# ---- mem_access_unit_flat ----
mem_access_unit_flat, a small window of the routed layout:
Scale bar: 10 um. Window x 52 to 77, y 27 to 52 um. Cells in gray, sequential cells in the stronger gray; small squares are vias.
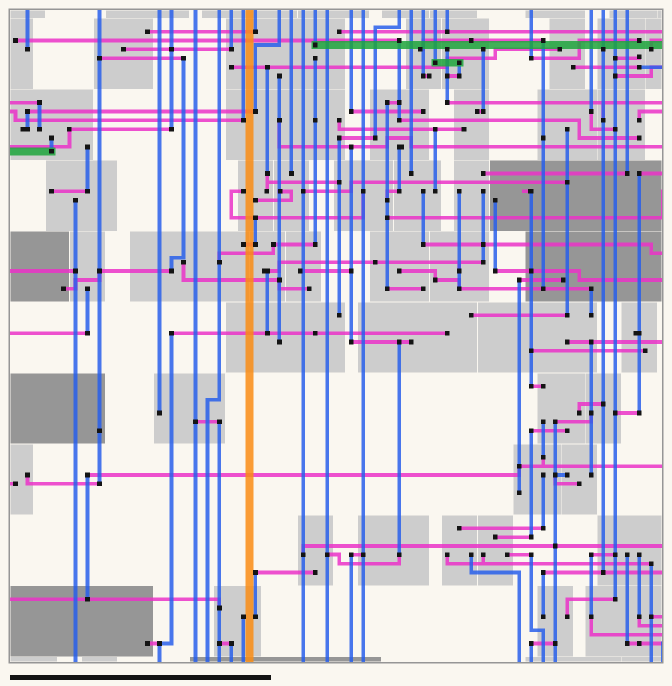
mem_access_unit_flat, signal metal coverage by tile:
The die is cut into 26 by 26 equal tiles; black is low, pale yellow is high, scaled to the fullest tile. Values are wire area over tile area, all layers added.
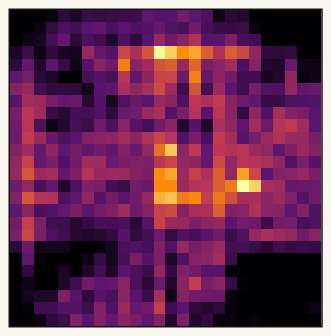
[config.mk]
export PLATFORM = sky130hd
export DESIGN_NAME = mem_access_unit_flat
export DESIGN_NICKNAME = d
export VERILOG_FILES = /design/src/rtl/mem_pkg.sv /design/src/rtl/mem_access_unit_if.sv /design/src/rtl/mem_lane_align.sv /design/src/rtl/mem_access_unit.sv /design/src/flat_wrapper.sv
export SDC_FILE = /design/constraint.sdc
export NUM_CORES = 1
export LEC_CHECK = 0
export CAP_MARGIN = 20
export CORE_AREA = 2 2 127 129
export CTS_CLUSTER_DIAMETER = 80
export CTS_CLUSTER_SIZE = 20
export DETAILED_ROUTE_END_ITERATION = 8
export DIE_AREA = 0 0 129 131
export PLACE_DENSITY = 0.66
export REMOVE_ABC_BUFFERS = 1
export SYNTH_ARGS = -nofsm -noshare
export SYNTH_HDL_FRONTEND = slang
export SYNTH_SLANG_ARGS = --single-unit
[constraint.sdc]
create_clock -name i_clock -period 5 [get_ports i_clock]
set_input_delay 1 -clock i_clock [delete_from_list [all_inputs] [get_ports i_clock]]
set_output_delay 1 -clock i_clock [all_outputs]
set_load 0.1 [all_outputs]
[src/rtl/mem_pkg.sv]
// Shared types for the MEM-stage load/store initiator: size codes,
// FSM state encoding and the latched request control bundle.
package mem_pkg;

    localparam logic [1:0] SIZE_WORD = 2'b00;
    localparam logic [1:0] SIZE_BYTE = 2'b01;
    localparam logic [1:0] SIZE_HALF = 2'b10;

    typedef enum logic [2:0] {
        ST_IDLE   = 3'd0,
        ST_RD     = 3'd1,
        ST_RMW_RD = 3'd2,
        ST_RMW_WR = 3'd3,
        ST_WR     = 3'd4,
        ST_DONE   = 3'd5
    } state_e;

    typedef struct packed {
        logic [1:0] size;
        logic       sgn;
        logic       store;
        logic       misal;
    } req_ctl_t;

    // Byte and halfword stores must read the old word first.
    function automatic logic is_partial(input logic [1:0] size);
        return (size == SIZE_BYTE) || (size == SIZE_HALF);
    endfunction

    // Any size code other than byte/half behaves as a word.
    function automatic logic is_misaligned(
        input logic [1:0] size,
        input logic [1:0] lo
    );
        logic bad;
        bad = 1'b0;
        if (size == SIZE_HALF) begin
            bad = lo[0];
        end else if (size != SIZE_BYTE) begin
            bad = (lo != 2'b00);
        end
        return bad;
    endfunction

endpackage

[src/rtl/mem_access_unit_if.sv]
// Request/response and data-memory bundle of the MEM-stage unit.
// slave = the unit itself, master = pipeline plus memory side.
interface mem_access_unit_if #(
    parameter int DATA_WIDTH = 32,
    parameter int ADDR_WIDTH = 32
);

    logic                  i_valid;
    logic                  o_ready;
    logic [ADDR_WIDTH-1:0] i_addr;
    logic [DATA_WIDTH-1:0] i_wdata;
    logic                  i_load;
    logic                  i_store;
    logic                  i_signed;
    logic [1:0]            i_size;
    logic [DATA_WIDTH-1:0] o_rdata;
    logic                  o_done;
    logic                  o_stall;
    logic [DATA_WIDTH-1:0] o_mem_address;
    logic [DATA_WIDTH-1:0] o_mem_datawrite;
    logic                  o_mem_memread;
    logic                  o_mem_memwrite;
    logic                  o_mem_signed;
    logic [1:0]            o_mem_size;
    logic [DATA_WIDTH-1:0] i_mem_dataread;
    logic                  o_misaligned;

    modport slave (
        input  i_valid,
        input  i_addr,
        input  i_wdata,
        input  i_load,
        input  i_store,
        input  i_signed,
        input  i_size,
        input  i_mem_dataread,
        output o_ready,
        output o_rdata,
        output o_done,
        output o_stall,
        output o_mem_address,
        output o_mem_datawrite,
        output o_mem_memread,
        output o_mem_memwrite,
        output o_mem_signed,
        output o_mem_size,
        output o_misaligned
    );

    modport master (
        output i_valid,
        output i_addr,
        output i_wdata,
        output i_load,
        output i_store,
        output i_signed,
        output i_size,
        output i_mem_dataread,
        input  o_ready,
        input  o_rdata,
        input  o_done,
        input  o_stall,
        input  o_mem_address,
        input  o_mem_datawrite,
        input  o_mem_memread,
        input  o_mem_memwrite,
        input  o_mem_signed,
        input  o_mem_size,
        input  o_misaligned
    );

endinterface

[src/rtl/mem_lane_align.sv]
// Combinational lane logic: extracts and extends a load lane and
// merges store data into the old word for read-modify-write.
module mem_lane_align
    import mem_pkg::*;
(
    input  logic [31:0] i_word,
    input  logic [31:0] i_data,
    input  logic [1:0]  i_lo,
    input  logic [1:0]  i_size,
    input  logic        i_signed,
    output logic [31:0] o_load,
    output logic [31:0] o_merged
);

    logic [4:0]  byte_sh;
    logic [7:0]  byte_sel;
    logic [15:0] half_sel;

    always_comb begin
        byte_sh  = {i_lo, 3'b000};
        byte_sel = i_word[byte_sh +: 8];
        half_sel = i_lo[1] ? i_word[31:16] : i_word[15:0];
        o_load   = i_word;
        o_merged = i_data;
        unique case (1'b1)
            (i_size == SIZE_BYTE): begin
                o_load = {{24{i_signed & byte_sel[7]}}, byte_sel};
                o_merged = i_word;
                o_merged[byte_sh +: 8] = i_data[7:0];
            end
            (i_size == SIZE_HALF): begin
                o_load = {{16{i_signed & half_sel[15]}}, half_sel};
                o_merged = i_word;
                if (i_lo[1]) begin
                    o_merged[31:16] = i_data[15:0];
                end else begin
                    o_merged[15:0] = i_data[15:0];
                end
            end
            default: begin
            end
        endcase
    end

endmodule

[src/rtl/mem_access_unit.sv]
// MEM-stage load/store initiator driving a word-addressed memory.
// Optional MEM_ALIGN_CHECK_EN: misaligned half/word requests fault.
module mem_access_unit
    import mem_pkg::*;
#(
    parameter int DATA_WIDTH = 32,
    parameter int ADDR_WIDTH = 32
) (
    input logic              i_clock,
    input logic              i_reset,
    mem_access_unit_if.slave bus
);

    state_e                state_q, state_d;
    logic [ADDR_WIDTH-1:0] addr_q, addr_d;
    logic [DATA_WIDTH-1:0] wdata_q, wdata_d;
    logic [DATA_WIDTH-1:0] word_q, word_d;
    req_ctl_t              ctl_q, ctl_d;

    logic                  req_go;
    logic                  accept;
    logic                  req_misal;
    logic [31:0]           load_val;
    logic [31:0]           merged;

    assign req_go = bus.i_valid && (bus.i_load || bus.i_store);
    assign accept = req_go && (state_q == ST_IDLE);

`ifdef MEM_ALIGN_CHECK_EN
    assign req_misal = is_misaligned(bus.i_size, bus.i_addr[1:0]);
`else
    assign req_misal = 1'b0;
`endif

    mem_lane_align u_lane (
        .i_word   (word_q),
        .i_data   (wdata_q),
        .i_lo     (addr_q[1:0]),
        .i_size   (ctl_q.size),
        .i_signed (ctl_q.sgn),
        .o_load   (load_val),
        .o_merged (merged)
    );

    always_ff @(posedge i_clock) begin
        if (i_reset) begin
            state_q <= ST_IDLE;
            addr_q  <= '0;
            wdata_q <= '0;
            word_q  <= '0;
            ctl_q   <= '0;
        end else begin
            state_q <= state_d;
            addr_q  <= addr_d;
            wdata_q <= wdata_d;
            word_q  <= word_d;
            ctl_q   <= ctl_d;
        end
    end

    // Request fields are held for the whole transaction.
    always_comb begin
        addr_d  = addr_q;
        wdata_d = wdata_q;
        ctl_d   = ctl_q;
        word_d  = word_q;
        if (accept) begin
            addr_d      = bus.i_addr;
            wdata_d     = bus.i_wdata;
            ctl_d.size  = bus.i_size;
            ctl_d.sgn   = bus.i_signed;
            ctl_d.store = bus.i_store;
            ctl_d.misal = req_misal;
        end
        if ((state_q == ST_RD) || (state_q == ST_RMW_RD)) begin
            word_d = bus.i_mem_dataread;
        end
    end

    always_comb begin
        state_d = state_q;
        unique case (state_q)
            ST_IDLE: begin
                if (accept) begin
                    if (req_misal) begin
                        state_d = ST_DONE;
                    end else if (bus.i_store) begin
                        state_d = is_partial(bus.i_size)
                                ? ST_RMW_RD : ST_WR;
                    end else begin
                        state_d = ST_RD;
                    end
                end
            end
            ST_RD:     state_d = ST_DONE;
            ST_RMW_RD: state_d = ST_RMW_WR;
            ST_RMW_WR: state_d = ST_DONE;
            ST_WR:     state_d = ST_DONE;
            ST_DONE:   state_d = ST_IDLE;
            default:   state_d = ST_IDLE;
        endcase
    end

    always_comb begin
        bus.o_ready         = (state_q == ST_IDLE);
        bus.o_stall         = 1'b0;
        bus.o_done          = 1'b0;
        bus.o_rdata         = '0;
        bus.o_mem_memread   = 1'b0;
        bus.o_mem_memwrite  = 1'b0;
        bus.o_mem_datawrite = '0;
        bus.o_misaligned    = 1'b0;
        unique case (state_q)
            ST_IDLE: begin
                bus.o_stall = req_go;
            end
            ST_RD, ST_RMW_RD: begin
                bus.o_stall       = 1'b1;
                bus.o_mem_memread = 1'b1;
            end
            ST_RMW_WR: begin
                bus.o_stall         = 1'b1;
                bus.o_mem_memwrite  = 1'b1;
                bus.o_mem_datawrite = merged;
            end
            ST_WR: begin
                bus.o_stall         = 1'b1;
                bus.o_mem_memwrite  = 1'b1;
                bus.o_mem_datawrite = wdata_q;
            end
            ST_DONE: begin
                bus.o_done = 1'b1;
                if (!ctl_q.store && !ctl_q.misal) begin
                    bus.o_rdata = load_val;
                end
`ifdef MEM_ALIGN_CHECK_EN
                bus.o_misaligned = ctl_q.misal;
`endif
            end
            default: begin
            end
        endcase
    end

    assign bus.o_mem_address = DATA_WIDTH'(addr_q >> 2);
    assign bus.o_mem_signed  = 1'b0;
    assign bus.o_mem_size    = 2'b00;

endmodule

[src/flat_wrapper.sv]
// flat-port wrapper written by rule: the top's interface ports become plain ports
module mem_access_unit_flat import mem_pkg::*;
#(
    parameter int DATA_WIDTH = 32,
    parameter int ADDR_WIDTH = 32
)
  (i_clock, i_reset, bus_i_valid, bus_i_addr, bus_i_wdata, bus_i_load, bus_i_store, bus_i_signed, bus_i_size, bus_i_mem_dataread, bus_o_ready, bus_o_rdata, bus_o_done, bus_o_stall, bus_o_mem_address, bus_o_mem_datawrite, bus_o_mem_memread, bus_o_mem_memwrite, bus_o_mem_signed, bus_o_mem_size, bus_o_misaligned);
  mem_access_unit_if #(.DATA_WIDTH(DATA_WIDTH), .ADDR_WIDTH(ADDR_WIDTH)) bus_i ();
  input logic i_clock;
  input logic i_reset;
  input wire logic [$bits(bus_i.i_valid)-1:0] bus_i_valid;
  input wire logic [$bits(bus_i.i_addr)-1:0] bus_i_addr;
  input wire logic [$bits(bus_i.i_wdata)-1:0] bus_i_wdata;
  input wire logic [$bits(bus_i.i_load)-1:0] bus_i_load;
  input wire logic [$bits(bus_i.i_store)-1:0] bus_i_store;
  input wire logic [$bits(bus_i.i_signed)-1:0] bus_i_signed;
  input wire logic [$bits(bus_i.i_size)-1:0] bus_i_size;
  input wire logic [$bits(bus_i.i_mem_dataread)-1:0] bus_i_mem_dataread;
  output wire logic [$bits(bus_i.o_ready)-1:0] bus_o_ready;
  output wire logic [$bits(bus_i.o_rdata)-1:0] bus_o_rdata;
  output wire logic [$bits(bus_i.o_done)-1:0] bus_o_done;
  output wire logic [$bits(bus_i.o_stall)-1:0] bus_o_stall;
  output wire logic [$bits(bus_i.o_mem_address)-1:0] bus_o_mem_address;
  output wire logic [$bits(bus_i.o_mem_datawrite)-1:0] bus_o_mem_datawrite;
  output wire logic [$bits(bus_i.o_mem_memread)-1:0] bus_o_mem_memread;
  output wire logic [$bits(bus_i.o_mem_memwrite)-1:0] bus_o_mem_memwrite;
  output wire logic [$bits(bus_i.o_mem_signed)-1:0] bus_o_mem_signed;
  output wire logic [$bits(bus_i.o_mem_size)-1:0] bus_o_mem_size;
  output wire logic [$bits(bus_i.o_misaligned)-1:0] bus_o_misaligned;
  assign bus_i.i_valid = bus_i_valid;
  assign bus_i.i_addr = bus_i_addr;
  assign bus_i.i_wdata = bus_i_wdata;
  assign bus_i.i_load = bus_i_load;
  assign bus_i.i_store = bus_i_store;
  assign bus_i.i_signed = bus_i_signed;
  assign bus_i.i_size = bus_i_size;
  assign bus_i.i_mem_dataread = bus_i_mem_dataread;
  assign bus_o_ready = bus_i.o_ready;
  assign bus_o_rdata = bus_i.o_rdata;
  assign bus_o_done = bus_i.o_done;
  assign bus_o_stall = bus_i.o_stall;
  assign bus_o_mem_address = bus_i.o_mem_address;
  assign bus_o_mem_datawrite = bus_i.o_mem_datawrite;
  assign bus_o_mem_memread = bus_i.o_mem_memread;
  assign bus_o_mem_memwrite = bus_i.o_mem_memwrite;
  assign bus_o_mem_signed = bus_i.o_mem_signed;
  assign bus_o_mem_size = bus_i.o_mem_size;
  assign bus_o_misaligned = bus_i.o_misaligned;
  mem_access_unit #(.DATA_WIDTH(DATA_WIDTH), .ADDR_WIDTH(ADDR_WIDTH)) u_core (.i_clock(i_clock), .i_reset(i_reset), .bus(bus_i));
endmodule
==> run notes <==
impl run done, here's what came out: status=complete, no violations, Sequential Power Share=40.2%, Arr. time, crit path=3.43 ns, met3 usage=5.78%, Pwr top=registers, Comb gate area=2790 um^2, Dominant cell area share=38.5%, Final ANT Viol Nets=0, Setup Viol. Count Final=0, top cells by count=nand2_1, a21oi_1, dfxtp_1, CTS hold repair buffers=0, CP Class=flip-flop to primary output, Yosys Instances=711, Mapped Cells=711, routed wl met3=1520 um, Post-synth seq share=38.5%, antenna violations before repair=0, crit path DRT=4.00 ns, dominant logic cell type in the layout=nand2_1, met1 WL=7780 um, Combinational Power Share=32.0%, ANT cells=0, storage element area=2060 um^2, clock share of power=27.8%, Worst-path clk slew=0.07 ns, YS chip area=5360 um^2, Hold Path End=u_core.wdata_q[22], CTS Sinks=103, root buffer cell=clkbuf_16, post-CTS setup buffer count=0, Seq group=0.000989 W, met2 usage=33.6%, Int Power=0.00149 W, PostCTS Resize Cnt=0, gpl congestion=0.894, bufs w/o clock=210, Seq area share=28.0%
Notes on 'a small window of the routed layout' of mem_access_unit_flat above:
- M4: orange
- M2: blue
- M1: magenta
- M3: green
- cells with their middle in the window: 45
- most frequent: nand2_1 (10), inv_1 (6), ha_1 (6)
- sequential cells in the window: 3
- netlist names of flops here include: `u_core.ctl_q` (2), `u_core.addr_q` (1)

Notes on 'signal metal coverage by tile' of mem_access_unit_flat above:
- mean over tiles: 0.17
- emptiest ninth of the die: south-east
- fullest tile: 0.66
- nearly empty tiles: 13%
- tiles over half the peak: 8.6%
global-route usage over all layers: 20.9%
vias: 5360
routed len/inst: 16.7 um

[registers in the layout (all words and copies together) (netlist names)]
signal          flops
u_core.addr_q      32
u_core.ctl_q        4
u_core.state_q      3
u_core.wdata_q     32
u_core.word_q      32
[critical path: stages (launching register included)]
cell and delay, ns:
dfxtp_1 0.36, inv_1 0.05, ha_1 0.39, inv_1 0.44, nand2b_1 0.51, a21oi_1 0.71, a221o_1 0.32, buf_4 0.31
[logic make-up (layout without fill, tap and decap cells)]
group / after synthesis / after routing / synth area share, %
buf+inv: 96 / 236 / 9.95
fa+ha+maj: 7 / 7 / 1.63
other cells: 1 / 6 / 0.0700
mux: 16 / 16 / 3.04
compound gates: 230 / 230 / 27.0
flops: 103 / 103 / 38.5
simple gates: 256 / 256 / 19.5
xor+xnor: 2 / 2 / 0.327
[through the flow]
step	util (%)	TNS [ns]	worst slack, ns	total power, W	hold WS, ns
CTS	47.1	0	0.553	0.00248	0.454
finish	47.2	0	0.568	0.00246	0.453
global route	47.2	0	0.316	0.00258	0.469
floorplan	-	-79.43	-1.16	0.00152	0.426
global placement	45.3	0	1.02	0.00179	0.439
detailed placement	45.3	0	0.943	0.00179	0.443

# ---- alu_vector_gen_flat ----
alu_vector_gen_flat, a small window of the routed layout:
Scale bar: 10 um. Window x 37 to 62, y 17 to 42 um. Cells in gray, sequential cells in the stronger gray; small squares are vias.
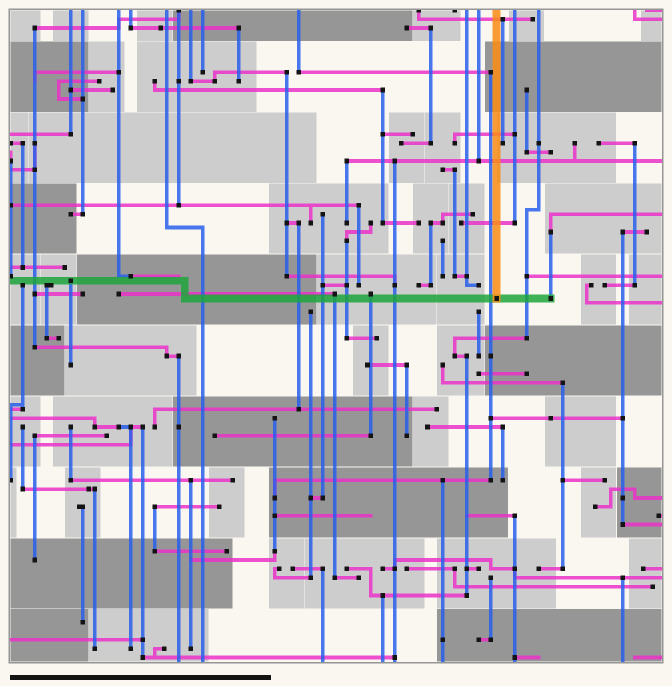
### src/rtl/alu_tb_pkg.sv
// Shared definitions for the ALU stimulus path: FSM states, LFSR constants
// and the lane helpers used by the vector generator.
package alu_tb_pkg;

    typedef enum logic [1:0] {
        IDLE = 2'd0,
        RUN  = 2'd1,
        DONE = 2'd2
    } gen_state_t;

    localparam logic [31:0] LFSR_MASK = 32'h80200003;
    localparam logic [31:0] LANE_SALT = 32'h9E3779B9;

    function automatic int lane_count(input int width);
        return (width + 31) / 32;
    endfunction

    // Galois right-shift step; the mask's top bit re-injects the shifted-out bit.
    function automatic logic [31:0] lfsr_step(input logic [31:0] s);
        return s[0] ? ((s >> 1) ^ LFSR_MASK) : (s >> 1);
    endfunction

    // An all-zero seed would lock the LFSR, so it is replaced.
    function automatic logic [31:0] fix_seed(input logic [31:0] s);
        return (s == 32'h0) ? 32'h1 : s;
    endfunction

endpackage

### src/rtl/alu_vector_gen_if.sv
// Valid/ready vector channel between the stimulus generator and the ALU.
interface alu_vector_gen_if #(
    parameter int WIDTH = 8,
    parameter int OP_W  = 3
);
    logic [WIDTH-1:0] a;
    logic [WIDTH-1:0] b;
    logic [OP_W-1:0]  op;
    logic             valid;
    logic             ready;

    modport master (output a, b, op, valid, input ready);
    modport slave  (input a, b, op, valid, output ready);
endinterface

### src/rtl/Set_Check.sv
// Elaboration-time guard on the vectors-per-run count (legal 1..1000).
module Set_Check #(
    parameter int SETS = 16
) ();
    if (SETS < 1 || SETS > 1000) begin : g_bad_sets
        $error("Set_Check: SETS=%0d outside 1..1000", SETS);
    end
endmodule

### src/rtl/Width_Check.sv
// Elaboration-time guard on the operand width (legal 1..1024).
module Width_Check #(
    parameter int WIDTH = 8
) ();
    if (WIDTH < 1 || WIDTH > 1024) begin : g_bad_width
        $error("Width_Check: WIDTH=%0d outside 1..1024", WIDTH);
    end
endmodule

### src/rtl/lfsr32.sv
// 32-bit Galois LFSR with synchronous reload and advance-on-demand.
module lfsr32
    import alu_tb_pkg::*;
(
    input  logic        clk,
    input  logic        rst_n,
    input  logic        load,
    input  logic [31:0] seed,
    input  logic        adv,
    output logic [31:0] state
);

    always_ff @(posedge clk or negedge rst_n) begin
        if (!rst_n)
            state <= seed;
        else if (load)
            state <= seed;
        else if (adv)
            state <= lfsr_step(state);
    end

endmodule

### src/rtl/alu_vector_gen.sv
// Emits SETS operand/opcode vectors per start over a valid/ready channel.
// Define ALU_VECGEN_CORNER_EN to prefix each run with fixed corner vectors.
module alu_vector_gen
    import alu_tb_pkg::*;
#(
    parameter int          WIDTH   = 8,
    parameter int          SETS    = 16,
    parameter int          NUM_OPS = 8,
    parameter logic [31:0] SEED    = 32'h1,
    localparam int         OP_W    = $clog2(NUM_OPS),
    localparam int         CNT_W   = $clog2(SETS + 1)
) (
    input  logic                   clk,
    input  logic                   rst_n,
    input  logic                   start,
    alu_vector_gen_if.master       vec,
    output logic                   busy,
    output logic                   done,
    output logic [CNT_W-1:0]       count
);

    localparam int          LANES  = lane_count(WIDTH);
    localparam logic [31:0] SEED_A = fix_seed(SEED);
    localparam logic [31:0] SEED_B = fix_seed(~SEED);
`ifdef ALU_VECGEN_CORNER_EN
    localparam int          CORNERS = (SETS < 4) ? SETS : 4;
`endif

    gen_state_t       state, next_state;
    logic [31:0]      lfsr_a, lfsr_b, src_a, src_b;
    logic [WIDTH-1:0] a_q, b_q, vec_a, vec_b;
    logic [OP_W-1:0]  op_q;
    logic             accept, enter_run, last, cur_random;

    Width_Check #(WIDTH) u_width_check ();
    Set_Check   #(SETS)  u_set_check ();

    lfsr32 u_lfsr_a (.clk(clk), .rst_n(rst_n), .load(enter_run), .seed(SEED_A),
                     .adv(accept && cur_random), .state(lfsr_a));
    lfsr32 u_lfsr_b (.clk(clk), .rst_n(rst_n), .load(enter_run), .seed(SEED_B),
                     .adv(accept && cur_random), .state(lfsr_b));

    // Replicate the LFSR word into salted 32-bit lanes, lane 0 in the LSBs.
    function automatic logic [WIDTH-1:0] lanes(input logic [31:0] s);
        logic [WIDTH-1:0] r;
        logic [31:0]      lane;
        r = '0;
        for (int k = 0; k < LANES; k++) begin
            lane = s ^ (32'(k) * LANE_SALT);
            for (int j = 0; j < 32; j++)
                if (k * 32 + j < WIDTH) r[k * 32 + j] = lane[j];
        end
        return r;
    endfunction

    assign accept    = (state == RUN) && vec.ready;
    assign enter_run = start && (state != RUN);
    assign last      = (count == CNT_W'(SETS - 1));

    always_ff @(posedge clk or negedge rst_n) begin
        if (!rst_n)
            state <= IDLE;
        else
            state <= next_state;
    end

    always_comb begin
        next_state = state;
        busy       = 1'b0;
        done       = 1'b0;
        case (state)
            IDLE: if (start) next_state = RUN;
            RUN: begin
                busy = 1'b1;
                if (accept && last) next_state = DONE;
            end
            DONE: begin
                done = 1'b1;
                if (start) next_state = RUN;
            end
            default: next_state = IDLE;
        endcase
    end

    // Next vector to present: vector 0 from the seeds on run entry, otherwise
    // the LFSR value it will hold after this accept.
    always_comb begin
        src_a      = lfsr_step(lfsr_a);
        src_b      = lfsr_step(lfsr_b);
        cur_random = 1'b1;
`ifdef ALU_VECGEN_CORNER_EN
        cur_random = (int'(count) >= CORNERS);
        if (!cur_random) begin
            src_a = lfsr_a;
            src_b = lfsr_b;
        end
`endif
        if (enter_run) begin
            src_a = SEED_A;
            src_b = SEED_B;
        end
        vec_a = lanes(src_a);
        vec_b = lanes(src_b);
`ifdef ALU_VECGEN_CORNER_EN
        begin
            int nxt_idx;
            nxt_idx = enter_run ? 0 : int'(count) + 1;
            if (nxt_idx < CORNERS) begin
                case (nxt_idx)
                    0:       begin vec_a = '0; vec_b = '0; end
                    1:       begin vec_a = '1; vec_b = '1; end
                    2:       begin vec_a = '1; vec_b = WIDTH'(1); end
                    default: begin
                        vec_a = WIDTH'(1) << (WIDTH - 1);
                        vec_b = WIDTH'(1) << (WIDTH - 1);
                    end
                endcase
            end
        end
`endif
    end

    // The final accept leaves a/b/op untouched so they hold through DONE.
    always_ff @(posedge clk or negedge rst_n) begin
        if (!rst_n) begin
            count <= '0;
            a_q   <= '0;
            b_q   <= '0;
            op_q  <= '0;
        end else if (enter_run) begin
            count <= '0;
            a_q   <= vec_a;
            b_q   <= vec_b;
            op_q  <= '0;
        end else if (accept) begin
            count <= count + CNT_W'(1);
            if (!last) begin
                a_q  <= vec_a;
                b_q  <= vec_b;
                op_q <= (op_q == OP_W'(NUM_OPS - 1)) ? '0 : op_q + OP_W'(1);
            end
        end
    end

    assign vec.a     = a_q;
    assign vec.b     = b_q;
    assign vec.op    = op_q;
    assign vec.valid = busy;

endmodule

### src/flat_wrapper.sv
// flat-port wrapper written by rule: the top's interface ports become plain ports
module alu_vector_gen_flat import alu_tb_pkg::*;
#(
    parameter int          WIDTH   = 8,
    parameter int          SETS    = 16,
    parameter int          NUM_OPS = 8,
    parameter logic [31:0] SEED    = 32'h1,
    localparam int         OP_W    = $clog2(NUM_OPS),
    localparam int         CNT_W   = $clog2(SETS + 1)
)
  (clk, rst_n, start, busy, done, count, vec_a, vec_b, vec_op, vec_valid, vec_ready);
  alu_vector_gen_if #(.WIDTH(WIDTH), .OP_W(3)) vec_i ();
  input  logic clk;
  input  logic rst_n;
  input  logic start;
  output logic busy;
  output logic done;
  output logic [CNT_W-1:0] count;
  output wire logic [$bits(vec_i.a)-1:0] vec_a;
  output wire logic [$bits(vec_i.b)-1:0] vec_b;
  output wire logic [$bits(vec_i.op)-1:0] vec_op;
  output wire logic [$bits(vec_i.valid)-1:0] vec_valid;
  input wire logic [$bits(vec_i.ready)-1:0] vec_ready;
  assign vec_a = vec_i.a;
  assign vec_b = vec_i.b;
  assign vec_op = vec_i.op;
  assign vec_valid = vec_i.valid;
  assign vec_i.ready = vec_ready;
  alu_vector_gen #(.WIDTH(WIDTH), .SETS(SETS), .NUM_OPS(NUM_OPS), .SEED(SEED)) u_core (.clk(clk), .rst_n(rst_n), .start(start), .vec(vec_i), .busy(busy), .done(done), .count(count));
endmodule
### config.mk
export PLATFORM = sky130hd
export DESIGN_NAME = alu_vector_gen_flat
export DESIGN_NICKNAME = d
export VERILOG_FILES = /design/src/rtl/alu_tb_pkg.sv /design/src/rtl/alu_vector_gen_if.sv /design/src/rtl/Set_Check.sv /design/src/rtl/Width_Check.sv /design/src/rtl/lfsr32.sv /design/src/rtl/alu_vector_gen.sv /design/src/flat_wrapper.sv
export SDC_FILE = /design/constraint.sdc
export NUM_CORES = 1
export LEC_CHECK = 0
export ABC_AREA = 1
export CAP_MARGIN = 20
export CELL_PAD_IN_SITES_DETAIL_PLACEMENT = 0
export CELL_PAD_IN_SITES_GLOBAL_PLACEMENT = 1
export CORE_MARGIN = 5
export CORE_UTILIZATION = 48
export DETAILED_ROUTE_END_ITERATION = 8
export PLACE_DENSITY = 0.84
export SETUP_SLACK_MARGIN = 0.1
export SYNTH_ARGS = -nofsm -noshare
export SYNTH_HDL_FRONTEND = slang
export SYNTH_SLANG_ARGS = --single-unit
export TNS_END_PERCENT = 30
### constraint.sdc
create_clock -name clk -period 3.5 [get_ports clk]
set_clock_uncertainty 0.05 [all_clocks]
set_input_delay 0.875 -clock clk [delete_from_list [all_inputs] [get_ports clk]]
set_output_delay 0.875 -clock clk [all_outputs]
set_load 0.1 [all_outputs]
==> run notes <==
impl run done, here's what came out: crit path DRT=3.70 ns, CP max FO=27, Synth Warn #=0, CTS buffer count=9, PostCTS Resize Cnt=0, Setup Viol. Count Final=0, MUX share of area=0%, Pre-Repair DR Iteration Count=4, root buffer cell=clkbuf_8, XOR/XNOR Area Share=0.916%, dominant register cell=dfrtp_1, ANT cells=0, CTS tree=built, Detailed Place HPWL=4320 um, status=complete, no violations, type of origin of the critical path=input port, Top Usage Layer GRT=met2, Area-dominant class=flip-flops and latches, fin worst setup slack=1.14 ns, Mapped Nets=401, Worst-path clk slew=0.09 ns, worst-margin pin slew=0.964 ns, Dominant cell area share=37.9%, CORE AREA=7730 um^2, seq_cells=90, Fin. Hold Viols=0, # Taps=102, Mapped Avg Cell Area=9.74 um^2, r2r setup slk=1.55 ns
About 'a small window of the routed layout' of alu_vector_gen_flat:
- M3: green
- M1: magenta
- M2: blue
- M4: orange
- most frequent: inv_1 (12), o22ai_2 (8), dfrtp_1 (7)
- cells with their middle in the window: 35
- netlist names of flops here include: `u_core.u_lfsr_a.state` (7)
- sequential cells in the window: 7

## state kept, by name, summed over array words and instances (netlist names)
signal and cells:
u_core.state 2, u_core.u_lfsr_a.state 32, u_core.count 5, u_core.u_lfsr_b.state 32, u_core.vec.op 3, u_core.vec.a 8, u_core.vec.b 8
## critical path, cell delays in order
cell	delay, ns
clkdlybuf4s50_1	0.49
nand3_2	0.11
nand2_2	0.49
nand2_2	0.38
nand2_1	0.15
nand2_1	0.05
## how the worst max path moves through the flow
stage                                from               to  slack, ns
after floorplan           u_core.state[0]        vec_valid       0.31
after global placement          vec_ready  u_core.vec.a[6]       0.78
after detailed placement        vec_ready  u_core.vec.a[0]       0.74
after CTS                       vec_ready  u_core.vec.a[3]       1.13
after global routing            vec_ready  u_core.vec.a[6]       0.98
final                           vec_ready  u_core.vec.a[0]       1.14
## routing by layer
layer | vias up | wire, um
li1 | 1291 | -
met1 | 1268 | 3390
met2 | 34 | 3190
met3 | 9 | 279
met4 | 0 | 91
met5 | - | 0

# ---- lcd_text_sequencer_flat ----
lcd_text_sequencer_flat, a small window of the routed layout:
Scale bar: 10 um. Window x 43 to 68, y 14 to 39 um. Cells in gray, sequential cells in the stronger gray; small squares are vias.
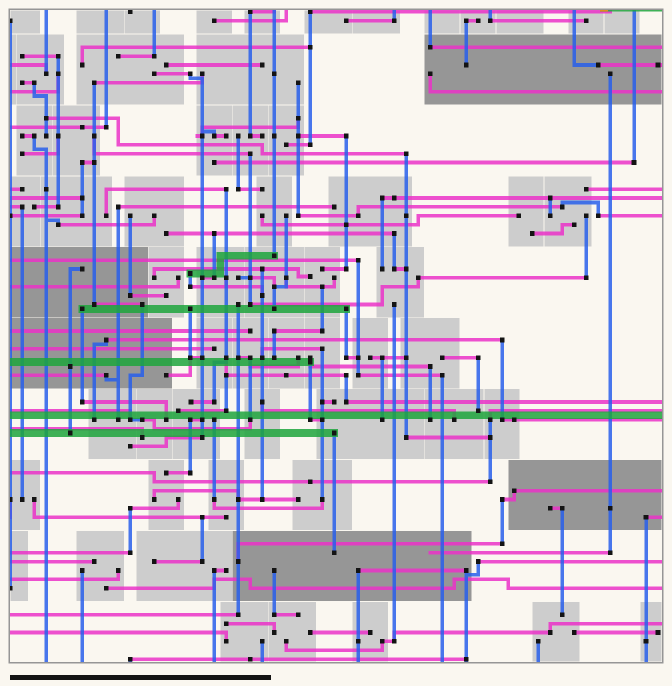
lcd_text_sequencer_flat, cell outlines without signal wires:
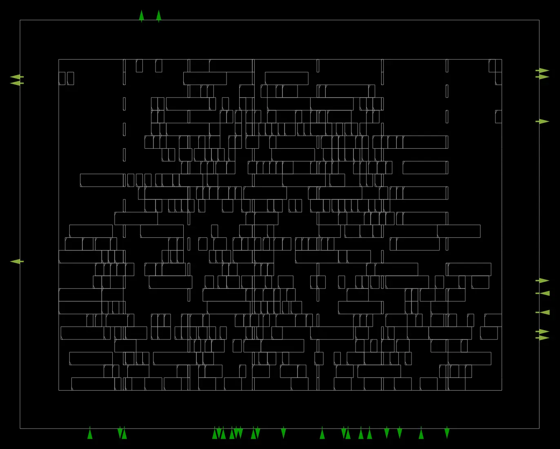
**src/rtl/lcd_text_sequencer_if.sv**
```systemverilog
// lcd_text_sequencer_if
//   Bus between lcd_text_sequencer and lcd_controller.
//   rs        : register select (0 = command, 1 = data)
//   data      : byte presented to the controller
//   strobe    : one-cycle start pulse
//   period_ns : clock period in ns, constant
//   done      : controller reports transfer complete
//   master = sequencer side, slave = controller side.
interface lcd_text_sequencer_if;
  logic       rs;
  logic [7:0] data;
  logic       strobe;
  logic [7:0] period_ns;
  logic       done;

  modport master (output rs, output data, output strobe, output period_ns, input done);
  modport slave  (input rs, input data, input strobe, input period_ns, output done);
endinterface

```
**src/rtl/lcd_text_sequencer.sv**
```systemverilog
// lcd_text_sequencer
//   Runs the HD44780 power-on init list, then turns characters from a
//   valid/ready requester into controller data writes, inserting DDRAM
//   address commands when the cursor moves to the other line of a 2x16
//   display. Services clear-screen requests including the post-clear wait.
//
// Ports:
//   clk         system clock, rising edge
//   rst         asynchronous reset, active low
//   char_valid  requester has a character
//   char_data   character code
//   char_ready  character accepted this cycle
//   clear_req   one-cycle clear-screen request, latched internally
//   busy        not idle, or a clear is pending
//   init_done   init list complete, held until reset
//   ctrl        controller bus (lcd_text_sequencer_if.master)
//
// Optional feature macro: LCD_SEQ_NEWLINE_EN
//   defined   : 0x0A is consumed as a forced end-of-line
//   undefined : 0x0A is written as ordinary data
module lcd_text_sequencer #(
  parameter int unsigned CLK_PERIOD_NS  = 20,
  parameter int unsigned POWERUP_CYCLES = 750000,
  parameter int unsigned CLEAR_CYCLES   = 82000,
  parameter int unsigned CNT_W          = 20
) (
  input  logic       clk,
  input  logic       rst,
  input  logic       char_valid,
  input  logic [7:0] char_data,
  output logic       char_ready,
  input  logic       clear_req,
  output logic       busy,
  output logic       init_done,
  lcd_text_sequencer_if.master ctrl
);

  typedef enum logic [2:0] {
    PWRUP, INIT, WAIT, CLRDLY, IDLE, CHAR, POST, CMD
  } state_t;

  // Where WAIT hands control back once the controller reports done.
  typedef enum logic [1:0] {
    RET_INIT, RET_CLEAR, RET_POST, RET_IDLE
  } ret_t;

  localparam logic [CNT_W-1:0] PWRUP_LAST = CNT_W'(POWERUP_CYCLES - 1);
  localparam logic [CNT_W-1:0] CLEAR_LAST = CNT_W'(CLEAR_CYCLES - 1);
  localparam logic [1:0]       INIT_LAST  = 2'd3;

  state_t           state, state_d;
  ret_t             ret, ret_d;
  logic [CNT_W-1:0] cnt, cnt_d;
  logic [1:0]       idx, idx_d;
  logic [3:0]       col, col_d;
  logic             line, line_d;
  logic             clear_pending, pend_d;
  logic             done_q, done_d;
  logic             rs_q, rs_d;
  logic [7:0]       data_q, data_d;
  logic             strobe;
  logic             newline_hit;

  function automatic logic [7:0] init_cmd(input logic [1:0] i);
    case (i)
      2'd0:    return 8'h28;
      2'd1:    return 8'h06;
      2'd2:    return 8'h0C;
      default: return 8'h01;
    endcase
  endfunction

`ifdef LCD_SEQ_NEWLINE_EN
  assign newline_hit = (char_data == 8'h0A);
`else
  assign newline_hit = 1'b0;
`endif

  always_ff @(posedge clk or negedge rst) begin
    if (!rst) begin
      state         <= PWRUP;
      ret           <= RET_INIT;
      cnt           <= '0;
      idx           <= '0;
      col           <= '0;
      line          <= 1'b0;
      clear_pending <= 1'b0;
      done_q        <= 1'b0;
      rs_q          <= 1'b0;
      data_q        <= '0;
    end else begin
      state         <= state_d;
      ret           <= ret_d;
      cnt           <= cnt_d;
      idx           <= idx_d;
      col           <= col_d;
      line          <= line_d;
      clear_pending <= pend_d;
      done_q        <= done_d;
      rs_q          <= rs_d;
      data_q        <= data_d;
    end
  end

  // rs/data are loaded on entry to an issuing state (INIT, CHAR, CMD) and
  // held untouched through WAIT, so the strobe is simply "in issuing state".
  always_comb begin
    state_d    = state;
    ret_d      = ret;
    cnt_d      = cnt;
    idx_d      = idx;
    col_d      = col;
    line_d     = line;
    pend_d     = clear_pending | clear_req;
    done_d     = done_q;
    rs_d       = rs_q;
    data_d     = data_q;
    strobe     = 1'b0;
    char_ready = 1'b0;

    case (state)
      PWRUP: begin
        if (cnt == PWRUP_LAST) begin
          cnt_d   = '0;
          idx_d   = '0;
          rs_d    = 1'b0;
          data_d  = init_cmd(2'd0);
          ret_d   = RET_INIT;
          state_d = INIT;
        end else begin
          cnt_d = cnt + 1'b1;
        end
      end

      INIT, CHAR, CMD: begin
        strobe  = 1'b1;
        state_d = WAIT;
      end

      WAIT: begin
        if (ctrl.done) begin
          case (ret)
            RET_INIT: begin
              if (idx == INIT_LAST) begin
                cnt_d   = '0;
                state_d = CLRDLY;
              end else begin
                idx_d   = idx + 2'd1;
                data_d  = init_cmd(idx + 2'd1);
                state_d = INIT;
              end
            end
            RET_CLEAR: begin
              cnt_d   = '0;
              state_d = CLRDLY;
            end
            RET_POST: state_d = POST;
            default:  state_d = IDLE;
          endcase
        end
      end

      // Ending here also drops any clear that arrived during init or
      // during this clear: the screen has just been cleared anyway.
      CLRDLY: begin
        if (cnt == CLEAR_LAST) begin
          cnt_d   = '0;
          col_d   = '0;
          line_d  = 1'b0;
          pend_d  = 1'b0;
          done_d  = 1'b1;
          state_d = IDLE;
        end else begin
          cnt_d = cnt + 1'b1;
        end
      end

      IDLE: begin
        // A same-cycle clear_req beats a waiting character.
        if (clear_pending || clear_req) begin
          rs_d    = 1'b0;
          data_d  = 8'h01;
          ret_d   = RET_CLEAR;
          state_d = CMD;
        end else begin
          char_ready = 1'b1;
          if (char_valid) begin
            if (newline_hit) begin
              col_d   = '0;
              line_d  = ~line;
              rs_d    = 1'b0;
              data_d  = line ? 8'h80 : 8'hC0;
              ret_d   = RET_IDLE;
              state_d = CMD;
            end else begin
              rs_d    = 1'b1;
              data_d  = char_data;
              ret_d   = RET_POST;
              state_d = CHAR;
            end
          end
        end
      end

      POST: begin
        if (col != 4'd15) begin
          col_d   = col + 4'd1;
          state_d = IDLE;
        end else begin
          col_d   = '0;
          line_d  = ~line;
          rs_d    = 1'b0;
          data_d  = line ? 8'h80 : 8'hC0;
          ret_d   = RET_IDLE;
          state_d = CMD;
        end
      end

      default: state_d = PWRUP;
    endcase
  end

  assign busy           = (state != IDLE) || clear_pending;
  assign init_done      = done_q;
  assign ctrl.rs        = rs_q;
  assign ctrl.data      = data_q;
  assign ctrl.strobe    = strobe;
  assign ctrl.period_ns = 8'(CLK_PERIOD_NS);

endmodule

```
**src/flat_wrapper.sv**
```systemverilog
// flat-port wrapper written by rule: the top's interface ports become plain ports
module lcd_text_sequencer_flat 
#(
  parameter int unsigned CLK_PERIOD_NS  = 20,
  parameter int unsigned POWERUP_CYCLES = 750000,
  parameter int unsigned CLEAR_CYCLES   = 82000,
  parameter int unsigned CNT_W          = 20
)
  (clk, rst, char_valid, char_data, char_ready, clear_req, busy, init_done, ctrl_rs, ctrl_data, ctrl_strobe, ctrl_period_ns, ctrl_done);
  lcd_text_sequencer_if ctrl_i ();
  input  logic clk;
  input  logic rst;
  input  logic char_valid;
  input  logic [7:0] char_data;
  output logic char_ready;
  input  logic clear_req;
  output logic busy;
  output logic init_done;
  output wire logic [$bits(ctrl_i.rs)-1:0] ctrl_rs;
  output wire logic [$bits(ctrl_i.data)-1:0] ctrl_data;
  output wire logic [$bits(ctrl_i.strobe)-1:0] ctrl_strobe;
  output wire logic [$bits(ctrl_i.period_ns)-1:0] ctrl_period_ns;
  input wire logic [$bits(ctrl_i.done)-1:0] ctrl_done;
  assign ctrl_rs = ctrl_i.rs;
  assign ctrl_data = ctrl_i.data;
  assign ctrl_strobe = ctrl_i.strobe;
  assign ctrl_period_ns = ctrl_i.period_ns;
  assign ctrl_i.done = ctrl_done;
  lcd_text_sequencer #(.CLK_PERIOD_NS(CLK_PERIOD_NS), .POWERUP_CYCLES(POWERUP_CYCLES), .CLEAR_CYCLES(CLEAR_CYCLES), .CNT_W(CNT_W)) u_core (.clk(clk), .rst(rst), .char_valid(char_valid), .char_data(char_data), .char_ready(char_ready), .clear_req(clear_req), .busy(busy), .init_done(init_done), .ctrl(ctrl_i));
endmodule
```
**config.mk**
```make
export PLATFORM = sky130hd
export DESIGN_NAME = lcd_text_sequencer_flat
export DESIGN_NICKNAME = d
export VERILOG_FILES = /design/src/rtl/lcd_text_sequencer_if.sv /design/src/rtl/lcd_text_sequencer.sv /design/src/flat_wrapper.sv
export SDC_FILE = /design/constraint.sdc
export NUM_CORES = 1
export LEC_CHECK = 0
export ABC_AREA = 1
export CAP_MARGIN = 5
export CORE_ASPECT_RATIO = 0.75
export CORE_MARGIN = 8
export CORE_UTILIZATION = 40
export DETAILED_ROUTE_END_ITERATION = 16
export PLACE_DENSITY = 0.6
export RECOVER_POWER = 100
export REMOVE_ABC_BUFFERS = 1
export SETUP_SLACK_MARGIN = 0.15
export SYNTH_ARGS = -nofsm -noshare
export SYNTH_HDL_FRONTEND = slang
export SYNTH_SLANG_ARGS = --single-unit
```
**constraint.sdc**
```tcl
create_clock -name clk -period 2.76 [get_ports clk]
set_input_delay 0.276 -clock clk [delete_from_list [all_inputs] [get_ports clk]]
set_output_delay 0.276 -clock clk [all_outputs]
set_load 0.05 [all_outputs]
```
==> run notes <==
impl run done, here's what came out: Synth Warn #=0, worst hold margin=0.471 ns, max-slew violation count=44, placed cell area=2990 um^2, reg2reg path depth=10, Comb gate area=1330 um^2, most common logic cells in the final layout=nand2_1, nor2_1, dfrtp_1, inv_1, nand3_1, synthesized cell area=2710 um^2, Fin. Hold Viols=0, failing checks=max-capacitance violations, max-slew violations, max-cap violations=1, status=finished with violations, top cells by count=nand2_1, nor2_1, dfrtp_1, DRT iter0 DRCs=157, most frequent cell after synthesis=nand2_1, vias=2330, Biggest register=u_core.cnt, r2r setup slk=0.48 ns, post-CTS setup buffer count=0, CP endpoint=busy, DR vias/cell=4.86, largest net degree at the start of global routing=44, Remaining DRCs=0, dominant register cell=dfrtp_1, Registers, synthesis=43, Min-Delay Path Class=flip-flop to flip-flop, synthesis-to-finish area growth=11.6%, CP Class=flip-flop to primary output, GRT Residual Overflow=0, number of library cell types mapped by synthesis=35, Post-Route Setup TNS=0 ns, worst-margin pin slew=2.37 ns, Crit. Startpoint=u_core.state[0], CORE AREA=6700 um^2, ANT cells=0, routed len/inst=13.0 um
Notes on 'a small window of the routed layout' of lcd_text_sequencer_flat above:
- M2: blue
- M1: magenta
- M4: orange
- M3: green
- cells with their middle in the window: 49
- sequential cells in the window: 5
- most frequent: nand2_1 (10), nor2_1 (7)
- netlist names of flops here include: `u_core.ctrl.data` (2), `u_core.state` (2)

Notes on 'cell outlines without signal wires' of lcd_text_sequencer_flat above:
Row Count: 26
Final Util: 45.1%

==> logic make-up (layout without fill, tap and decap cells) <==
| logic type | after synthesis | count (layout) | share of synthesized area [%] |
|---|---|---|---|
| AND-OR/OR-AND | 45 | 45 | 11.1 |
| buffers and inverters | 59 | 81 | 10.3 |
| adder cells (fa/ha/maj) | 9 | 9 | 4.16 |
| AND/OR/NAND/NOR | 204 | 204 | 32.9 |
| flip-flops | 43 | 43 | 39.7 |
| XOR/XNOR | 5 | 5 | 1.62 |
| other | 2 | 8 | 0.277 |
==> critical path, cell delays in order (launching register included) <==
cell and delay [ns]:
dfrtp_1 0.46, nor2_1 0.16, nand2_1 0.10, or2_2 0.28, dlygate4sd3_1 0.76
==> final cells by class <==
cell class	count	share of cell area, %
inverter	45	5.58
multi-input combinational	271	44.1
tap	84	3.47
clock buffer	6	2.40
timing repair buffer	28	8.48
clock inverter	2	0.414
sequential	43	35.6
==> per-layer routing <==
layer,routed length (um),track usage (%)
met5,0,0
met4,83,4.70
met3,347,2.69
met2,2600,19.8
met1,3190,18.4
==> where the power goes <==
part	internal, W	switching (W)
registers	0.000757	0.000121
clock network	0.000177	0.000224
logic	0.000353	0.000863

# ---- axi_burst_reader ----
axi_burst_reader, cell outlines without signal wires:
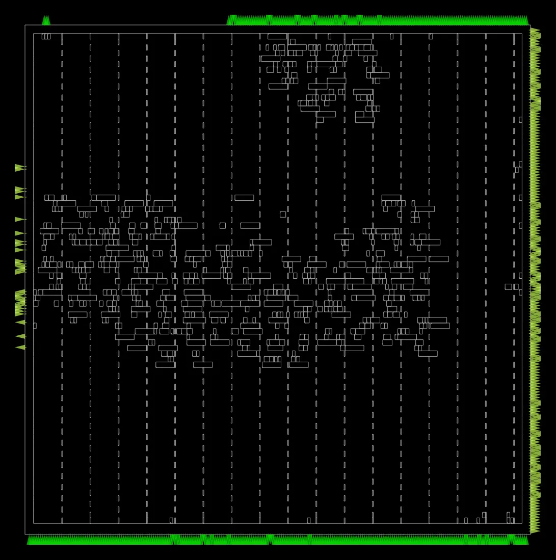
axi_burst_reader, signal metal coverage by tile:
The die is cut into 25 by 25 equal tiles; black is low, pale yellow is high, scaled to the fullest tile. Values are wire area over tile area, all layers added.
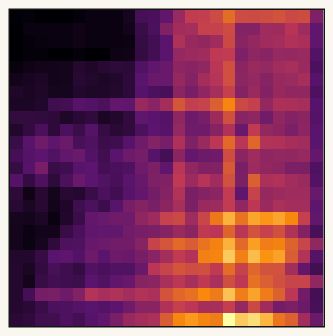
axi_burst_reader, clock wires, drivers and flops:
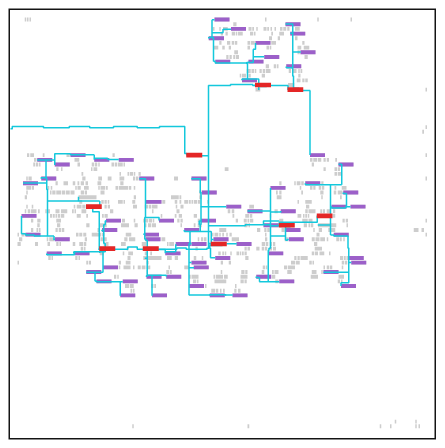
`config.mk`:
```
export PLATFORM = sky130hd
export DESIGN_NAME = axi_burst_reader
export DESIGN_NICKNAME = d
export VERILOG_FILES = /design/src/rtl/axi_burst_reader.sv
export SDC_FILE = /design/constraint.sdc
export NUM_CORES = 1
export LEC_CHECK = 0
export CAP_MARGIN = 0
export CORE_AREA = 4 4 243 245
export CTS_CLUSTER_SIZE = 24
export DETAILED_ROUTE_END_ITERATION = 7
export DIE_AREA = 0 0 247 249
export DONT_BUFFER_PORTS = 1
export PLACE_DENSITY = 0.34
export REMOVE_ABC_BUFFERS = 1
export SETUP_SLACK_MARGIN = 0.2
export SLEW_MARGIN = 20
export SYNTH_ARGS = -nofsm -noshare
export SYNTH_HDL_FRONTEND = slang
export SYNTH_SLANG_ARGS = --single-unit
```
`constraint.sdc`:
```
create_clock -name clk -period 5.1 [get_ports clk]
set_input_delay 1.02 -clock clk [delete_from_list [all_inputs] [get_ports clk]]
set_output_delay 1.02 -clock clk [all_outputs]
set_load 0.05 [all_outputs]
```
`src/rtl/axi_burst_reader.sv`:
```
// AXI4 read initiator: splits a (start address, beat count) command into INCR bursts and streams the beats out.
// Define AXI_RD_4K_SPLIT_EN to keep every burst inside one 4 KB page.
module axi_burst_reader #(
    parameter int ADDR_W    = 32,
    parameter int DATA_W    = 256,
    parameter int LEN_W     = 16,
    parameter int MAX_BURST = 16
) (
    input  logic              clk,
    input  logic              resetn,
    input  logic              cmd_valid,
    output logic              cmd_ready,
    input  logic [ADDR_W-1:0] cmd_addr,
    input  logic [LEN_W-1:0]  cmd_len,
    output logic              done,
    output logic              err,
    output logic              out_valid,
    input  logic              out_ready,
    output logic [DATA_W-1:0] out_data,
    output logic              out_last,
    output logic              m_axi_arid,
    output logic [ADDR_W-1:0] m_axi_araddr,
    output logic [7:0]        m_axi_arlen,
    output logic [2:0]        m_axi_arsize,
    output logic [1:0]        m_axi_arburst,
    output logic              m_axi_arlock,
    output logic [3:0]        m_axi_arcache,
    output logic [2:0]        m_axi_arprot,
    output logic [3:0]        m_axi_arqos,
    output logic              m_axi_arvalid,
    input  logic              m_axi_arready,
    input  logic              m_axi_rid,
    input  logic [DATA_W-1:0] m_axi_rdata,
    input  logic [1:0]        m_axi_rresp,
    input  logic              m_axi_rlast,
    input  logic              m_axi_rvalid,
    output logic              m_axi_rready
);

    localparam int BYTES = DATA_W / 8;
    localparam int SIZE  = $clog2(BYTES);

    typedef enum logic [1:0] {IDLE, ADDR, DATA} state_t;

    state_t            state;
    logic [LEN_W-1:0]  beats_left;
    logic [8:0]        beat_cnt;
    logic [8:0]        burst;
    logic [ADDR_W-1:0] nxt_addr;
    logic [LEN_W-1:0]  nxt_left;
    logic [8:0]        nxt_burst;
    logic              beat;
    logic              last_of_burst;
`ifdef AXI_RD_4K_SPLIT_EN
    logic [12:0]       room;
    logic [12:0]       room_beats;
`endif

    assign m_axi_arid    = 1'b0;
    assign m_axi_arsize  = 3'(SIZE);
    assign m_axi_arburst = 2'b01;
    assign m_axi_arlock  = 1'b0;
    assign m_axi_arcache = 4'b0011;
    assign m_axi_arprot  = 3'd0;
    assign m_axi_arqos   = 4'd0;

    // R channel is a straight pass-through so out_ready alone throttles the memory.
    assign out_valid     = (state == DATA) && m_axi_rvalid;
    assign m_axi_rready  = (state == DATA) && out_ready;
    assign out_data      = m_axi_rdata;
    assign out_last      = (state == DATA) && (beats_left == LEN_W'(1));
    assign beat          = out_valid && out_ready;
    assign last_of_burst = (beat_cnt == 9'd1);

    // Address and length of the burst that would be issued next: from the
    // command while idle, from the running position at the end of a burst.
    always_comb begin
        // NOTE: every variable gets a default first so no path leaves it unassigned (no latch).
        nxt_addr = {cmd_addr[ADDR_W-1:SIZE], SIZE'(0)};
        nxt_left = cmd_len;
        if (state == DATA) begin
            nxt_addr = m_axi_araddr + (ADDR_W'(burst) << SIZE);
            nxt_left = beats_left - LEN_W'(1);
        end
        if (32'(nxt_left) > 32'(MAX_BURST)) nxt_burst = 9'(MAX_BURST);
        else                                nxt_burst = 9'(nxt_left);
`ifdef AXI_RD_4K_SPLIT_EN
        room       = 13'h1000 - {1'b0, nxt_addr[11:0]};
        room_beats = room >> SIZE;
        if ({4'b0, nxt_burst} > room_beats) nxt_burst = room_beats[8:0];
`endif
    end

    always_ff @(posedge clk or negedge resetn) begin
        if (!resetn) begin
            state         <= IDLE;
            cmd_ready     <= 1'b1;
            m_axi_arvalid <= 1'b0;
            m_axi_araddr  <= '0;
            m_axi_arlen   <= '0;
            done          <= 1'b0;
            err           <= 1'b0;
            beats_left    <= '0;
            beat_cnt      <= '0;
            burst         <= '0;
        end else begin
            // NOTE: non-blocking assignments only, so every register sees pre-edge values.
            done <= 1'b0;
            case (state)
                IDLE: begin
                    if (cmd_valid && cmd_ready) begin
                        err <= 1'b0;
                        if (cmd_len == '0) begin
                            done <= 1'b1;
                        end else begin
                            beats_left    <= cmd_len;
                            state         <= ADDR;
                            cmd_ready     <= 1'b0;
                            m_axi_arvalid <= 1'b1;
                            m_axi_araddr  <= nxt_addr;
                            m_axi_arlen   <= 8'(nxt_burst - 9'd1);
                            burst         <= nxt_burst;
                        end
                    end
                end
                ADDR: begin
                    if (m_axi_arready) begin
                        m_axi_arvalid <= 1'b0;
                        beat_cnt      <= burst;
                        state         <= DATA;
                    end
                end
                DATA: begin
                    if (beat) begin
                        beat_cnt   <= beat_cnt - 9'd1;
                        beats_left <= beats_left - LEN_W'(1);
                        // Protocol violations are flagged but the data keeps flowing.
                        if ((m_axi_rlast != last_of_burst) || (m_axi_rresp != 2'b00)) err <= 1'b1;
                        if (last_of_burst) begin
                            if (beats_left == LEN_W'(1)) begin
                                done      <= 1'b1;
                                state     <= IDLE;
                                cmd_ready <= 1'b1;
                            end else begin
                                state         <= ADDR;
                                m_axi_arvalid <= 1'b1;
                                m_axi_araddr  <= nxt_addr;
                                m_axi_arlen   <= 8'(nxt_burst - 9'd1);
                                burst         <= nxt_burst;
                            end
                        end
                    end
                end
                default: state <= IDLE;
            endcase
        end
    end

    logic unused_ok;
    assign unused_ok = &{1'b0, m_axi_rid, cmd_addr[SIZE-1:0]};

endmodule

```
==> run notes <==
impl run done, here's what came out: CORE AREA=57100 um^2, max-cap violations=0, Top Usage Layer GRT=met2, number of port buffers=0, slowest CP cell=dfrtp_1, routed wl met3=29100 um, reg2reg end=m_axi_araddr[23], root buffer cell=clkbuf_16, Synth Warn #=0, met2 usage=50.5%, Worst path most repeated cell=a31oi_1, Mapped Avg Cell Area=7.90 um^2, dpl cells=1350, placed cell area=5730 um^2, WP buf/inv=1, number of library cell types mapped by synthesis=65, r2r setup slk=1.40 ns, top cells by count=buf_4, dfrtp_1, nor2_1, critical path's top delay family=AND-OR/OR-AND gates, fin crit period=3.70 ns, worst stage delay on the critical path=0.74 ns, max-slew violation count=0, Synth area leader=buf_4, vias in the first global route=5102, CTS Sinks=75, Starting Density=12.1%, clock share of power=24.4%, Post-Layout Cell Count=1366, CP Class=flip-flop to flip-flop, status=complete, no violations, Mapped Cells=873, Yosys Instances=873, met1 WL=12400 um, Leakage Power=2.20 nW, DRT iter0 DRCs=586, Registers, synthesis=75, most frequent cell after synthesis=buf_4, Setup Viol. Count Final=0, CTS buffer count=9, Min-Delay Path Class=input port to asynchronous set/reset pin
## Picture notes: 'cell outlines without signal wires' of axi_burst_reader
filler cell count: 6600
# Taps: 765
seq_cells: 75
Final Util: 10.6%

## Picture notes: 'signal metal coverage by tile' of axi_burst_reader
- nearly empty tiles: 2.7%
- tiles over half the peak: 19%
- emptiest ninth of the die: north-west
- fullest tile: 1.1
- densest ninth of the die: south-east
routed len/inst: 71.4 um
global-route usage over all layers: 30.6%
vias: 5706
Routed WL: 97500 um

## Picture notes: 'clock wires, drivers and flops' of axi_burst_reader
- clock-net drivers: red (count 9)
- flip-flops: purple (count 75)
- clock wires: cyan (length 1540 um)
- routed clock nets: 10
skew final: 0.0125 ns
clk latency late pin: 0.37 ns

==> area by class of cell <==
type / instances / area (um^2) / area share, %
multi-input combinational: 491 / 2810 / 46.2
tap: 765 / 957 / 15.7
timing repair buffer: 4 / 30.0 / 0.494
clock buffer: 9 / 225 / 3.70
clock inverter: 7 / 125 / 2.06
sequential: 75 / 1880 / 30.9
inverter: 15 / 56.3 / 0.926
==> flip-flops by register name (all words and copies together) (netlist names) <==
signal,flops
state,2
m_axi_arvalid,1
beats_left,16
burst,9
m_axi_araddr,27
done,1
err,1
beat_cnt,9
cmd_ready,1
m_axi_arlen,8
==> power by group through the flow <==
stage / Combinational [W] / Clock, W / Sequential (W)
detailed placement: 0.00101 / 0 / 0.00146
global placement: 0.00100 / 0 / 0.00145
global route: 0.00115 / 0.000834 / 0.00148
floorplan: 0.000784 / 0 / 0.00132
finish: 0.00102 / 0.000799 / 0.00145
CTS: 0.00102 / 0.000820 / 0.00145
==> logic make-up after synthesis <==
group	after synthesis	synth area share [%]
AND-OR/OR-AND	199	17.7
XOR/XNOR	10	1.27
adder cells (fa/ha/maj)	15	2.83
buffers and inverters	328	33.4
flip-flops	75	27.2
multiplexers	2	0.290
other	2	0.109
AND/OR/NAND/NOR	242	17.2

# ---- ldm_stm_sequencer_flat ----
ldm_stm_sequencer_flat, clock wires, drivers and flops:
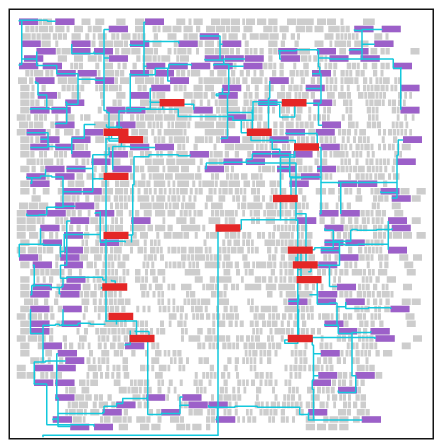
ldm_stm_sequencer_flat, gate-type map:
Scale bar: 50 um.
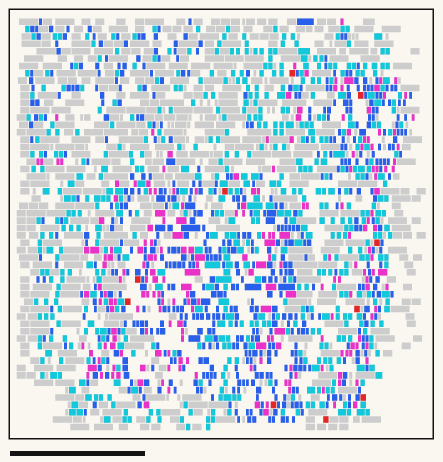
--- config.mk ---
export PLATFORM = sky130hd
export DESIGN_NAME = ldm_stm_sequencer_flat
export DESIGN_NICKNAME = d
export VERILOG_FILES = /design/src/rtl/ldm_stm_sequencer_if.sv /design/src/rtl/ldm_stm_sequencer.sv /design/src/flat_wrapper.sv
export SDC_FILE = /design/constraint.sdc
export NUM_CORES = 1
export LEC_CHECK = 0
export ABC_AREA = 1
export CAP_MARGIN = 0
export CORE_AREA = 2 2 154 156
export DETAILED_ROUTE_END_ITERATION = 12
export DIE_AREA = 0 0 156 158
export PLACE_DENSITY = 0.82
export SLEW_MARGIN = 25
export SYNTH_ARGS = -nofsm -noshare
export SYNTH_HDL_FRONTEND = slang
export SYNTH_SLANG_ARGS = --single-unit
export TNS_END_PERCENT = 100
--- constraint.sdc ---
create_clock -name clk -period 17.6 [get_ports clk]
set_input_delay 3.52 -clock clk [delete_from_list [all_inputs] [get_ports clk]]
set_output_delay 3.52 -clock clk [all_outputs]
set_load 0.02 [all_outputs]
--- src/rtl/ldm_stm_sequencer_if.sv ---
// Memory-side handshake between the LDM/STM sequencer (master) and the data memory port (slave).
interface ldm_stm_sequencer_if #(
   parameter int ADDR_W = 32,
   parameter int DATA_W = 32
);
   logic              mem_req;
   logic              mem_we;
   logic [ADDR_W-1:0] mem_addr;
   logic              mem_ack;
   logic [DATA_W-1:0] mem_rdata;

   modport master (
      output mem_req, mem_we, mem_addr,
      input  mem_ack, mem_rdata
   );

   modport slave (
      input  mem_req, mem_we, mem_addr,
      output mem_ack, mem_rdata
   );
endinterface

--- src/rtl/ldm_stm_sequencer.sv ---
// Load/Store Multiple sequencer: walks a 16-bit register list lowest-first, one memory
// handshake per word, and produces register-file strobes plus the optional base writeback.
module ldm_stm_sequencer #(
   parameter int ADDR_W = 32,
   parameter int DATA_W = 32
) (
   input  logic                clk,
   input  logic                rst_n,
   input  logic                start,
   input  logic [31:0]         ir,
   input  logic [16:0]         fam,
   input  logic [ADDR_W-1:0]   base_val,
   output logic                busy,
   ldm_stm_sequencer_if.master bus,
   output logic [3:0]          reg_idx,
   output logic                reg_we,
   output logic [DATA_W-1:0]   reg_wdata,
   output logic                base_we,
   output logic [3:0]          base_idx,
   output logic [ADDR_W-1:0]   base_wdata,
   output logic                done
);

   typedef enum logic [1:0] {IDLE, SETUP, XFER, FINISH} state_t;

   state_t            state;
   logic              p, u, w, l;
   logic [15:0]       rl;
   logic [15:0]       rem;
   logic [ADDR_W-1:0] base_r;

   logic [4:0]        n;
   logic [ADDR_W-1:0] four_n;
   logic [ADDR_W-1:0] first_addr;
   logic [ADDR_W-1:0] wb_val;
   logic [15:0]       rem_nx;

   // S bit, condition field and the other decode families are handled elsewhere.
   logic unused_ok;
   assign unused_ok = ^{ir[31:25], ir[22], fam[16:15], fam[13:0]};

   function automatic logic [4:0] popcount16(input logic [15:0] v);
      popcount16 = '0;
      for (int i = 0; i < 16; i++) popcount16 = popcount16 + 5'(v[i]);
   endfunction

   function automatic logic [3:0] lowest_bit(input logic [15:0] v);
      lowest_bit = '0;
      for (int i = 15; i >= 0; i--) if (v[i]) lowest_bit = 4'(i);
   endfunction

   assign n      = popcount16(rl);
   assign four_n = ADDR_W'(n) << 2;
   // Clearing the lowest set bit moves the pointer to the next register in the list.
   assign rem_nx = rem & (rem - 16'd1);

   always_comb begin
      first_addr = base_r;
      unique case ({p, u})
         2'b01: first_addr = base_r;
         2'b11: first_addr = base_r + ADDR_W'(4);
         2'b00: first_addr = base_r - four_n + ADDR_W'(4);
         2'b10: first_addr = base_r - four_n;
      endcase
      wb_val = u ? base_r + four_n : base_r - four_n;
   end

   // NOTE: every register here uses <= so all updates in a cycle see the pre-edge values;
   // a blocking = would let later statements observe half-updated state.
   always_ff @(posedge clk) begin
      if (!rst_n) begin
         // NOTE: reset clears every output and control register, data included, so an
         // abandoned transfer leaves nothing on the ports (there is no storage array here).
         state        <= IDLE;
         busy         <= 1'b0;
         bus.mem_req  <= 1'b0;
         bus.mem_we   <= 1'b0;
         bus.mem_addr <= '0;
         reg_idx      <= '0;
         reg_we       <= 1'b0;
         reg_wdata    <= '0;
         base_we      <= 1'b0;
         base_idx     <= '0;
         base_wdata   <= '0;
         done         <= 1'b0;
         p            <= 1'b0;
         u            <= 1'b0;
         w            <= 1'b0;
         l            <= 1'b0;
         rl           <= '0;
         rem          <= '0;
         base_r       <= '0;
      end else begin
         reg_we  <= 1'b0;
         base_we <= 1'b0;
         done    <= 1'b0;
         case (state)
            IDLE: begin
               if (start && fam[14]) begin
                  p        <= ir[24];
                  u        <= ir[23];
                  w        <= ir[21];
                  l        <= ir[20];
                  base_idx <= ir[19:16];
                  rl       <= ir[15:0];
                  base_r   <= base_val;
                  busy     <= 1'b1;
                  state    <= SETUP;
               end
            end
            SETUP: begin
               rem          <= rl;
               bus.mem_addr <= first_addr;
               bus.mem_we   <= ~l;
               base_wdata   <= wb_val;
               reg_idx      <= lowest_bit(rl);
               if (n == 5'd0) begin
                  done    <= 1'b1;
                  base_we <= w;
                  state   <= FINISH;
               end else begin
                  bus.mem_req <= 1'b1;
                  state       <= XFER;
               end
            end
            XFER: begin
               // Loads keep reg_idx one word behind so it matches the reg_we pulse.
               if (l) reg_idx <= lowest_bit(rem);
               if (bus.mem_ack) begin
                  bus.mem_addr <= bus.mem_addr + ADDR_W'(4);
                  rem          <= rem_nx;
                  if (l) begin
                     reg_we    <= 1'b1;
                     reg_wdata <= bus.mem_rdata;
                  end else begin
                     reg_idx <= lowest_bit(rem_nx);
                  end
                  if (rem_nx == '0) begin
                     bus.mem_req <= 1'b0;
                     done        <= 1'b1;
                     base_we     <= w & ~(l & rl[base_idx]);
                     state       <= FINISH;
                  end
               end
            end
            FINISH: begin
               busy  <= 1'b0;
               state <= IDLE;
            end
            default: state <= IDLE;
         endcase
      end
   end

endmodule

--- src/flat_wrapper.sv ---
// flat-port wrapper written by rule: the top's interface ports become plain ports
module ldm_stm_sequencer_flat 
#(
   parameter int ADDR_W = 32,
   parameter int DATA_W = 32
)
  (clk, rst_n, start, ir, fam, base_val, busy, reg_idx, reg_we, reg_wdata, base_we, base_idx, base_wdata, done, bus_mem_req, bus_mem_we, bus_mem_addr, bus_mem_ack, bus_mem_rdata);
  ldm_stm_sequencer_if #(.ADDR_W(ADDR_W), .DATA_W(DATA_W)) bus_i ();
  input  logic clk;
  input  logic rst_n;
  input  logic start;
  input  logic [31:0] ir;
  input  logic [16:0] fam;
  input  logic [ADDR_W-1:0] base_val;
  output logic busy;
  output logic [3:0] reg_idx;
  output logic reg_we;
  output logic [DATA_W-1:0] reg_wdata;
  output logic base_we;
  output logic [3:0] base_idx;
  output logic [ADDR_W-1:0] base_wdata;
  output logic done;
  output wire logic [$bits(bus_i.mem_req)-1:0] bus_mem_req;
  output wire logic [$bits(bus_i.mem_we)-1:0] bus_mem_we;
  output wire logic [$bits(bus_i.mem_addr)-1:0] bus_mem_addr;
  input wire logic [$bits(bus_i.mem_ack)-1:0] bus_mem_ack;
  input wire logic [$bits(bus_i.mem_rdata)-1:0] bus_mem_rdata;
  assign bus_mem_req = bus_i.mem_req;
  assign bus_mem_we = bus_i.mem_we;
  assign bus_mem_addr = bus_i.mem_addr;
  assign bus_i.mem_ack = bus_mem_ack;
  assign bus_i.mem_rdata = bus_mem_rdata;
  ldm_stm_sequencer #(.ADDR_W(ADDR_W), .DATA_W(DATA_W)) u_core (.clk(clk), .rst_n(rst_n), .start(start), .ir(ir), .fam(fam), .base_val(base_val), .busy(busy), .bus(bus_i), .reg_idx(reg_idx), .reg_we(reg_we), .reg_wdata(reg_wdata), .base_we(base_we), .base_idx(base_idx), .base_wdata(base_wdata), .done(done));
endmodule
==> run notes <==
impl run done, here's what came out: status=complete, no violations, Mapped Cells=1918, inverters=218, worst-margin pin slew=1.05 ns, layout cells sized above 1=8.15%, vias=13600, CTS tree=built, Starting Density=54.0%, Mapped Nets=2072, PostCTS Resize Cnt=0, reg2reg path depth=30, GR Layer Usage met1=46.7%, I/O pin count=227, Detailed Place HPWL=29400 um, Worst-path clk slew=0.09 ns, CP Class=flip-flop to flip-flop, filler cell count=2070, synthesis-to-finish area growth=21.6%, MUX share of area=0%, die span in y=158 um, max-cap violations=0, maximum vdd drop=0.121 mV, gpl congestion=0.956, top cells by count=nand2_1, a21oi_1, inv_1
About 'clock wires, drivers and flops' of ldm_stm_sequencer_flat:
- flip-flops: purple (count 180)
- clock-net drivers: red (count 17)
- clock wires: cyan (length 2430 um)
- routed clock nets: 18
clock share of power: 14.6%
clk latency late pin: 0.45 ns
skew final: 0.0208 ns
clock network power: 0.000412 W

About 'gate-type map' of ldm_stm_sequencer_flat:
- nor cells: magenta (cells 211)
- aoi and oai cells: cyan (cells 542; where spread over the die)
- nand cells: blue (cells 586; where spread over the die)
- and/or cells: red (cells 10)
dominant logic cell type in the layout: nand2_1
Post-Layout Cell Count: 2353
Comb/total area: 50.3%

[state kept, by name, indices dropped and copies added (netlist names)]
register	count
u_core.base_r	32
u_core.base_wdata	32
u_core.bus.mem_addr	32
u_core.reg_wdata	32
u_core.rem	16
u_core.rl	16
u_core.base_idx	4
u_core.reg_idx	4
u_core.state	2
u_core.base_we	1
u_core.bus.mem_req	1
u_core.bus.mem_we	1
u_core.busy	1
u_core.done	1
u_core.l	1
u_core.p	1
u_core.reg_we	1
u_core.u	1
u_core.w	1
[power breakdown]
group          leakage, nW  internal [W]  switching [W]  total (W)
clock                0.304      0.000200       0.000212   0.000412
sequential            1.47      0.000503       0.000112   0.000616
combinational         4.19      0.000612        0.00117    0.00179
total                 5.96       0.00131        0.00150    0.00281
[tightest hold or removal path: cells and delay by family (launching register included)]
family / cells / cell delay [ns]
buffers and inverters: 1 / 0.05
DFF: 1 / 0.32
AOI/OAI and AO/OA: 1 / 0.05
[metal layers]
layer | up-vias | share of wire [%] | wire length [um]
met2 | 616 | 44 | 17500
met4 | 0 | 1.6 | 631
li1 | 6700 | - | -
met1 | 6226 | 45 | 18100
met5 | - | 0 | 0
met3 | 56 | 9.3 | 3700

# ---- riscv_mem_arbiter ----
## src/rtl/riscv_mem_arbiter.sv

```systemverilog
// Single-port memory bus arbiter for the IF and MEM ports, with a bus timeout.
// Define ARB_FAIRNESS_EN to bound consecutive data grants while IF waits.
module riscv_mem_arbiter #(
  parameter int WIDTH      = 32,
  parameter int TIMEOUT    = 16,
  parameter int FAIR_LIMIT = 4
) (
  input  logic             i_clk,
  input  logic             i_reset,
  input  logic             i_if_req,
  input  logic [WIDTH-1:0] i_if_addr,
  output logic [WIDTH-1:0] o_if_rdata,
  output logic             o_if_valid,
  input  logic             i_dm_req,
  input  logic             i_dm_we,
  input  logic [WIDTH-1:0] i_dm_addr,
  input  logic [WIDTH-1:0] i_dm_wdata,
  input  logic [3:0]       i_dm_byteen,
  output logic [WIDTH-1:0] o_dm_rdata,
  output logic             o_dm_valid,
  output logic             o_mem_req,
  output logic             o_mem_we,
  output logic [WIDTH-1:0] o_mem_addr,
  output logic [WIDTH-1:0] o_mem_wdata,
  output logic [3:0]       o_mem_byteen,
  input  logic [WIDTH-1:0] i_mem_rdata,
  input  logic             i_mem_ready,
  output logic             o_err,
  output logic             o_busy
);

  typedef enum logic [1:0] {
    IDLE,
    BUS_IF,
    BUS_DM,
    DONE
  } state_t;

  localparam int CW = $clog2(TIMEOUT);
  localparam int FW = $clog2(FAIR_LIMIT + 1);
  localparam logic [CW-1:0] TO_LAST  = CW'(TIMEOUT - 1);
  localparam logic [FW-1:0] FAIR_MAX = FW'(FAIR_LIMIT);
`ifdef ARB_FAIRNESS_EN
  localparam bit FAIR_EN = 1'b1;
`else
  localparam bit FAIR_EN = 1'b0;
`endif

  state_t           state_q, state_d;
  logic [CW-1:0]    wait_q;
  logic [FW-1:0]    fair_q;
  logic             mem_we_q;
  logic [WIDTH-1:0] mem_addr_q;
  logic [WIDTH-1:0] mem_wdata_q;
  logic [3:0]       mem_byteen_q;
  logic [WIDTH-1:0] if_rdata_q;
  logic [WIDTH-1:0] dm_rdata_q;
  logic             if_valid_q;
  logic             dm_valid_q;
  logic             err_q;

  logic grant_dm, grant_if;
  logic fin_ok, fin_to, fin;
  logic in_bus;
  logic fair_hit;

  assign in_bus   = (state_q == BUS_IF) || (state_q == BUS_DM);
  assign fin      = fin_ok || fin_to;
  assign fair_hit = FAIR_EN && (fair_q == FAIR_MAX);

  always_comb begin
    state_d  = state_q;
    grant_dm = 1'b0;
    grant_if = 1'b0;
    fin_ok   = 1'b0;
    fin_to   = 1'b0;
    unique case (state_q)
      IDLE: begin
        if (i_dm_req && !(fair_hit && i_if_req)) begin
          grant_dm = 1'b1;
          state_d  = BUS_DM;
        end else if (i_if_req) begin
          grant_if = 1'b1;
          state_d  = BUS_IF;
        end
      end
      BUS_IF, BUS_DM: begin
        // a ready on the last allowed cycle still completes normally
        if (i_mem_ready) begin
          fin_ok  = 1'b1;
          state_d = DONE;
        end else if (wait_q == TO_LAST) begin
          fin_to  = 1'b1;
          state_d = DONE;
        end
      end
      DONE:    state_d = IDLE;
      default: state_d = IDLE;
    endcase
  end

  always_ff @(posedge i_clk or posedge i_reset) begin
    if (i_reset) begin
      state_q      <= IDLE;
      wait_q       <= '0;
      fair_q       <= '0;
      mem_we_q     <= 1'b0;
      mem_addr_q   <= '0;
      mem_wdata_q  <= '0;
      mem_byteen_q <= '0;
      if_rdata_q   <= '0;
      dm_rdata_q   <= '0;
      if_valid_q   <= 1'b0;
      dm_valid_q   <= 1'b0;
      err_q        <= 1'b0;
    end else begin
      state_q    <= state_d;
      if_valid_q <= fin && (state_q == BUS_IF);
      dm_valid_q <= fin && (state_q == BUS_DM);
      err_q      <= fin_to;
      if (in_bus && !fin) wait_q <= wait_q + 1'b1;
      else                wait_q <= '0;
      if (grant_dm) begin
        mem_we_q     <= i_dm_we;
        mem_addr_q   <= i_dm_addr;
        mem_wdata_q  <= i_dm_wdata;
        mem_byteen_q <= i_dm_byteen;
        if (!i_if_req)              fair_q <= '0;
        else if (fair_q != FAIR_MAX) fair_q <= fair_q + 1'b1;
      end
      if (grant_if) begin
        mem_we_q     <= 1'b0;
        mem_addr_q   <= i_if_addr;
        mem_wdata_q  <= '0;
        mem_byteen_q <= 4'b1111;
        fair_q       <= '0;
      end
      if (fin && state_q == BUS_IF)
        if_rdata_q <= fin_ok ? i_mem_rdata : '0;
      if (fin && state_q == BUS_DM)
        dm_rdata_q <= fin_ok ? i_mem_rdata : '0;
    end
  end

  assign o_mem_req    = in_bus;
  assign o_mem_we     = mem_we_q;
  assign o_mem_addr   = mem_addr_q;
  assign o_mem_wdata  = mem_wdata_q;
  assign o_mem_byteen = mem_byteen_q;
  assign o_if_rdata   = if_rdata_q;
  assign o_dm_rdata   = dm_rdata_q;
  assign o_if_valid   = if_valid_q;
  assign o_dm_valid   = dm_valid_q;
  assign o_err        = err_q;
  assign o_busy       = (state_q != IDLE);

endmodule

```

## config.mk

```make
export PLATFORM = sky130hd
export DESIGN_NAME = riscv_mem_arbiter
export DESIGN_NICKNAME = d
export VERILOG_FILES = /design/src/rtl/riscv_mem_arbiter.sv
export SDC_FILE = /design/constraint.sdc
export NUM_CORES = 1
export LEC_CHECK = 0
export CORE_MARGIN = 3
export CORE_UTILIZATION = 41
export DETAILED_ROUTE_END_ITERATION = 16
export GPL_TIMING_DRIVEN = 1
export MAX_ROUTING_LAYER = met4
export PLACE_DENSITY = 0.81
export REMOVE_ABC_BUFFERS = 1
export SYNTH_ARGS = -nofsm -noshare
export SYNTH_HDL_FRONTEND = slang
export SYNTH_SLANG_ARGS = --single-unit
```

## constraint.sdc

```tcl
create_clock -name i_clk -period 6.45 [get_ports i_clk]
set_input_delay 1.6125 -clock i_clk [delete_from_list [all_inputs] [get_ports i_clk]]
set_output_delay 1.6125 -clock i_clk [all_outputs]
set_load 0.01 [all_outputs]
```

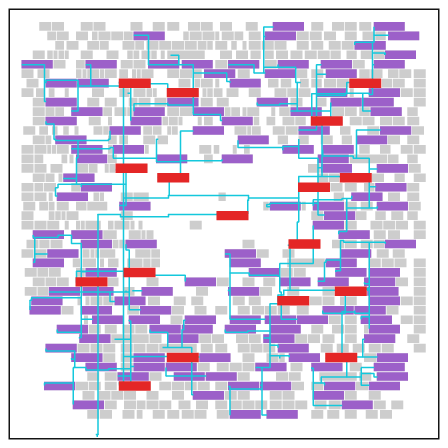
riscv_mem_arbiter: clock wires, drivers and flops
- clock wires: cyan (length 1720 um)
- flip-flops: purple (count 142)
- clock-net drivers: red (count 17)
- routed clock nets: 18
- flops lie: spread over the die
clock network power: 0.00111 W
clock share of power: 24.0%
clk latency late pin: 0.42 ns

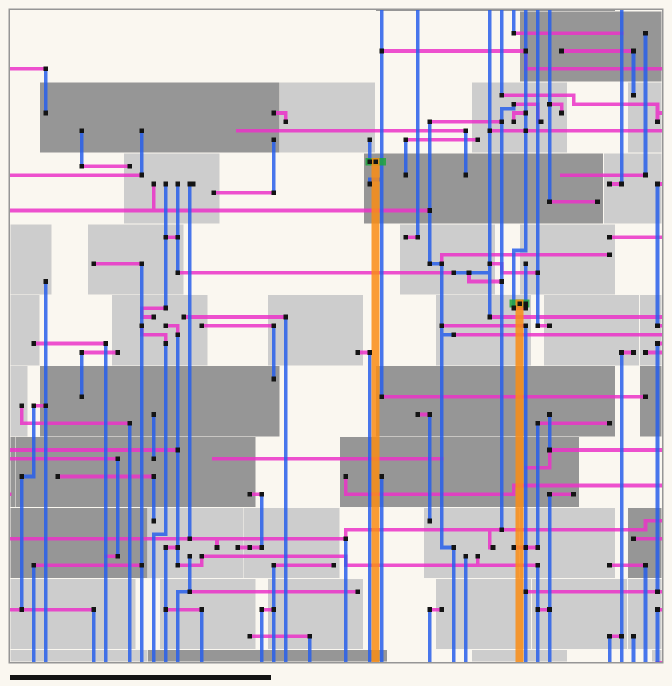
riscv_mem_arbiter: a small window of the routed layout
Scale bar: 10 um. Window x 49 to 74, y 24 to 49 um. Cells in gray, sequential cells in the stronger gray; small squares are vias.
- M2: blue
- M3: green
- M1: magenta
- M4: orange
- cells with their middle in the window: 27
- sequential cells in the window: 8
- most frequent: clkdlybuf4s50_1 (13), dfrtp_1 (8), a32o_1 (6)
- netlist names of flops here include: `o_dm_rdata` (4), `o_if_rdata` (4)

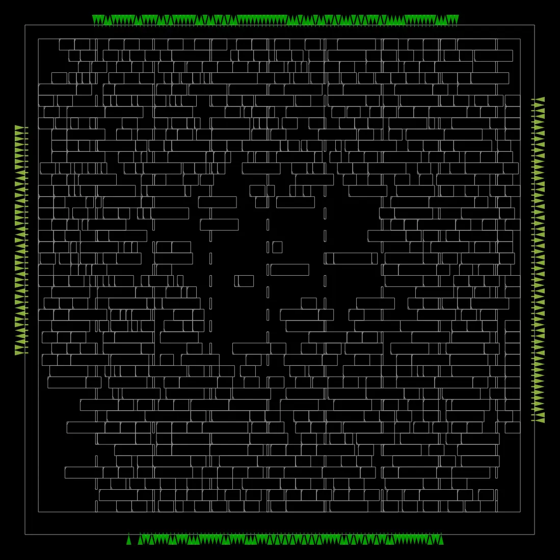
riscv_mem_arbiter: cell outlines without signal wires
Row Count: 42
seq_cells: 142
filler cell count: 949

==> run notes <==
impl run done, here's what came out: status=complete, no violations, Routed WL=18100 um, Worst R2R Start=state_q[0], aoi share=24.9%, PostCTS Resize Cnt=0, fin crit period=3.52 ns, WP buf/inv=2, unrepaired setup endpoints after global routing=false, routed len/inst=20.8 um, first-pass GRT wire length=27300 um, Hold Path Cell Cnt=1, XOR/XNOR Area Share=0.312%, number of H-tree levels=4, Main logic family=AND-OR/OR-AND gates, worst-margin pin slew=1.37 ns, yosys adder share=1.11%, Post-Route Setup TNS=0 ns, CP Class=input port to flip-flop, fin worst setup slack=2.93 ns, top cells by count=dfrtp_1, a32o_1, nand2_1, Starting Density=42.2%, Yosys Instances=422, DRT iter0 DRCs=428, CTS tree=built, MUX share of area=0.535%, slowest CP cell=nor2b_2, Post-synth EDFFs=0, critical path's top delay family=simple AND/OR/NAND/NOR gates, placed cell area=8350 um^2, worst hold margin=0.458 ns, Hold Path End=wait_q[0], die area=15100 um^2, Pwr Total=0.00462 W, root buffer cell=clkbuf_16, Dominant cell area share=63.3%, max-cap violations=0
==> registers in the layout (all words and copies together), names as in the netlist <==
register	cells
o_dm_rdata	32
o_if_rdata	32
o_mem_addr	32
o_mem_wdata	32
o_mem_byteen	4
wait_q	4
state_q	2
o_dm_valid	1
o_err	1
o_if_valid	1
o_mem_we	1
==> routing by layer <==
layer | track usage (%) | wire, um
met1 | 28.6 | 6930
met2 | 39.9 | 9480
met3 | 4.99 | 981
met4 | 12.0 | 727
met5 | - | 0
==> cell type report <==
| type | instances | area [um^2] | share of cell area (%) |
|---|---|---|---|
| tap | 176 | 220 | 2.44 |
| clock inverter | 13 | 235 | 2.61 |
| inverter | 6 | 27.5 | 0.305 |
| clock buffer | 19 | 433 | 4.80 |
| multi-input combinational | 231 | 1750 | 19.4 |
| antenna | 1 | 2.50 | 0.0277 |
| sequential | 142 | 3550 | 39.4 |
| timing repair buffer | 282 | 2800 | 31.0 |
==> power breakdown <==
part,internal [W],total (W),leakage [nW],switching (W)
logic,0.00110,0.00197,1.74,0.000871
registers,0.00130,0.00154,1.79,0.000239
clock network,0.000728,0.00111,0.318,0.000380

# ---- opb_register_ppc2simulink_sync ----
opb_register_ppc2simulink_sync, gate-type map:
Scale bar: 20 um.
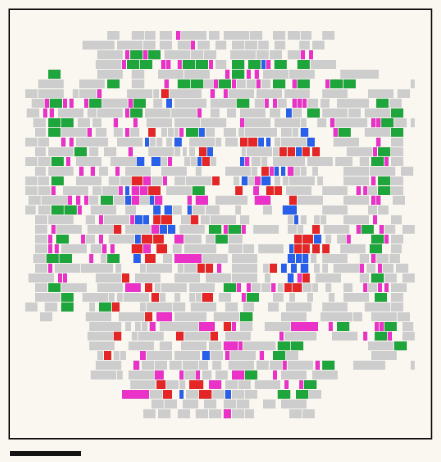
opb_register_ppc2simulink_sync, cell outlines without signal wires:
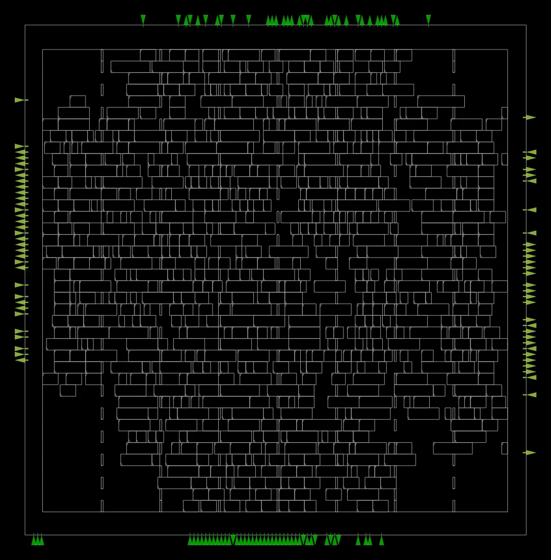
opb_register_ppc2simulink_sync, a small window of the routed layout:
Scale bar: 10 um. Window x 46 to 71, y 24 to 49 um. Cells in gray, sequential cells in the stronger gray; small squares are vias.
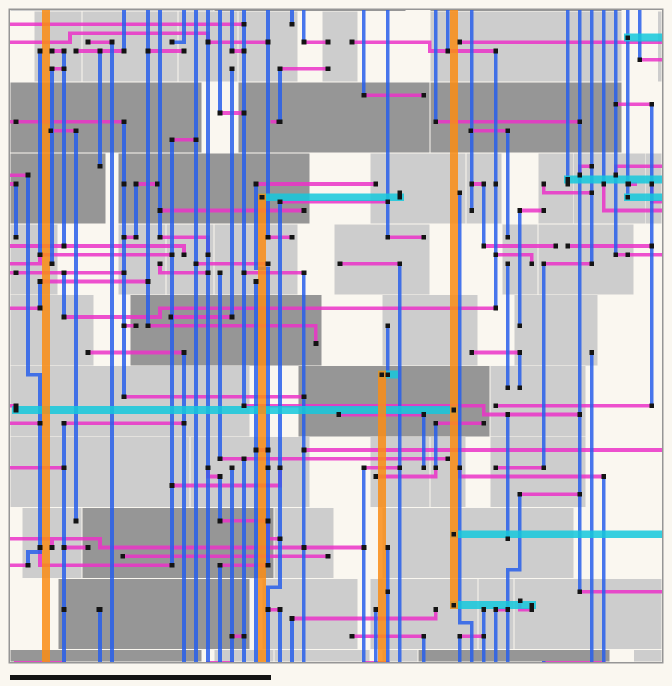
[config.mk]
export PLATFORM = sky130hd
export DESIGN_NAME = opb_register_ppc2simulink_sync
export DESIGN_NICKNAME = d
export VERILOG_FILES = /design/src/rtl/opb_reg_pkg.sv /design/src/rtl/opb_slave_decode.sv /design/src/rtl/opb_register_ppc2simulink_sync.sv
export SDC_FILE = /design/constraint.sdc
export NUM_CORES = 1
export LEC_CHECK = 0
export CAP_MARGIN = 20
export CORE_AREA = 4 4 114 116
export CTS_CLUSTER_SIZE = 12
export DETAILED_ROUTE_END_ITERATION = 10
export DIE_AREA = 0 0 118 120
export PLACE_DENSITY = 0.86
export SLEW_MARGIN = 40
export SYNTH_ARGS = -nofsm -noshare
export SYNTH_HDL_FRONTEND = slang
export SYNTH_SLANG_ARGS = --single-unit
[constraint.sdc]
create_clock -name OPB_Clk -period 2.8 [get_ports OPB_Clk]
set_input_delay 0.28 -clock OPB_Clk [delete_from_list [all_inputs] [get_ports OPB_Clk]]
set_output_delay 0.28 -clock OPB_Clk [all_outputs]
set_load 0.02 [all_outputs]
[src/rtl/opb_reg_pkg.sv]
// Shared definitions for the OPB slave register blocks: transfer FSM
// states, register word offsets within the slave window, and the byte-lane
// merge used on partial writes.
package opb_reg_pkg;

  typedef enum logic [1:0] {
    IDLE = 2'd0,
    ACK  = 2'd1,
    HOLD = 2'd2
  } opb_state_e;

  localparam logic [31:0] OFF_DATA   = 32'h0000_0000;
  localparam logic [31:0] OFF_WCOUNT = 32'h0000_0004;

  // be[3] owns bits [31:24] (OPB byte lane 0), be[0] owns bits [7:0].
  function automatic logic [31:0] be_merge(input logic [31:0] old_val,
                                           input logic [31:0] new_val,
                                           input logic [3:0]  be);
    logic [31:0] res;
    res = old_val;
    for (int i = 0; i < 4; i++) begin
      if (be[i]) res[8*i +: 8] = new_val[8*i +: 8];
    end
    return res;
  endfunction

endpackage

[src/rtl/opb_slave_decode.sv]
// Single-beat OPB slave front end: window decode, request capture and the
// IDLE/ACK/HOLD transfer sequencer that drives the acknowledge.
//
// Handshake: i_select is the master's request and stays asserted until it
// sees o_xfer_ack. A hit in IDLE is captured at the end of that cycle and
// acked for exactly the next cycle; HOLD then gives one turnaround cycle so
// a still-asserted select is not double-counted. Select changes during ACK
// or HOLD are ignored. Out-of-window selects are never acked.
module opb_slave_decode
  import opb_reg_pkg::*;
#(
  parameter logic [31:0] C_BASEADDR = 32'h0108_EC00,
  parameter logic [31:0] C_HIGHADDR = 32'h0108_ECFF
) (
  input  logic        i_clk,
  input  logic        i_rst,
  input  logic [31:0] i_abus,
  input  logic [31:0] i_dbus,
  input  logic [3:0]  i_be,
  input  logic        i_rnw,
  input  logic        i_select,
  output logic        o_xfer_ack,
  output logic        o_rnw,
  output logic [3:0]  o_be,
  output logic [31:0] o_data,
  output logic [31:0] o_offset,
  output opb_state_e  o_state
);

  opb_state_e  r_state;
  logic        r_ack;
  logic        r_rnw;
  logic [3:0]  r_be;
  logic [31:0] r_data;
  logic [31:0] r_offset;
  logic        w_hit;
  logic [31:0] w_offset;

  assign w_hit    = i_select && (i_abus >= C_BASEADDR) && (i_abus <= C_HIGHADDR);
  assign w_offset = i_abus - C_BASEADDR;

  // Transfer sequencer with request capture and registered acknowledge.
  always_ff @(posedge i_clk) begin
    if (i_rst) begin
      r_state  <= IDLE;
      r_ack    <= 1'b0;
      r_rnw    <= 1'b0;
      r_be     <= 4'b0000;
      r_data   <= 32'h0;
      r_offset <= 32'h0;
    end else begin
      case (r_state)
        IDLE: begin
          r_ack <= 1'b0;
          if (w_hit) begin
            r_state  <= ACK;
            r_ack    <= 1'b1;
            r_rnw    <= i_rnw;
            r_be     <= i_be;
            r_data   <= i_dbus;
            r_offset <= {w_offset[31:2], 2'b00};
          end
        end
        ACK: begin
          r_state <= HOLD;
          r_ack   <= 1'b0;
        end
        HOLD: begin
          r_state <= IDLE;
          r_ack   <= 1'b0;
        end
        default: begin
          r_state <= IDLE;
          r_ack   <= 1'b0;
        end
      endcase
    end
  end

  assign o_xfer_ack = r_ack;
  assign o_rnw      = r_rnw;
  assign o_be       = r_be;
  assign o_data     = r_data;
  assign o_offset   = r_offset;
  assign o_state    = r_state;

endmodule

[src/rtl/opb_register_ppc2simulink_sync.sv]
// PPC-to-user control register on OPB: software writes a 32-bit control
// word (byte-enable merged), user logic sees it on user_data_out with a
// one-cycle update strobe; a read-only counter tracks effective writes.
module opb_register_ppc2simulink_sync
  import opb_reg_pkg::*;
#(
  parameter logic [31:0] C_BASEADDR   = 32'h0108_EC00,
  parameter logic [31:0] C_HIGHADDR   = 32'h0108_ECFF,
  parameter int          C_OPB_AWIDTH = 32,
  parameter int          C_OPB_DWIDTH = 32,
  parameter string       C_FAMILY     = "virtex5",
  parameter logic [31:0] C_DEFAULT    = 32'h0000_0000
) (
  input  logic        OPB_Clk,
  input  logic        OPB_Rst,
  input  logic [0:31] OPB_ABus,
  input  logic [0:3]  OPB_BE,
  input  logic [0:31] OPB_DBus,
  input  logic        OPB_RNW,
  input  logic        OPB_select,
  input  logic        OPB_seqAddr,
  output logic [0:31] Sl_DBus,
  output logic        Sl_xferAck,
  output logic        Sl_errAck,
  output logic        Sl_retry,
  output logic        Sl_toutSup,
  output logic [31:0] user_data_out,
  output logic        user_data_update
);

  logic        w_ack;
  logic        w_rnw;
  logic [3:0]  w_be;
  logic [31:0] w_wdata;
  logic [31:0] w_offset;
  logic        w_wr_eff;
  logic [31:0] w_rdata;
  opb_state_e  w_unused_state;
  logic        w_unused_seq;

  logic [31:0] r_user_data;
  logic [31:0] r_wcount;
  logic        r_update;

  // Bit 0 of the big-endian OPB buses lands on bit 31 of the local vectors.
  opb_slave_decode #(
    .C_BASEADDR (C_BASEADDR),
    .C_HIGHADDR (C_HIGHADDR)
  ) u_decode (
    .i_clk      (OPB_Clk),
    .i_rst      (OPB_Rst),
    .i_abus     (OPB_ABus),
    .i_dbus     (OPB_DBus),
    .i_be       (OPB_BE),
    .i_rnw      (OPB_RNW),
    .i_select   (OPB_select),
    .o_xfer_ack (w_ack),
    .o_rnw      (w_rnw),
    .o_be       (w_be),
    .o_data     (w_wdata),
    .o_offset   (w_offset),
    .o_state    (w_unused_state)
  );

  assign w_unused_seq = OPB_seqAddr;

  // A DATA write with no byte lanes enabled is acked but changes nothing.
  assign w_wr_eff = w_ack && !w_rnw && (w_offset == OFF_DATA) && (w_be != 4'b0000);

  // Control word, effective-write counter and update strobe.
  always_ff @(posedge OPB_Clk) begin
    if (OPB_Rst) begin
      r_user_data <= C_DEFAULT;
      r_wcount    <= 32'h0;
      r_update    <= 1'b0;
    end else begin
      r_update <= w_wr_eff;
      if (w_wr_eff) begin
        r_user_data <= be_merge(r_user_data, w_wdata, w_be);
        r_wcount    <= r_wcount + 32'd1;
      end
    end
  end

  // Read mux; the bus is driven only during the ack of a read.
  always_comb begin
    w_rdata = 32'h0;
    if (w_ack && w_rnw) begin
      case (w_offset)
        OFF_DATA:   w_rdata = r_user_data;
        OFF_WCOUNT: w_rdata = r_wcount;
        default:    w_rdata = 32'h0;
      endcase
    end
  end

  assign Sl_DBus          = w_rdata;
  assign Sl_xferAck       = w_ack;
  assign Sl_errAck        = 1'b0;
  assign Sl_retry         = 1'b0;
  assign Sl_toutSup       = 1'b0;
  assign user_data_out    = r_user_data;
  assign user_data_update = r_update;

endmodule

==> run notes <==
impl run done, here's what came out: max-slew violation count=0, die area=14200 um^2, critical path's top delay family=simple AND/OR/NAND/NOR gates, dominant register cell=dfxtp_1, Area-dominant class=logic gates, clock share of power=51.5%, status=complete, no violations, antenna violations before repair=1, reg2reg end=r_wcount[17], Max clock buf depth=2, post-CTS setup buffer count=1, worst stage delay on the critical path=0.36 ns, fmax=372 MHz, CTS hold repair buffers=0, multi-input gate count=444
Notes on 'gate-type map' of opb_register_ppc2simulink_sync above:
- mux cells: green (cells 77; where spread over the die)
- and/or cells: red (cells 55)
- nor cells: magenta (cells 151; where spread over the die)
- nand cells: blue (cells 46; where center)
Comb/total area: 36.2%
Post-Layout Cell Count: 914
dominant logic cell type in the layout: dfxtp_1

Notes on 'cell outlines without signal wires' of opb_register_ppc2simulink_sync above:
CORE AREA: 11900 um^2
Final Util: 65.7%

Notes on 'a small window of the routed layout' of opb_register_ppc2simulink_sync above:
- M1: magenta
- M3: cyan
- M4: orange
- M2: blue
- sequential cells in the window: 9
- cells with their middle in the window: 43
- netlist names of flops here include: `u_decode.o_offset` (8), `u_decode.o_data` (1)
- most frequent: dfxtp_1 (9), nor2_1 (6), clkdlybuf4s50_1 (6)

[per-stage QoR]
stage	setup TNS (ns)	utilization (%)	hold WS, ns
6_report	0	65.7	0.352
5_1_grt	-0.0261	65.7	0.363
4_1_cts	-0.151	65.3	0.334
3_5_place_dp	-0.0301	60.2	0.407
3_3_place_gp	0	60.2	0.403
2_1_floorplan	0	-	0.372
[cells in the mapped netlist (all sizes together), types with 2 or more instances]
cell / count / area [um^2]
nor4bb: 2 / 20.0
buf: 16 / 144
nor3: 7 / 35.0
or3: 18 / 113
nor4: 14 / 93.8
a22oi: 32 / 240
nand4: 13 / 81.3
xnor2: 5 / 43.8
and3: 5 / 31.3
o31ai: 4 / 30.0
mux2i: 77 / 771
and4: 9 / 78.8
dfxtp: 135 / 2700
nor2: 125 / 477
and2: 15 / 93.8
inv: 3 / 11.3
nand3: 16 / 80.1
ha: 2 / 25.0
nor3b: 2 / 15.0
nand2: 13 / 48.8
a21oi: 35 / 175
clkbuf: 30 / 113
xor2: 2 / 17.5
or4: 5 / 41.3
nand3b: 2 / 15.0
o21ai: 31 / 159

# ---- elevator ----
`src/rtl/elevator_pkg.sv`:
```
// Shared types for the four-floor elevator controller: FSM states, floor index
// and a one-hot floor helper.
package elevator_pkg;

    localparam int NUM_FLOORS = 4;

    typedef logic [1:0]            floor_t;
    typedef logic [NUM_FLOORS-1:0] floor_mask_t;

    typedef enum logic [2:0] {
        IDLE  = 3'd0,
        UP    = 3'd1,
        DOWN  = 3'd2,
        DOOR  = 3'd3,
        ESTOP = 3'd4
    } state_t;

    function automatic floor_mask_t floor_bit(input floor_t f);
        floor_mask_t m;
        m    = '0;
        m[f] = 1'b1;
        return m;
    endfunction

endpackage

```
`src/rtl/elevator_req_sched.sv`:
```
// Combinational request scan: where pending calls lie relative to a floor,
// both absolutely (above/below) and relative to the travel direction.
module elevator_req_sched
    import elevator_pkg::*;
(
    input  floor_mask_t pending_next,
    input  floor_t      floor,
    input  logic        dir_up,
    output logic        has_here,
    output logic        has_above,
    output logic        has_below,
    output logic        has_ahead,
    output logic        has_behind
);

    always_comb begin
        has_here  = pending_next[floor];
        has_above = 1'b0;
        has_below = 1'b0;
        for (int i = 0; i < NUM_FLOORS; i++) begin
            if (i > int'(floor)) has_above = has_above | pending_next[i];
            if (i < int'(floor)) has_below = has_below | pending_next[i];
        end
        has_ahead  = dir_up ? has_above : has_below;
        has_behind = dir_up ? has_below : has_above;
    end

endmodule

```
`src/rtl/elevator.sv`:
```
// Four-floor SCAN elevator controller with emergency-stop override.
// Optional door dwell state is enabled by defining ELEVATOR_DOOR_DWELL_EN.
module elevator
    import elevator_pkg::*;
#(
    parameter int FLOOR_TRAVEL_CYCLES = 1,
    parameter int DOOR_DWELL_CYCLES   = 2
) (
    input  logic        clk,
    input  logic        rst,
    input  floor_mask_t floor_req,
    input  logic        emergency_stop,
    output logic        move_up,
    output logic        move_down,
    output logic        motor_stop,
    output floor_t      current_floor,
    output state_t      dbg_state
);

    localparam int TW = (FLOOR_TRAVEL_CYCLES > 1) ? $clog2(FLOOR_TRAVEL_CYCLES) : 1;
    localparam logic [TW-1:0] TRAVEL_LAST = TW'(FLOOR_TRAVEL_CYCLES - 1);

    if (FLOOR_TRAVEL_CYCLES < 1 || DOOR_DWELL_CYCLES < 1) begin : g_bad_param
        $error("elevator: travel and dwell cycle counts must be at least 1");
    end

    state_t      state, state_nx;
    floor_t      floor_nx, arrive_floor;
    floor_mask_t pending, pending_next, pending_nx;
    logic        dir_up, dir_nx;
    logic [TW-1:0] travel_cnt, travel_nx;
    logic        arrive;
    logic        has_here, has_above, has_below, has_ahead, has_behind;

`ifdef ELEVATOR_DOOR_DWELL_EN
    localparam int DW = (DOOR_DWELL_CYCLES > 1) ? $clog2(DOOR_DWELL_CYCLES) : 1;
    localparam logic [DW-1:0] DOOR_LAST = DW'(DOOR_DWELL_CYCLES - 1);
    logic [DW-1:0] door_cnt, door_nx;
`endif

    assign dbg_state = state;

    // Requests freeze during ESTOP; scheduling always looks at the arrival floor when moving.
    always_comb begin
        pending_next = (state == ESTOP) ? pending : (pending | floor_req);
        arrive       = 1'b0;
        arrive_floor = current_floor;
        if ((state == UP || state == DOWN) && travel_cnt == TRAVEL_LAST) begin
            arrive       = 1'b1;
            arrive_floor = (state == UP) ? current_floor + floor_t'(1)
                                         : current_floor - floor_t'(1);
        end
    end

    elevator_req_sched u_sched (
        .pending_next (pending_next),
        .floor        (arrive_floor),
        .dir_up       (dir_up),
        .has_here     (has_here),
        .has_above    (has_above),
        .has_below    (has_below),
        .has_ahead    (has_ahead),
        .has_behind   (has_behind)
    );

    always_comb begin
        state_nx   = state;
        floor_nx   = current_floor;
        pending_nx = pending_next;
        dir_nx     = dir_up;
        travel_nx  = travel_cnt;
`ifdef ELEVATOR_DOOR_DWELL_EN
        door_nx    = door_cnt;
`endif
        if (emergency_stop) begin
            state_nx  = ESTOP;
            travel_nx = '0;
`ifdef ELEVATOR_DOOR_DWELL_EN
            door_nx   = '0;
`endif
        end else begin
            case (state)
                IDLE: begin
                    if (has_here) begin
                        pending_nx = pending_next & ~floor_bit(current_floor);
`ifdef ELEVATOR_DOOR_DWELL_EN
                        state_nx   = DOOR;
`endif
                    end else if (has_ahead) begin
                        state_nx = dir_up ? UP : DOWN;
                    end else if (has_behind) begin
                        state_nx = dir_up ? DOWN : UP;
                        dir_nx   = ~dir_up;
                    end
                end
                UP, DOWN: begin
                    if (arrive) begin
                        floor_nx  = arrive_floor;
                        travel_nx = '0;
                        if (has_here) begin
                            pending_nx = pending_next & ~floor_bit(arrive_floor);
`ifdef ELEVATOR_DOOR_DWELL_EN
                            state_nx   = DOOR;
`else
                            state_nx   = IDLE;
`endif
                        end else if (!((state == UP) ? has_above : has_below)) begin
                            state_nx = IDLE;
                        end
                    end else begin
                        travel_nx = travel_cnt + TW'(1);
                    end
                end
                DOOR: begin
`ifdef ELEVATOR_DOOR_DWELL_EN
                    pending_nx = pending_next & ~floor_bit(current_floor);
                    if (door_cnt == DOOR_LAST) begin
                        state_nx = IDLE;
                        door_nx  = '0;
                    end else begin
                        door_nx = door_cnt + DW'(1);
                    end
`else
                    state_nx = IDLE;
`endif
                end
                ESTOP:   state_nx = IDLE;
                default: state_nx = IDLE;
            endcase
        end
    end

    always_ff @(posedge clk or negedge rst) begin
        if (!rst) begin
            state         <= IDLE;
            current_floor <= '0;
            pending       <= '0;
            dir_up        <= 1'b1;
            travel_cnt    <= '0;
            move_up       <= 1'b0;
            move_down     <= 1'b0;
            motor_stop    <= 1'b1;
        end else begin
            state         <= state_nx;
            current_floor <= floor_nx;
            pending       <= pending_nx;
            dir_up        <= dir_nx;
            travel_cnt    <= travel_nx;
            move_up       <= (state_nx == UP);
            move_down     <= (state_nx == DOWN);
            motor_stop    <= (state_nx != UP) && (state_nx != DOWN);
        end
    end

`ifdef ELEVATOR_DOOR_DWELL_EN
    always_ff @(posedge clk or negedge rst) begin
        if (!rst) door_cnt <= '0;
        else      door_cnt <= door_nx;
    end
`endif

endmodule

```
`config.mk`:
```
export PLATFORM = sky130hd
export DESIGN_NAME = elevator
export DESIGN_NICKNAME = d
export VERILOG_FILES = /design/src/rtl/elevator_pkg.sv /design/src/rtl/elevator_req_sched.sv /design/src/rtl/elevator.sv
export SDC_FILE = /design/constraint.sdc
export NUM_CORES = 1
export LEC_CHECK = 0
export ABC_AREA = 1
export CORE_MARGIN = 1
export CORE_UTILIZATION = 54
export CTS_BUF_LIST = sky130_fd_sc_hd__clkbuf_4
export DETAILED_ROUTE_END_ITERATION = 8
export GPL_ROUTABILITY_DRIVEN = 0
export PLACE_DENSITY = 0.93
export SETUP_SLACK_MARGIN = 0.05
export SYNTH_ARGS = -nofsm -noshare
export SYNTH_HDL_FRONTEND = slang
export SYNTH_SLANG_ARGS = --single-unit
```
`constraint.sdc`:
```
create_clock -name clk -period 2 [get_ports clk]
set_clock_uncertainty 0.1 [all_clocks]
set_input_delay 0.4 -clock clk [delete_from_list [all_inputs] [get_ports clk]]
set_output_delay 0.4 -clock clk [all_outputs]
set_load 0.03 [all_outputs]
```
==> run notes <==
impl run done, here's what came out: Yosys Instances=122, Pwr Density=1520 nW/um^2, most frequent cell after synthesis=nand2_1, inverters=20, synthesis-to-finish area growth=55.2%, P_sw=0.00117 W, vias=1108, DRT iter0 DRCs=69, Post-Layout Cell Count=166, failing checks=negative setup slack, Setup Viol. Count Final=10, combinational power=0.00144 W, Sequential Power Share=22.6%, I/O pin count=15, routed wl met3=434 um, fin worst setup slack=-0.159 ns, met2 wire len=1710 um, Post-synth EDFFs=0, met3 usage=5.11%, routed len/inst=21.3 um, maximum vdd drop=1.37 mV, status=finished with violations, Registers, synthesis=14, worst-margin pin slew=0.665 ns, top cells by count=nand2_1, inv_1, a21oi_1, dfrtp_1, Log Warnings=28, Synth async-reset ratio=100%
[metrics by stage]
stage	cell area, um^2	utilization [%]	hold WS, ns	worst slack [ns]
floorplan	897	-	0.00441	0.0914
global placement	1080	70.6	0.375	0.0217
detailed placement	1080	70.6	0.389	-0.0584
CTS	1200	78.5	0.401	0.0330
global route	1390	91.4	0.424	-0.193
finish	1390	91.4	0.384	-0.159
[flip-flops by register name, indices dropped and copies added (netlist names)]
register,flops
move_up,1
dbg_state,3
dir_up,1
pending,4
current_floor,2
motor_stop,1
move_down,1
travel_cnt,1
[cell families after synthesis]
group / synth area share [%]
xor gates and xnor gates: 0.976
DFF: 39.3
AOI/OAI and AO/OA: 17.0
and+or+nand+nor: 33.9
buffers and inverters: 8.79
[layout by cell type, fill, tap and decap left out, drive strengths merged]
master,netlist,final
o21ai,12,12
dlygate4sd2,0,1
inv,20,20
nand3,14,14
a21o,1,1
nand2,41,41
xor2,1,1
clkdlybuf4s50,0,10
a31oi,2,2
dlymetal6s2s,0,3
dfstp,2,2
nor2,2,2
a21oi,13,13
buf,0,11
clkbuf,1,4
nor3,1,1
dfrtp,12,12
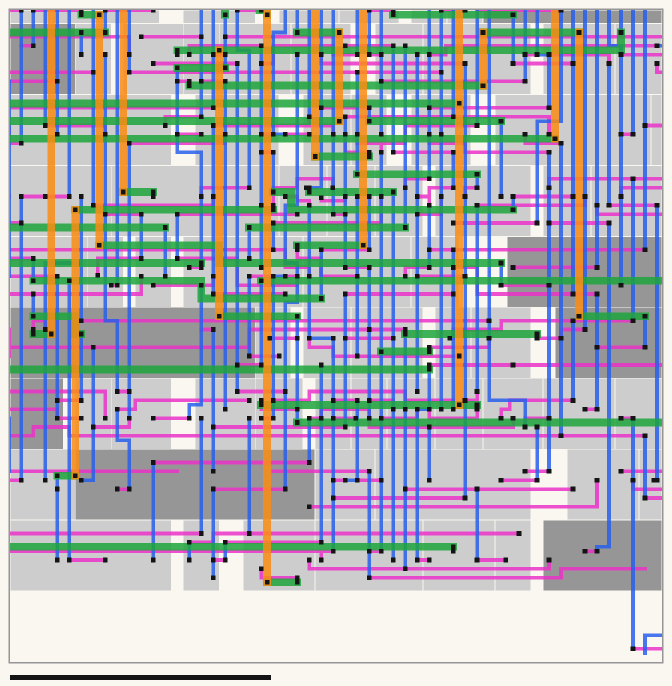
elevator: a small window of the routed layout
Scale bar: 10 um. Window x 9 to 34, y 0 to 25 um. Cells in gray, sequential cells in the stronger gray; small squares are vias.
- M4: orange
- M1: magenta
- M3: green
- M2: blue
- sequential cells in the window: 3
- cells with their middle in the window: 58
- netlist names of flops here include: `dbg_state` (2), `pending` (1)
- most frequent: nand2_1 (7)

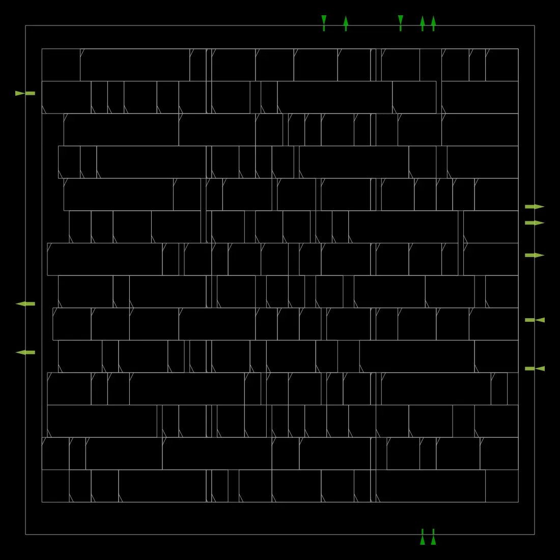
elevator: cell outlines without signal wires
Seq area share: 25.6%
seq_cells: 14

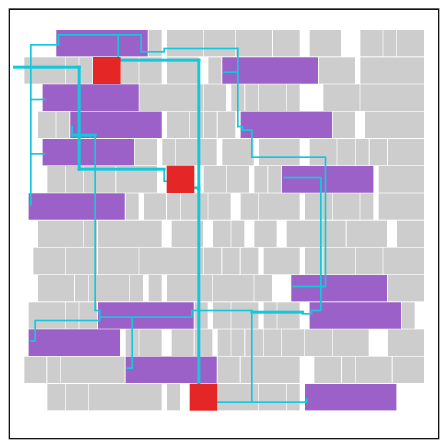
elevator: clock wires, drivers and flops
- clock-net drivers: red (count 3)
- clock wires: cyan (length 257 um)
- flip-flops: purple (count 14)
- flops lie: spread over the die
- routed clock nets: 4
clock network power: 0.000207 W
clk latency late pin: 0.31 ns
clock share of power: 9.8%


# ---- operand_loader ----
operand_loader, signal metal coverage by tile:
The die is cut into 11 by 19 equal tiles; black is low, pale yellow is high, scaled to the fullest tile. Values are wire area over tile area, all layers added.
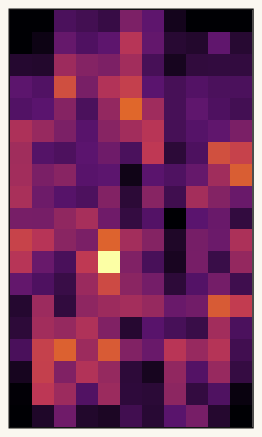
operand_loader, clock wires, drivers and flops:
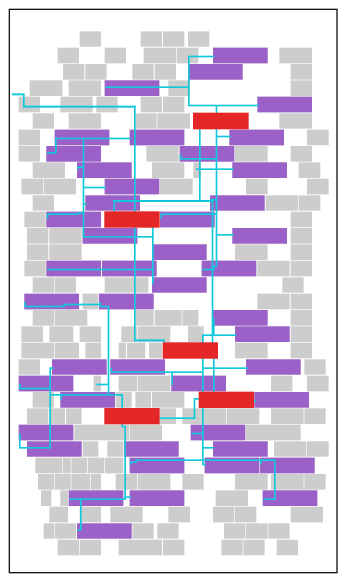
operand_loader, a small window of the routed layout:
Scale bar: 10 um. Window x 15 to 40, y 15 to 40 um. Cells in gray, sequential cells in the stronger gray; small squares are vias.
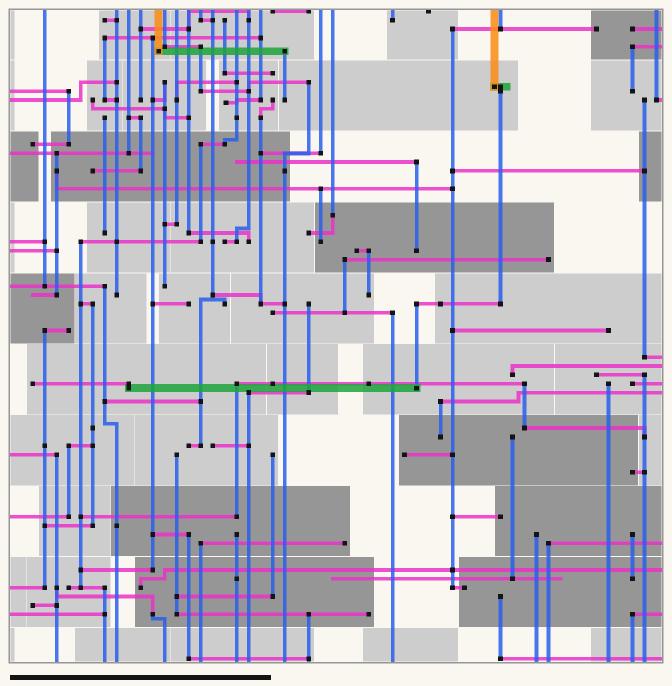
==> config.mk <==
export PLATFORM = sky130hd
export DESIGN_NAME = operand_loader
export DESIGN_NICKNAME = d
export VERILOG_FILES = /design/src/rtl/operand_loader.sv
export SDC_FILE = /design/constraint.sdc
export NUM_CORES = 1
export LEC_CHECK = 0
export CORE_ASPECT_RATIO = 1.75
export CORE_UTILIZATION = 37
export CTS_BUF_LIST = sky130_fd_sc_hd__clkbuf_16
export CTS_CLUSTER_DIAMETER = 50
export DETAILED_ROUTE_END_ITERATION = 8
export PLACE_DENSITY = 0.74
export SKIP_LAST_GASP = 1
export SLEW_MARGIN = 20
export SYNTH_ARGS = -nofsm -noshare
export SYNTH_HDL_FRONTEND = slang
export SYNTH_SLANG_ARGS = --single-unit
export TNS_END_PERCENT = 50
==> constraint.sdc <==
create_clock -name clk -period 1.3 [get_ports clk]
set_input_delay 0.13 -clock clk [delete_from_list [all_inputs] [get_ports clk]]
set_output_delay 0.13 -clock clk [all_outputs]
set_load 0.005 [all_outputs]
==> src/rtl/operand_loader.sv <==
// -----------------------------------------------------------------------------
// operand_loader
//
// Upstream feeder for the approximate-multiplier controller/datapath. Operand
// pairs arrive on a valid/ready stream and are written into the operand RAM.
// After a full frame of DEPTH pairs is written, the loader pulses Start for one
// cycle. It then holds off further input until the multiplier returns Done, so
// a frame in flight is never overwritten.
//
// Ports:
//   clk        in   clock, rising edge
//   rst        in   asynchronous active-low reset
//   in_valid   in   operand pair present
//   in_a/in_b  in   operands (DATA_W)
//   in_ready   out  loader accepts a pair this cycle (decoded from state only)
//   mem_wr     out  registered RAM write strobe
//   mem_addr   out  registered RAM write address (ADDR_W)
//   mem_din_a  out  registered operand A word (DATA_W)
//   mem_din_b  out  registered operand B word (DATA_W)
//   Start      out  one-cycle frame-start pulse
//   Done       in   one-cycle frame-complete pulse (only honoured in WAIT_DONE)
//   busy       out  high from Start until Done is accepted
//   frame_cnt  out  [7:0] completed-frame counter, present only with
//                   LOADER_FRAME_CNT_EN defined
//
// Optional feature macro: LOADER_FRAME_CNT_EN
// Parameter constraint: 1 <= DEPTH <= 2**ADDR_W.
// -----------------------------------------------------------------------------
module operand_loader #(
    parameter int DATA_W = 16,
    parameter int ADDR_W = 4,
    parameter int DEPTH  = 16
) (
    input  logic              clk,
    input  logic              rst,
    input  logic              in_valid,
    input  logic [DATA_W-1:0] in_a,
    input  logic [DATA_W-1:0] in_b,
    output logic              in_ready,
    output logic              mem_wr,
    output logic [ADDR_W-1:0] mem_addr,
    output logic [DATA_W-1:0] mem_din_a,
    output logic [DATA_W-1:0] mem_din_b,
    output logic              Start,
    input  logic              Done,
    output logic              busy
`ifdef LOADER_FRAME_CNT_EN
    ,
    output logic [7:0]        frame_cnt
`endif
);

    typedef enum logic [2:0] {
        IDLE      = 3'd0,
        FILL      = 3'd1,
        FLUSH     = 3'd2,
        START     = 3'd3,
        WAIT_DONE = 3'd4
    } state_e;

    // Wrap point for the write pointer; supports frames shorter than the RAM.
    localparam logic [ADDR_W-1:0] LAST_PTR = ADDR_W'(DEPTH - 1);

    state_e              state_q, state_d;
    logic [ADDR_W-1:0]   wptr_q, wptr_d;
    logic                wr_en_s;
    logic                mem_wr_q;
    logic [ADDR_W-1:0]   mem_addr_q;
    logic [DATA_W-1:0]   din_a_q, din_b_q;
    logic                start_q, busy_q;

    // Next-state, write-pointer and handshake decode.
    always_comb begin
        state_d  = state_q;
        wptr_d   = wptr_q;
        in_ready = 1'b0;
        wr_en_s  = 1'b0;
        case (state_q)
            IDLE: begin
                state_d = FILL;
            end
            FILL: begin
                in_ready = 1'b1;
                if (in_valid) begin
                    wr_en_s = 1'b1;
                    if (wptr_q == LAST_PTR) begin
                        wptr_d  = {ADDR_W{1'b0}};
                        state_d = FLUSH;
                    end else begin
                        wptr_d = wptr_q + ADDR_W'(1);
                    end
                end else begin
                    wr_en_s = 1'b0;
                end
            end
            FLUSH: begin
                // Final mem_wr of the frame is on the bus during this cycle.
                state_d = START;
            end
            START: begin
                state_d = WAIT_DONE;
            end
            WAIT_DONE: begin
                if (Done) begin
                    state_d = FILL;
                end else begin
                    state_d = WAIT_DONE;
                end
            end
            default: begin
                state_d = IDLE;
            end
        endcase
    end

    // State and write-pointer registers.
    always_ff @(posedge clk or negedge rst) begin
        if (!rst) begin
            state_q <= IDLE;
            wptr_q  <= {ADDR_W{1'b0}};
        end else begin
            state_q <= state_d;
            wptr_q  <= wptr_d;
        end
    end

    // RAM write port; address/data hold their last values between writes.
    always_ff @(posedge clk or negedge rst) begin
        if (!rst) begin
            mem_wr_q   <= 1'b0;
            mem_addr_q <= {ADDR_W{1'b0}};
            din_a_q    <= {DATA_W{1'b0}};
            din_b_q    <= {DATA_W{1'b0}};
        end else begin
            mem_wr_q <= wr_en_s;
            if (wr_en_s) begin
                mem_addr_q <= wptr_q;
                din_a_q    <= in_a;
                din_b_q    <= in_b;
            end
        end
    end

    // Start/busy are registered from the next state so they align with the
    // START and WAIT_DONE states without any input-to-output path.
    always_ff @(posedge clk or negedge rst) begin
        if (!rst) begin
            start_q <= 1'b0;
            busy_q  <= 1'b0;
        end else begin
            start_q <= (state_d == START);
            busy_q  <= (state_d == START) || (state_d == WAIT_DONE);
        end
    end

    assign mem_wr    = mem_wr_q;
    assign mem_addr  = mem_addr_q;
    assign mem_din_a = din_a_q;
    assign mem_din_b = din_b_q;
    assign Start     = start_q;
    assign busy      = busy_q;

`ifdef LOADER_FRAME_CNT_EN
    logic [7:0] frame_cnt_q;

    // Completed-frame counter; wraps naturally at 8 bits.
    always_ff @(posedge clk or negedge rst) begin
        if (!rst) begin
            frame_cnt_q <= 8'd0;
        end else if ((state_q == WAIT_DONE) && Done) begin
            frame_cnt_q <= frame_cnt_q + 8'd1;
        end
    end

    assign frame_cnt = frame_cnt_q;
`endif

endmodule

==> run notes <==
impl run done, here's what came out: status=finished with violations, failing checks=negative setup slack, Synth async-reset ratio=100%, clock share of power=16.8%, unrepaired setup endpoints after global routing=true, Worst R2R Start=state_q[1], met3 usage=3.74%, met1 WL=1540 um, fin worst setup slack=-0.205 ns, Synth area leaders=dfrtp_1, mux2_2, buf_4, Setup Viol. Count Final=43, yosys adder share=0.711%, CP Class=flip-flop to flip-flop, Post-Route Setup TNS=-7.37 ns, Sequential Power Share=35.9%, most frequent cell after synthesis=dfrtp_1, storage element area=1150 um^2, worst path cell trace=nor4bb_4 -> buf_4 -> buf_12 -> mux2_4, Mapped Cells=108, Starting Density=39.2%
## Picture notes: 'signal metal coverage by tile' of operand_loader
- tiles over half the peak: 8.6%
- fullest tile: 0.46
- nearly empty tiles: 4.8%
- mean over tiles: 0.13
vias: 1233
global-route usage over all layers: 18.0%
routed len/inst: 16.6 um
Routed WL: 4190 um

## Picture notes: 'clock wires, drivers and flops' of operand_loader
- clock-net drivers: red (count 5)
- flip-flops: purple (count 46)
- clock wires: cyan (length 547 um)
- routed clock nets: 6
clk latency late pin: 0.28 ns
clock network power: 0.00116 W

## Picture notes: 'a small window of the routed layout' of operand_loader
- M4: orange
- M1: magenta
- M2: blue
- M3: green
- netlist names of flops here include: `mem_addr` (3), `mem_din_a` (3)
- cells with their middle in the window: 28
- sequential cells in the window: 7
- most frequent: dfrtp_1 (7), mux2_4 (5), buf_4 (5)

-- state kept, by name, indices dropped and copies added, names as in the netlist --
name,flops
state_q,3
busy,1
wptr_q,4
mem_din_a,16
mem_wr,1
mem_din_b,16
Start,1
mem_addr,4
-- placed cells by master (no fill, tap or decap) --
master           instances
and4_1                   1
dfrtp_1                 46
xnor2_1                  1
or4b_2                   1
nand2_1                  2
ha_1                     1
a21boi_0                 1
o32ai_1                  1
nor4bb_4                 1
nor3b_2                  1
dlygate4sd3_1            1
a21o_1                   2
buf_2                    1
mux2_2                   2
nor3_1                   1
mux2_4                  36
a41oi_1                  2
buf_12                   3
dlygate4sd2_1            1
o21ai_0                  1
buf_4                   12
inv_1                    3
clkdlybuf4s50_1         73
nand3b_1                 1
clkbuf_16                6
a31oi_1                  1
-- cell type report --
cell class	instances	area share, %
multi-input combinational	56	24.0
timing repair buffer	92	31.0
inverter	1	0.125
clock buffer	5	4.17
sequential	46	38.3
clock inverter	2	0.250
tap	51	2.13
-- worst max-delay path: cells and delay by family (launching register included) --
kind	cells	cell delay, ns
flip-flops	1	0.40
multiplexers	1	0.31
buffers and inverters	2	0.35
AND/OR/NAND/NOR	1	0.31


==> notes/layouts.md <==
Pictures saved along the way, in no particular order.

Signal metal coverage by tile.
image #1
The die is cut into 9 by 9 equal tiles; black is low, pale yellow is high, scaled to the fullest tile. Values are wire area over tile area, all layers added.
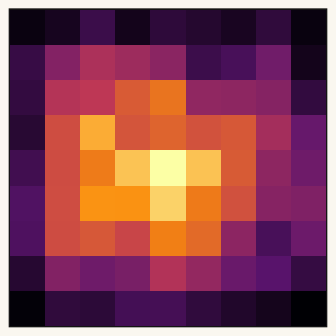
image #2
The die is cut into 31 by 32 equal tiles; black is low, pale yellow is high, scaled to the fullest tile. Values are wire area over tile area, all layers added.
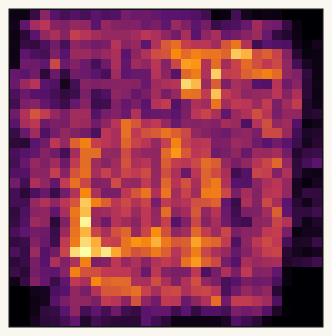
image #3
The die is cut into 24 by 24 equal tiles; black is low, pale yellow is high, scaled to the fullest tile. Values are wire area over tile area, all layers added.
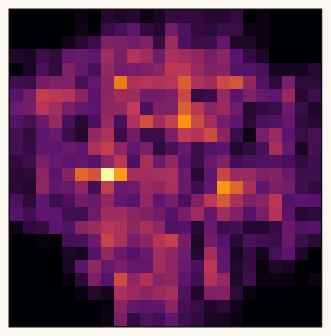
image #4
The die is cut into 25 by 25 equal tiles; black is low, pale yellow is high, scaled to the fullest tile. Values are wire area over tile area, all layers added.
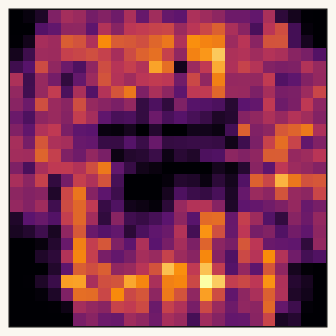
image #5
The die is cut into 22 by 17 equal tiles; black is low, pale yellow is high, scaled to the fullest tile. Values are wire area over tile area, all layers added.
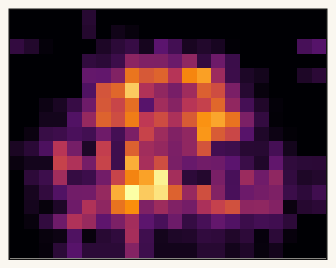
image #6
The die is cut into 20 by 20 equal tiles; black is low, pale yellow is high, scaled to the fullest tile. Values are wire area over tile area, all layers added.
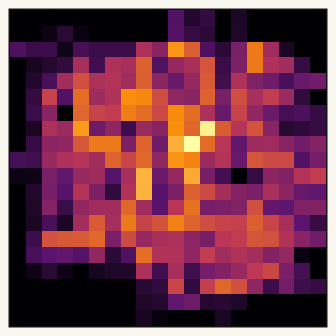
ldm_stm_sequencer_flat -> image #2
riscv_mem_arbiter -> image #4
alu_vector_gen_flat -> image #6
lcd_text_sequencer_flat -> image #5
elevator -> image #1
opb_register_ppc2simulink_sync -> image #3

Key to image #1:
- fullest tile: 0.92
- mean over tiles: 0.34
- nearly empty tiles: 2.5%
- densest ninth of the die: center
- tiles over half the peak: 32%


==> gallery <==
Gate-type map.
picture 1
Scale bar: 50 um.
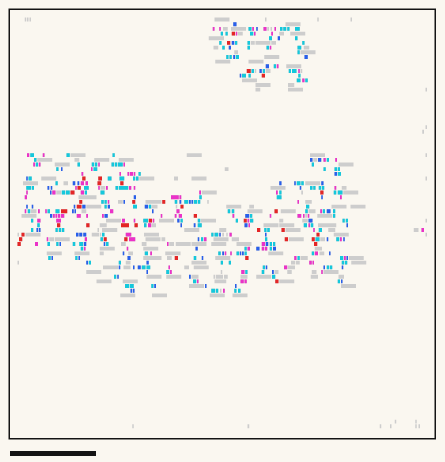
picture 2
Scale bar: 20 um.
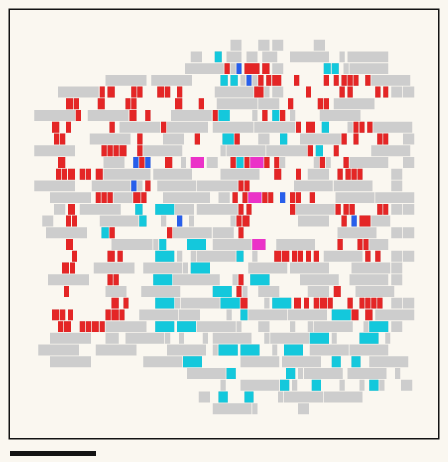
picture 3
Scale bar: 10 um.
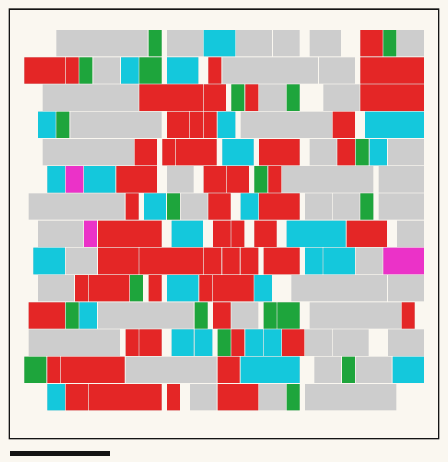
picture 4
Scale bar: 50 um.
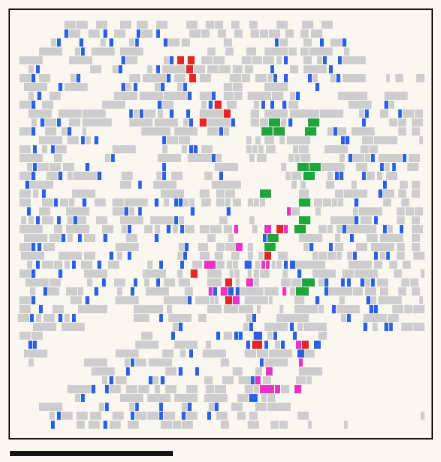
picture 5
Scale bar: 20 um.
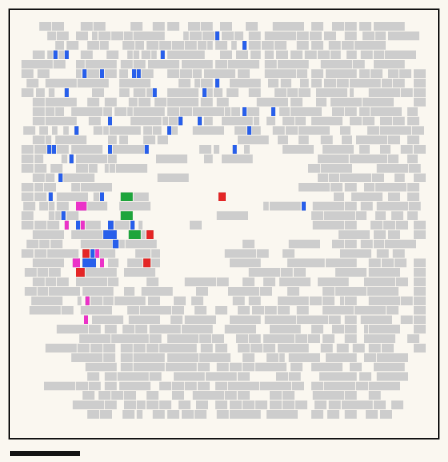
picture 6
Scale bar: 20 um.
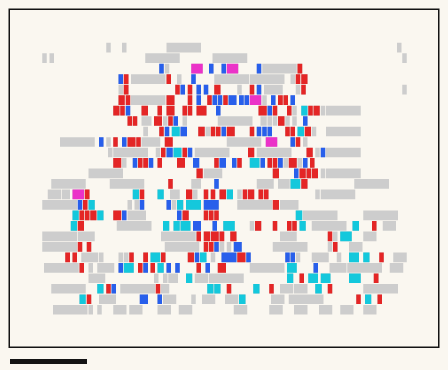
picture 3: elevator
picture 4: mem_access_unit_flat
picture 5: riscv_mem_arbiter
picture 6: lcd_text_sequencer_flat
picture 2: alu_vector_gen_flat
picture 1: axi_burst_reader

Key to picture 1:
- nand cells: blue (cells 94)
- aoi and oai cells: cyan (cells 171)
- and/or cells: red (cells 39)
- nor cells: magenta (cells 109)

Power figures rest on the tool's default switching activity, not on a simulated workload.
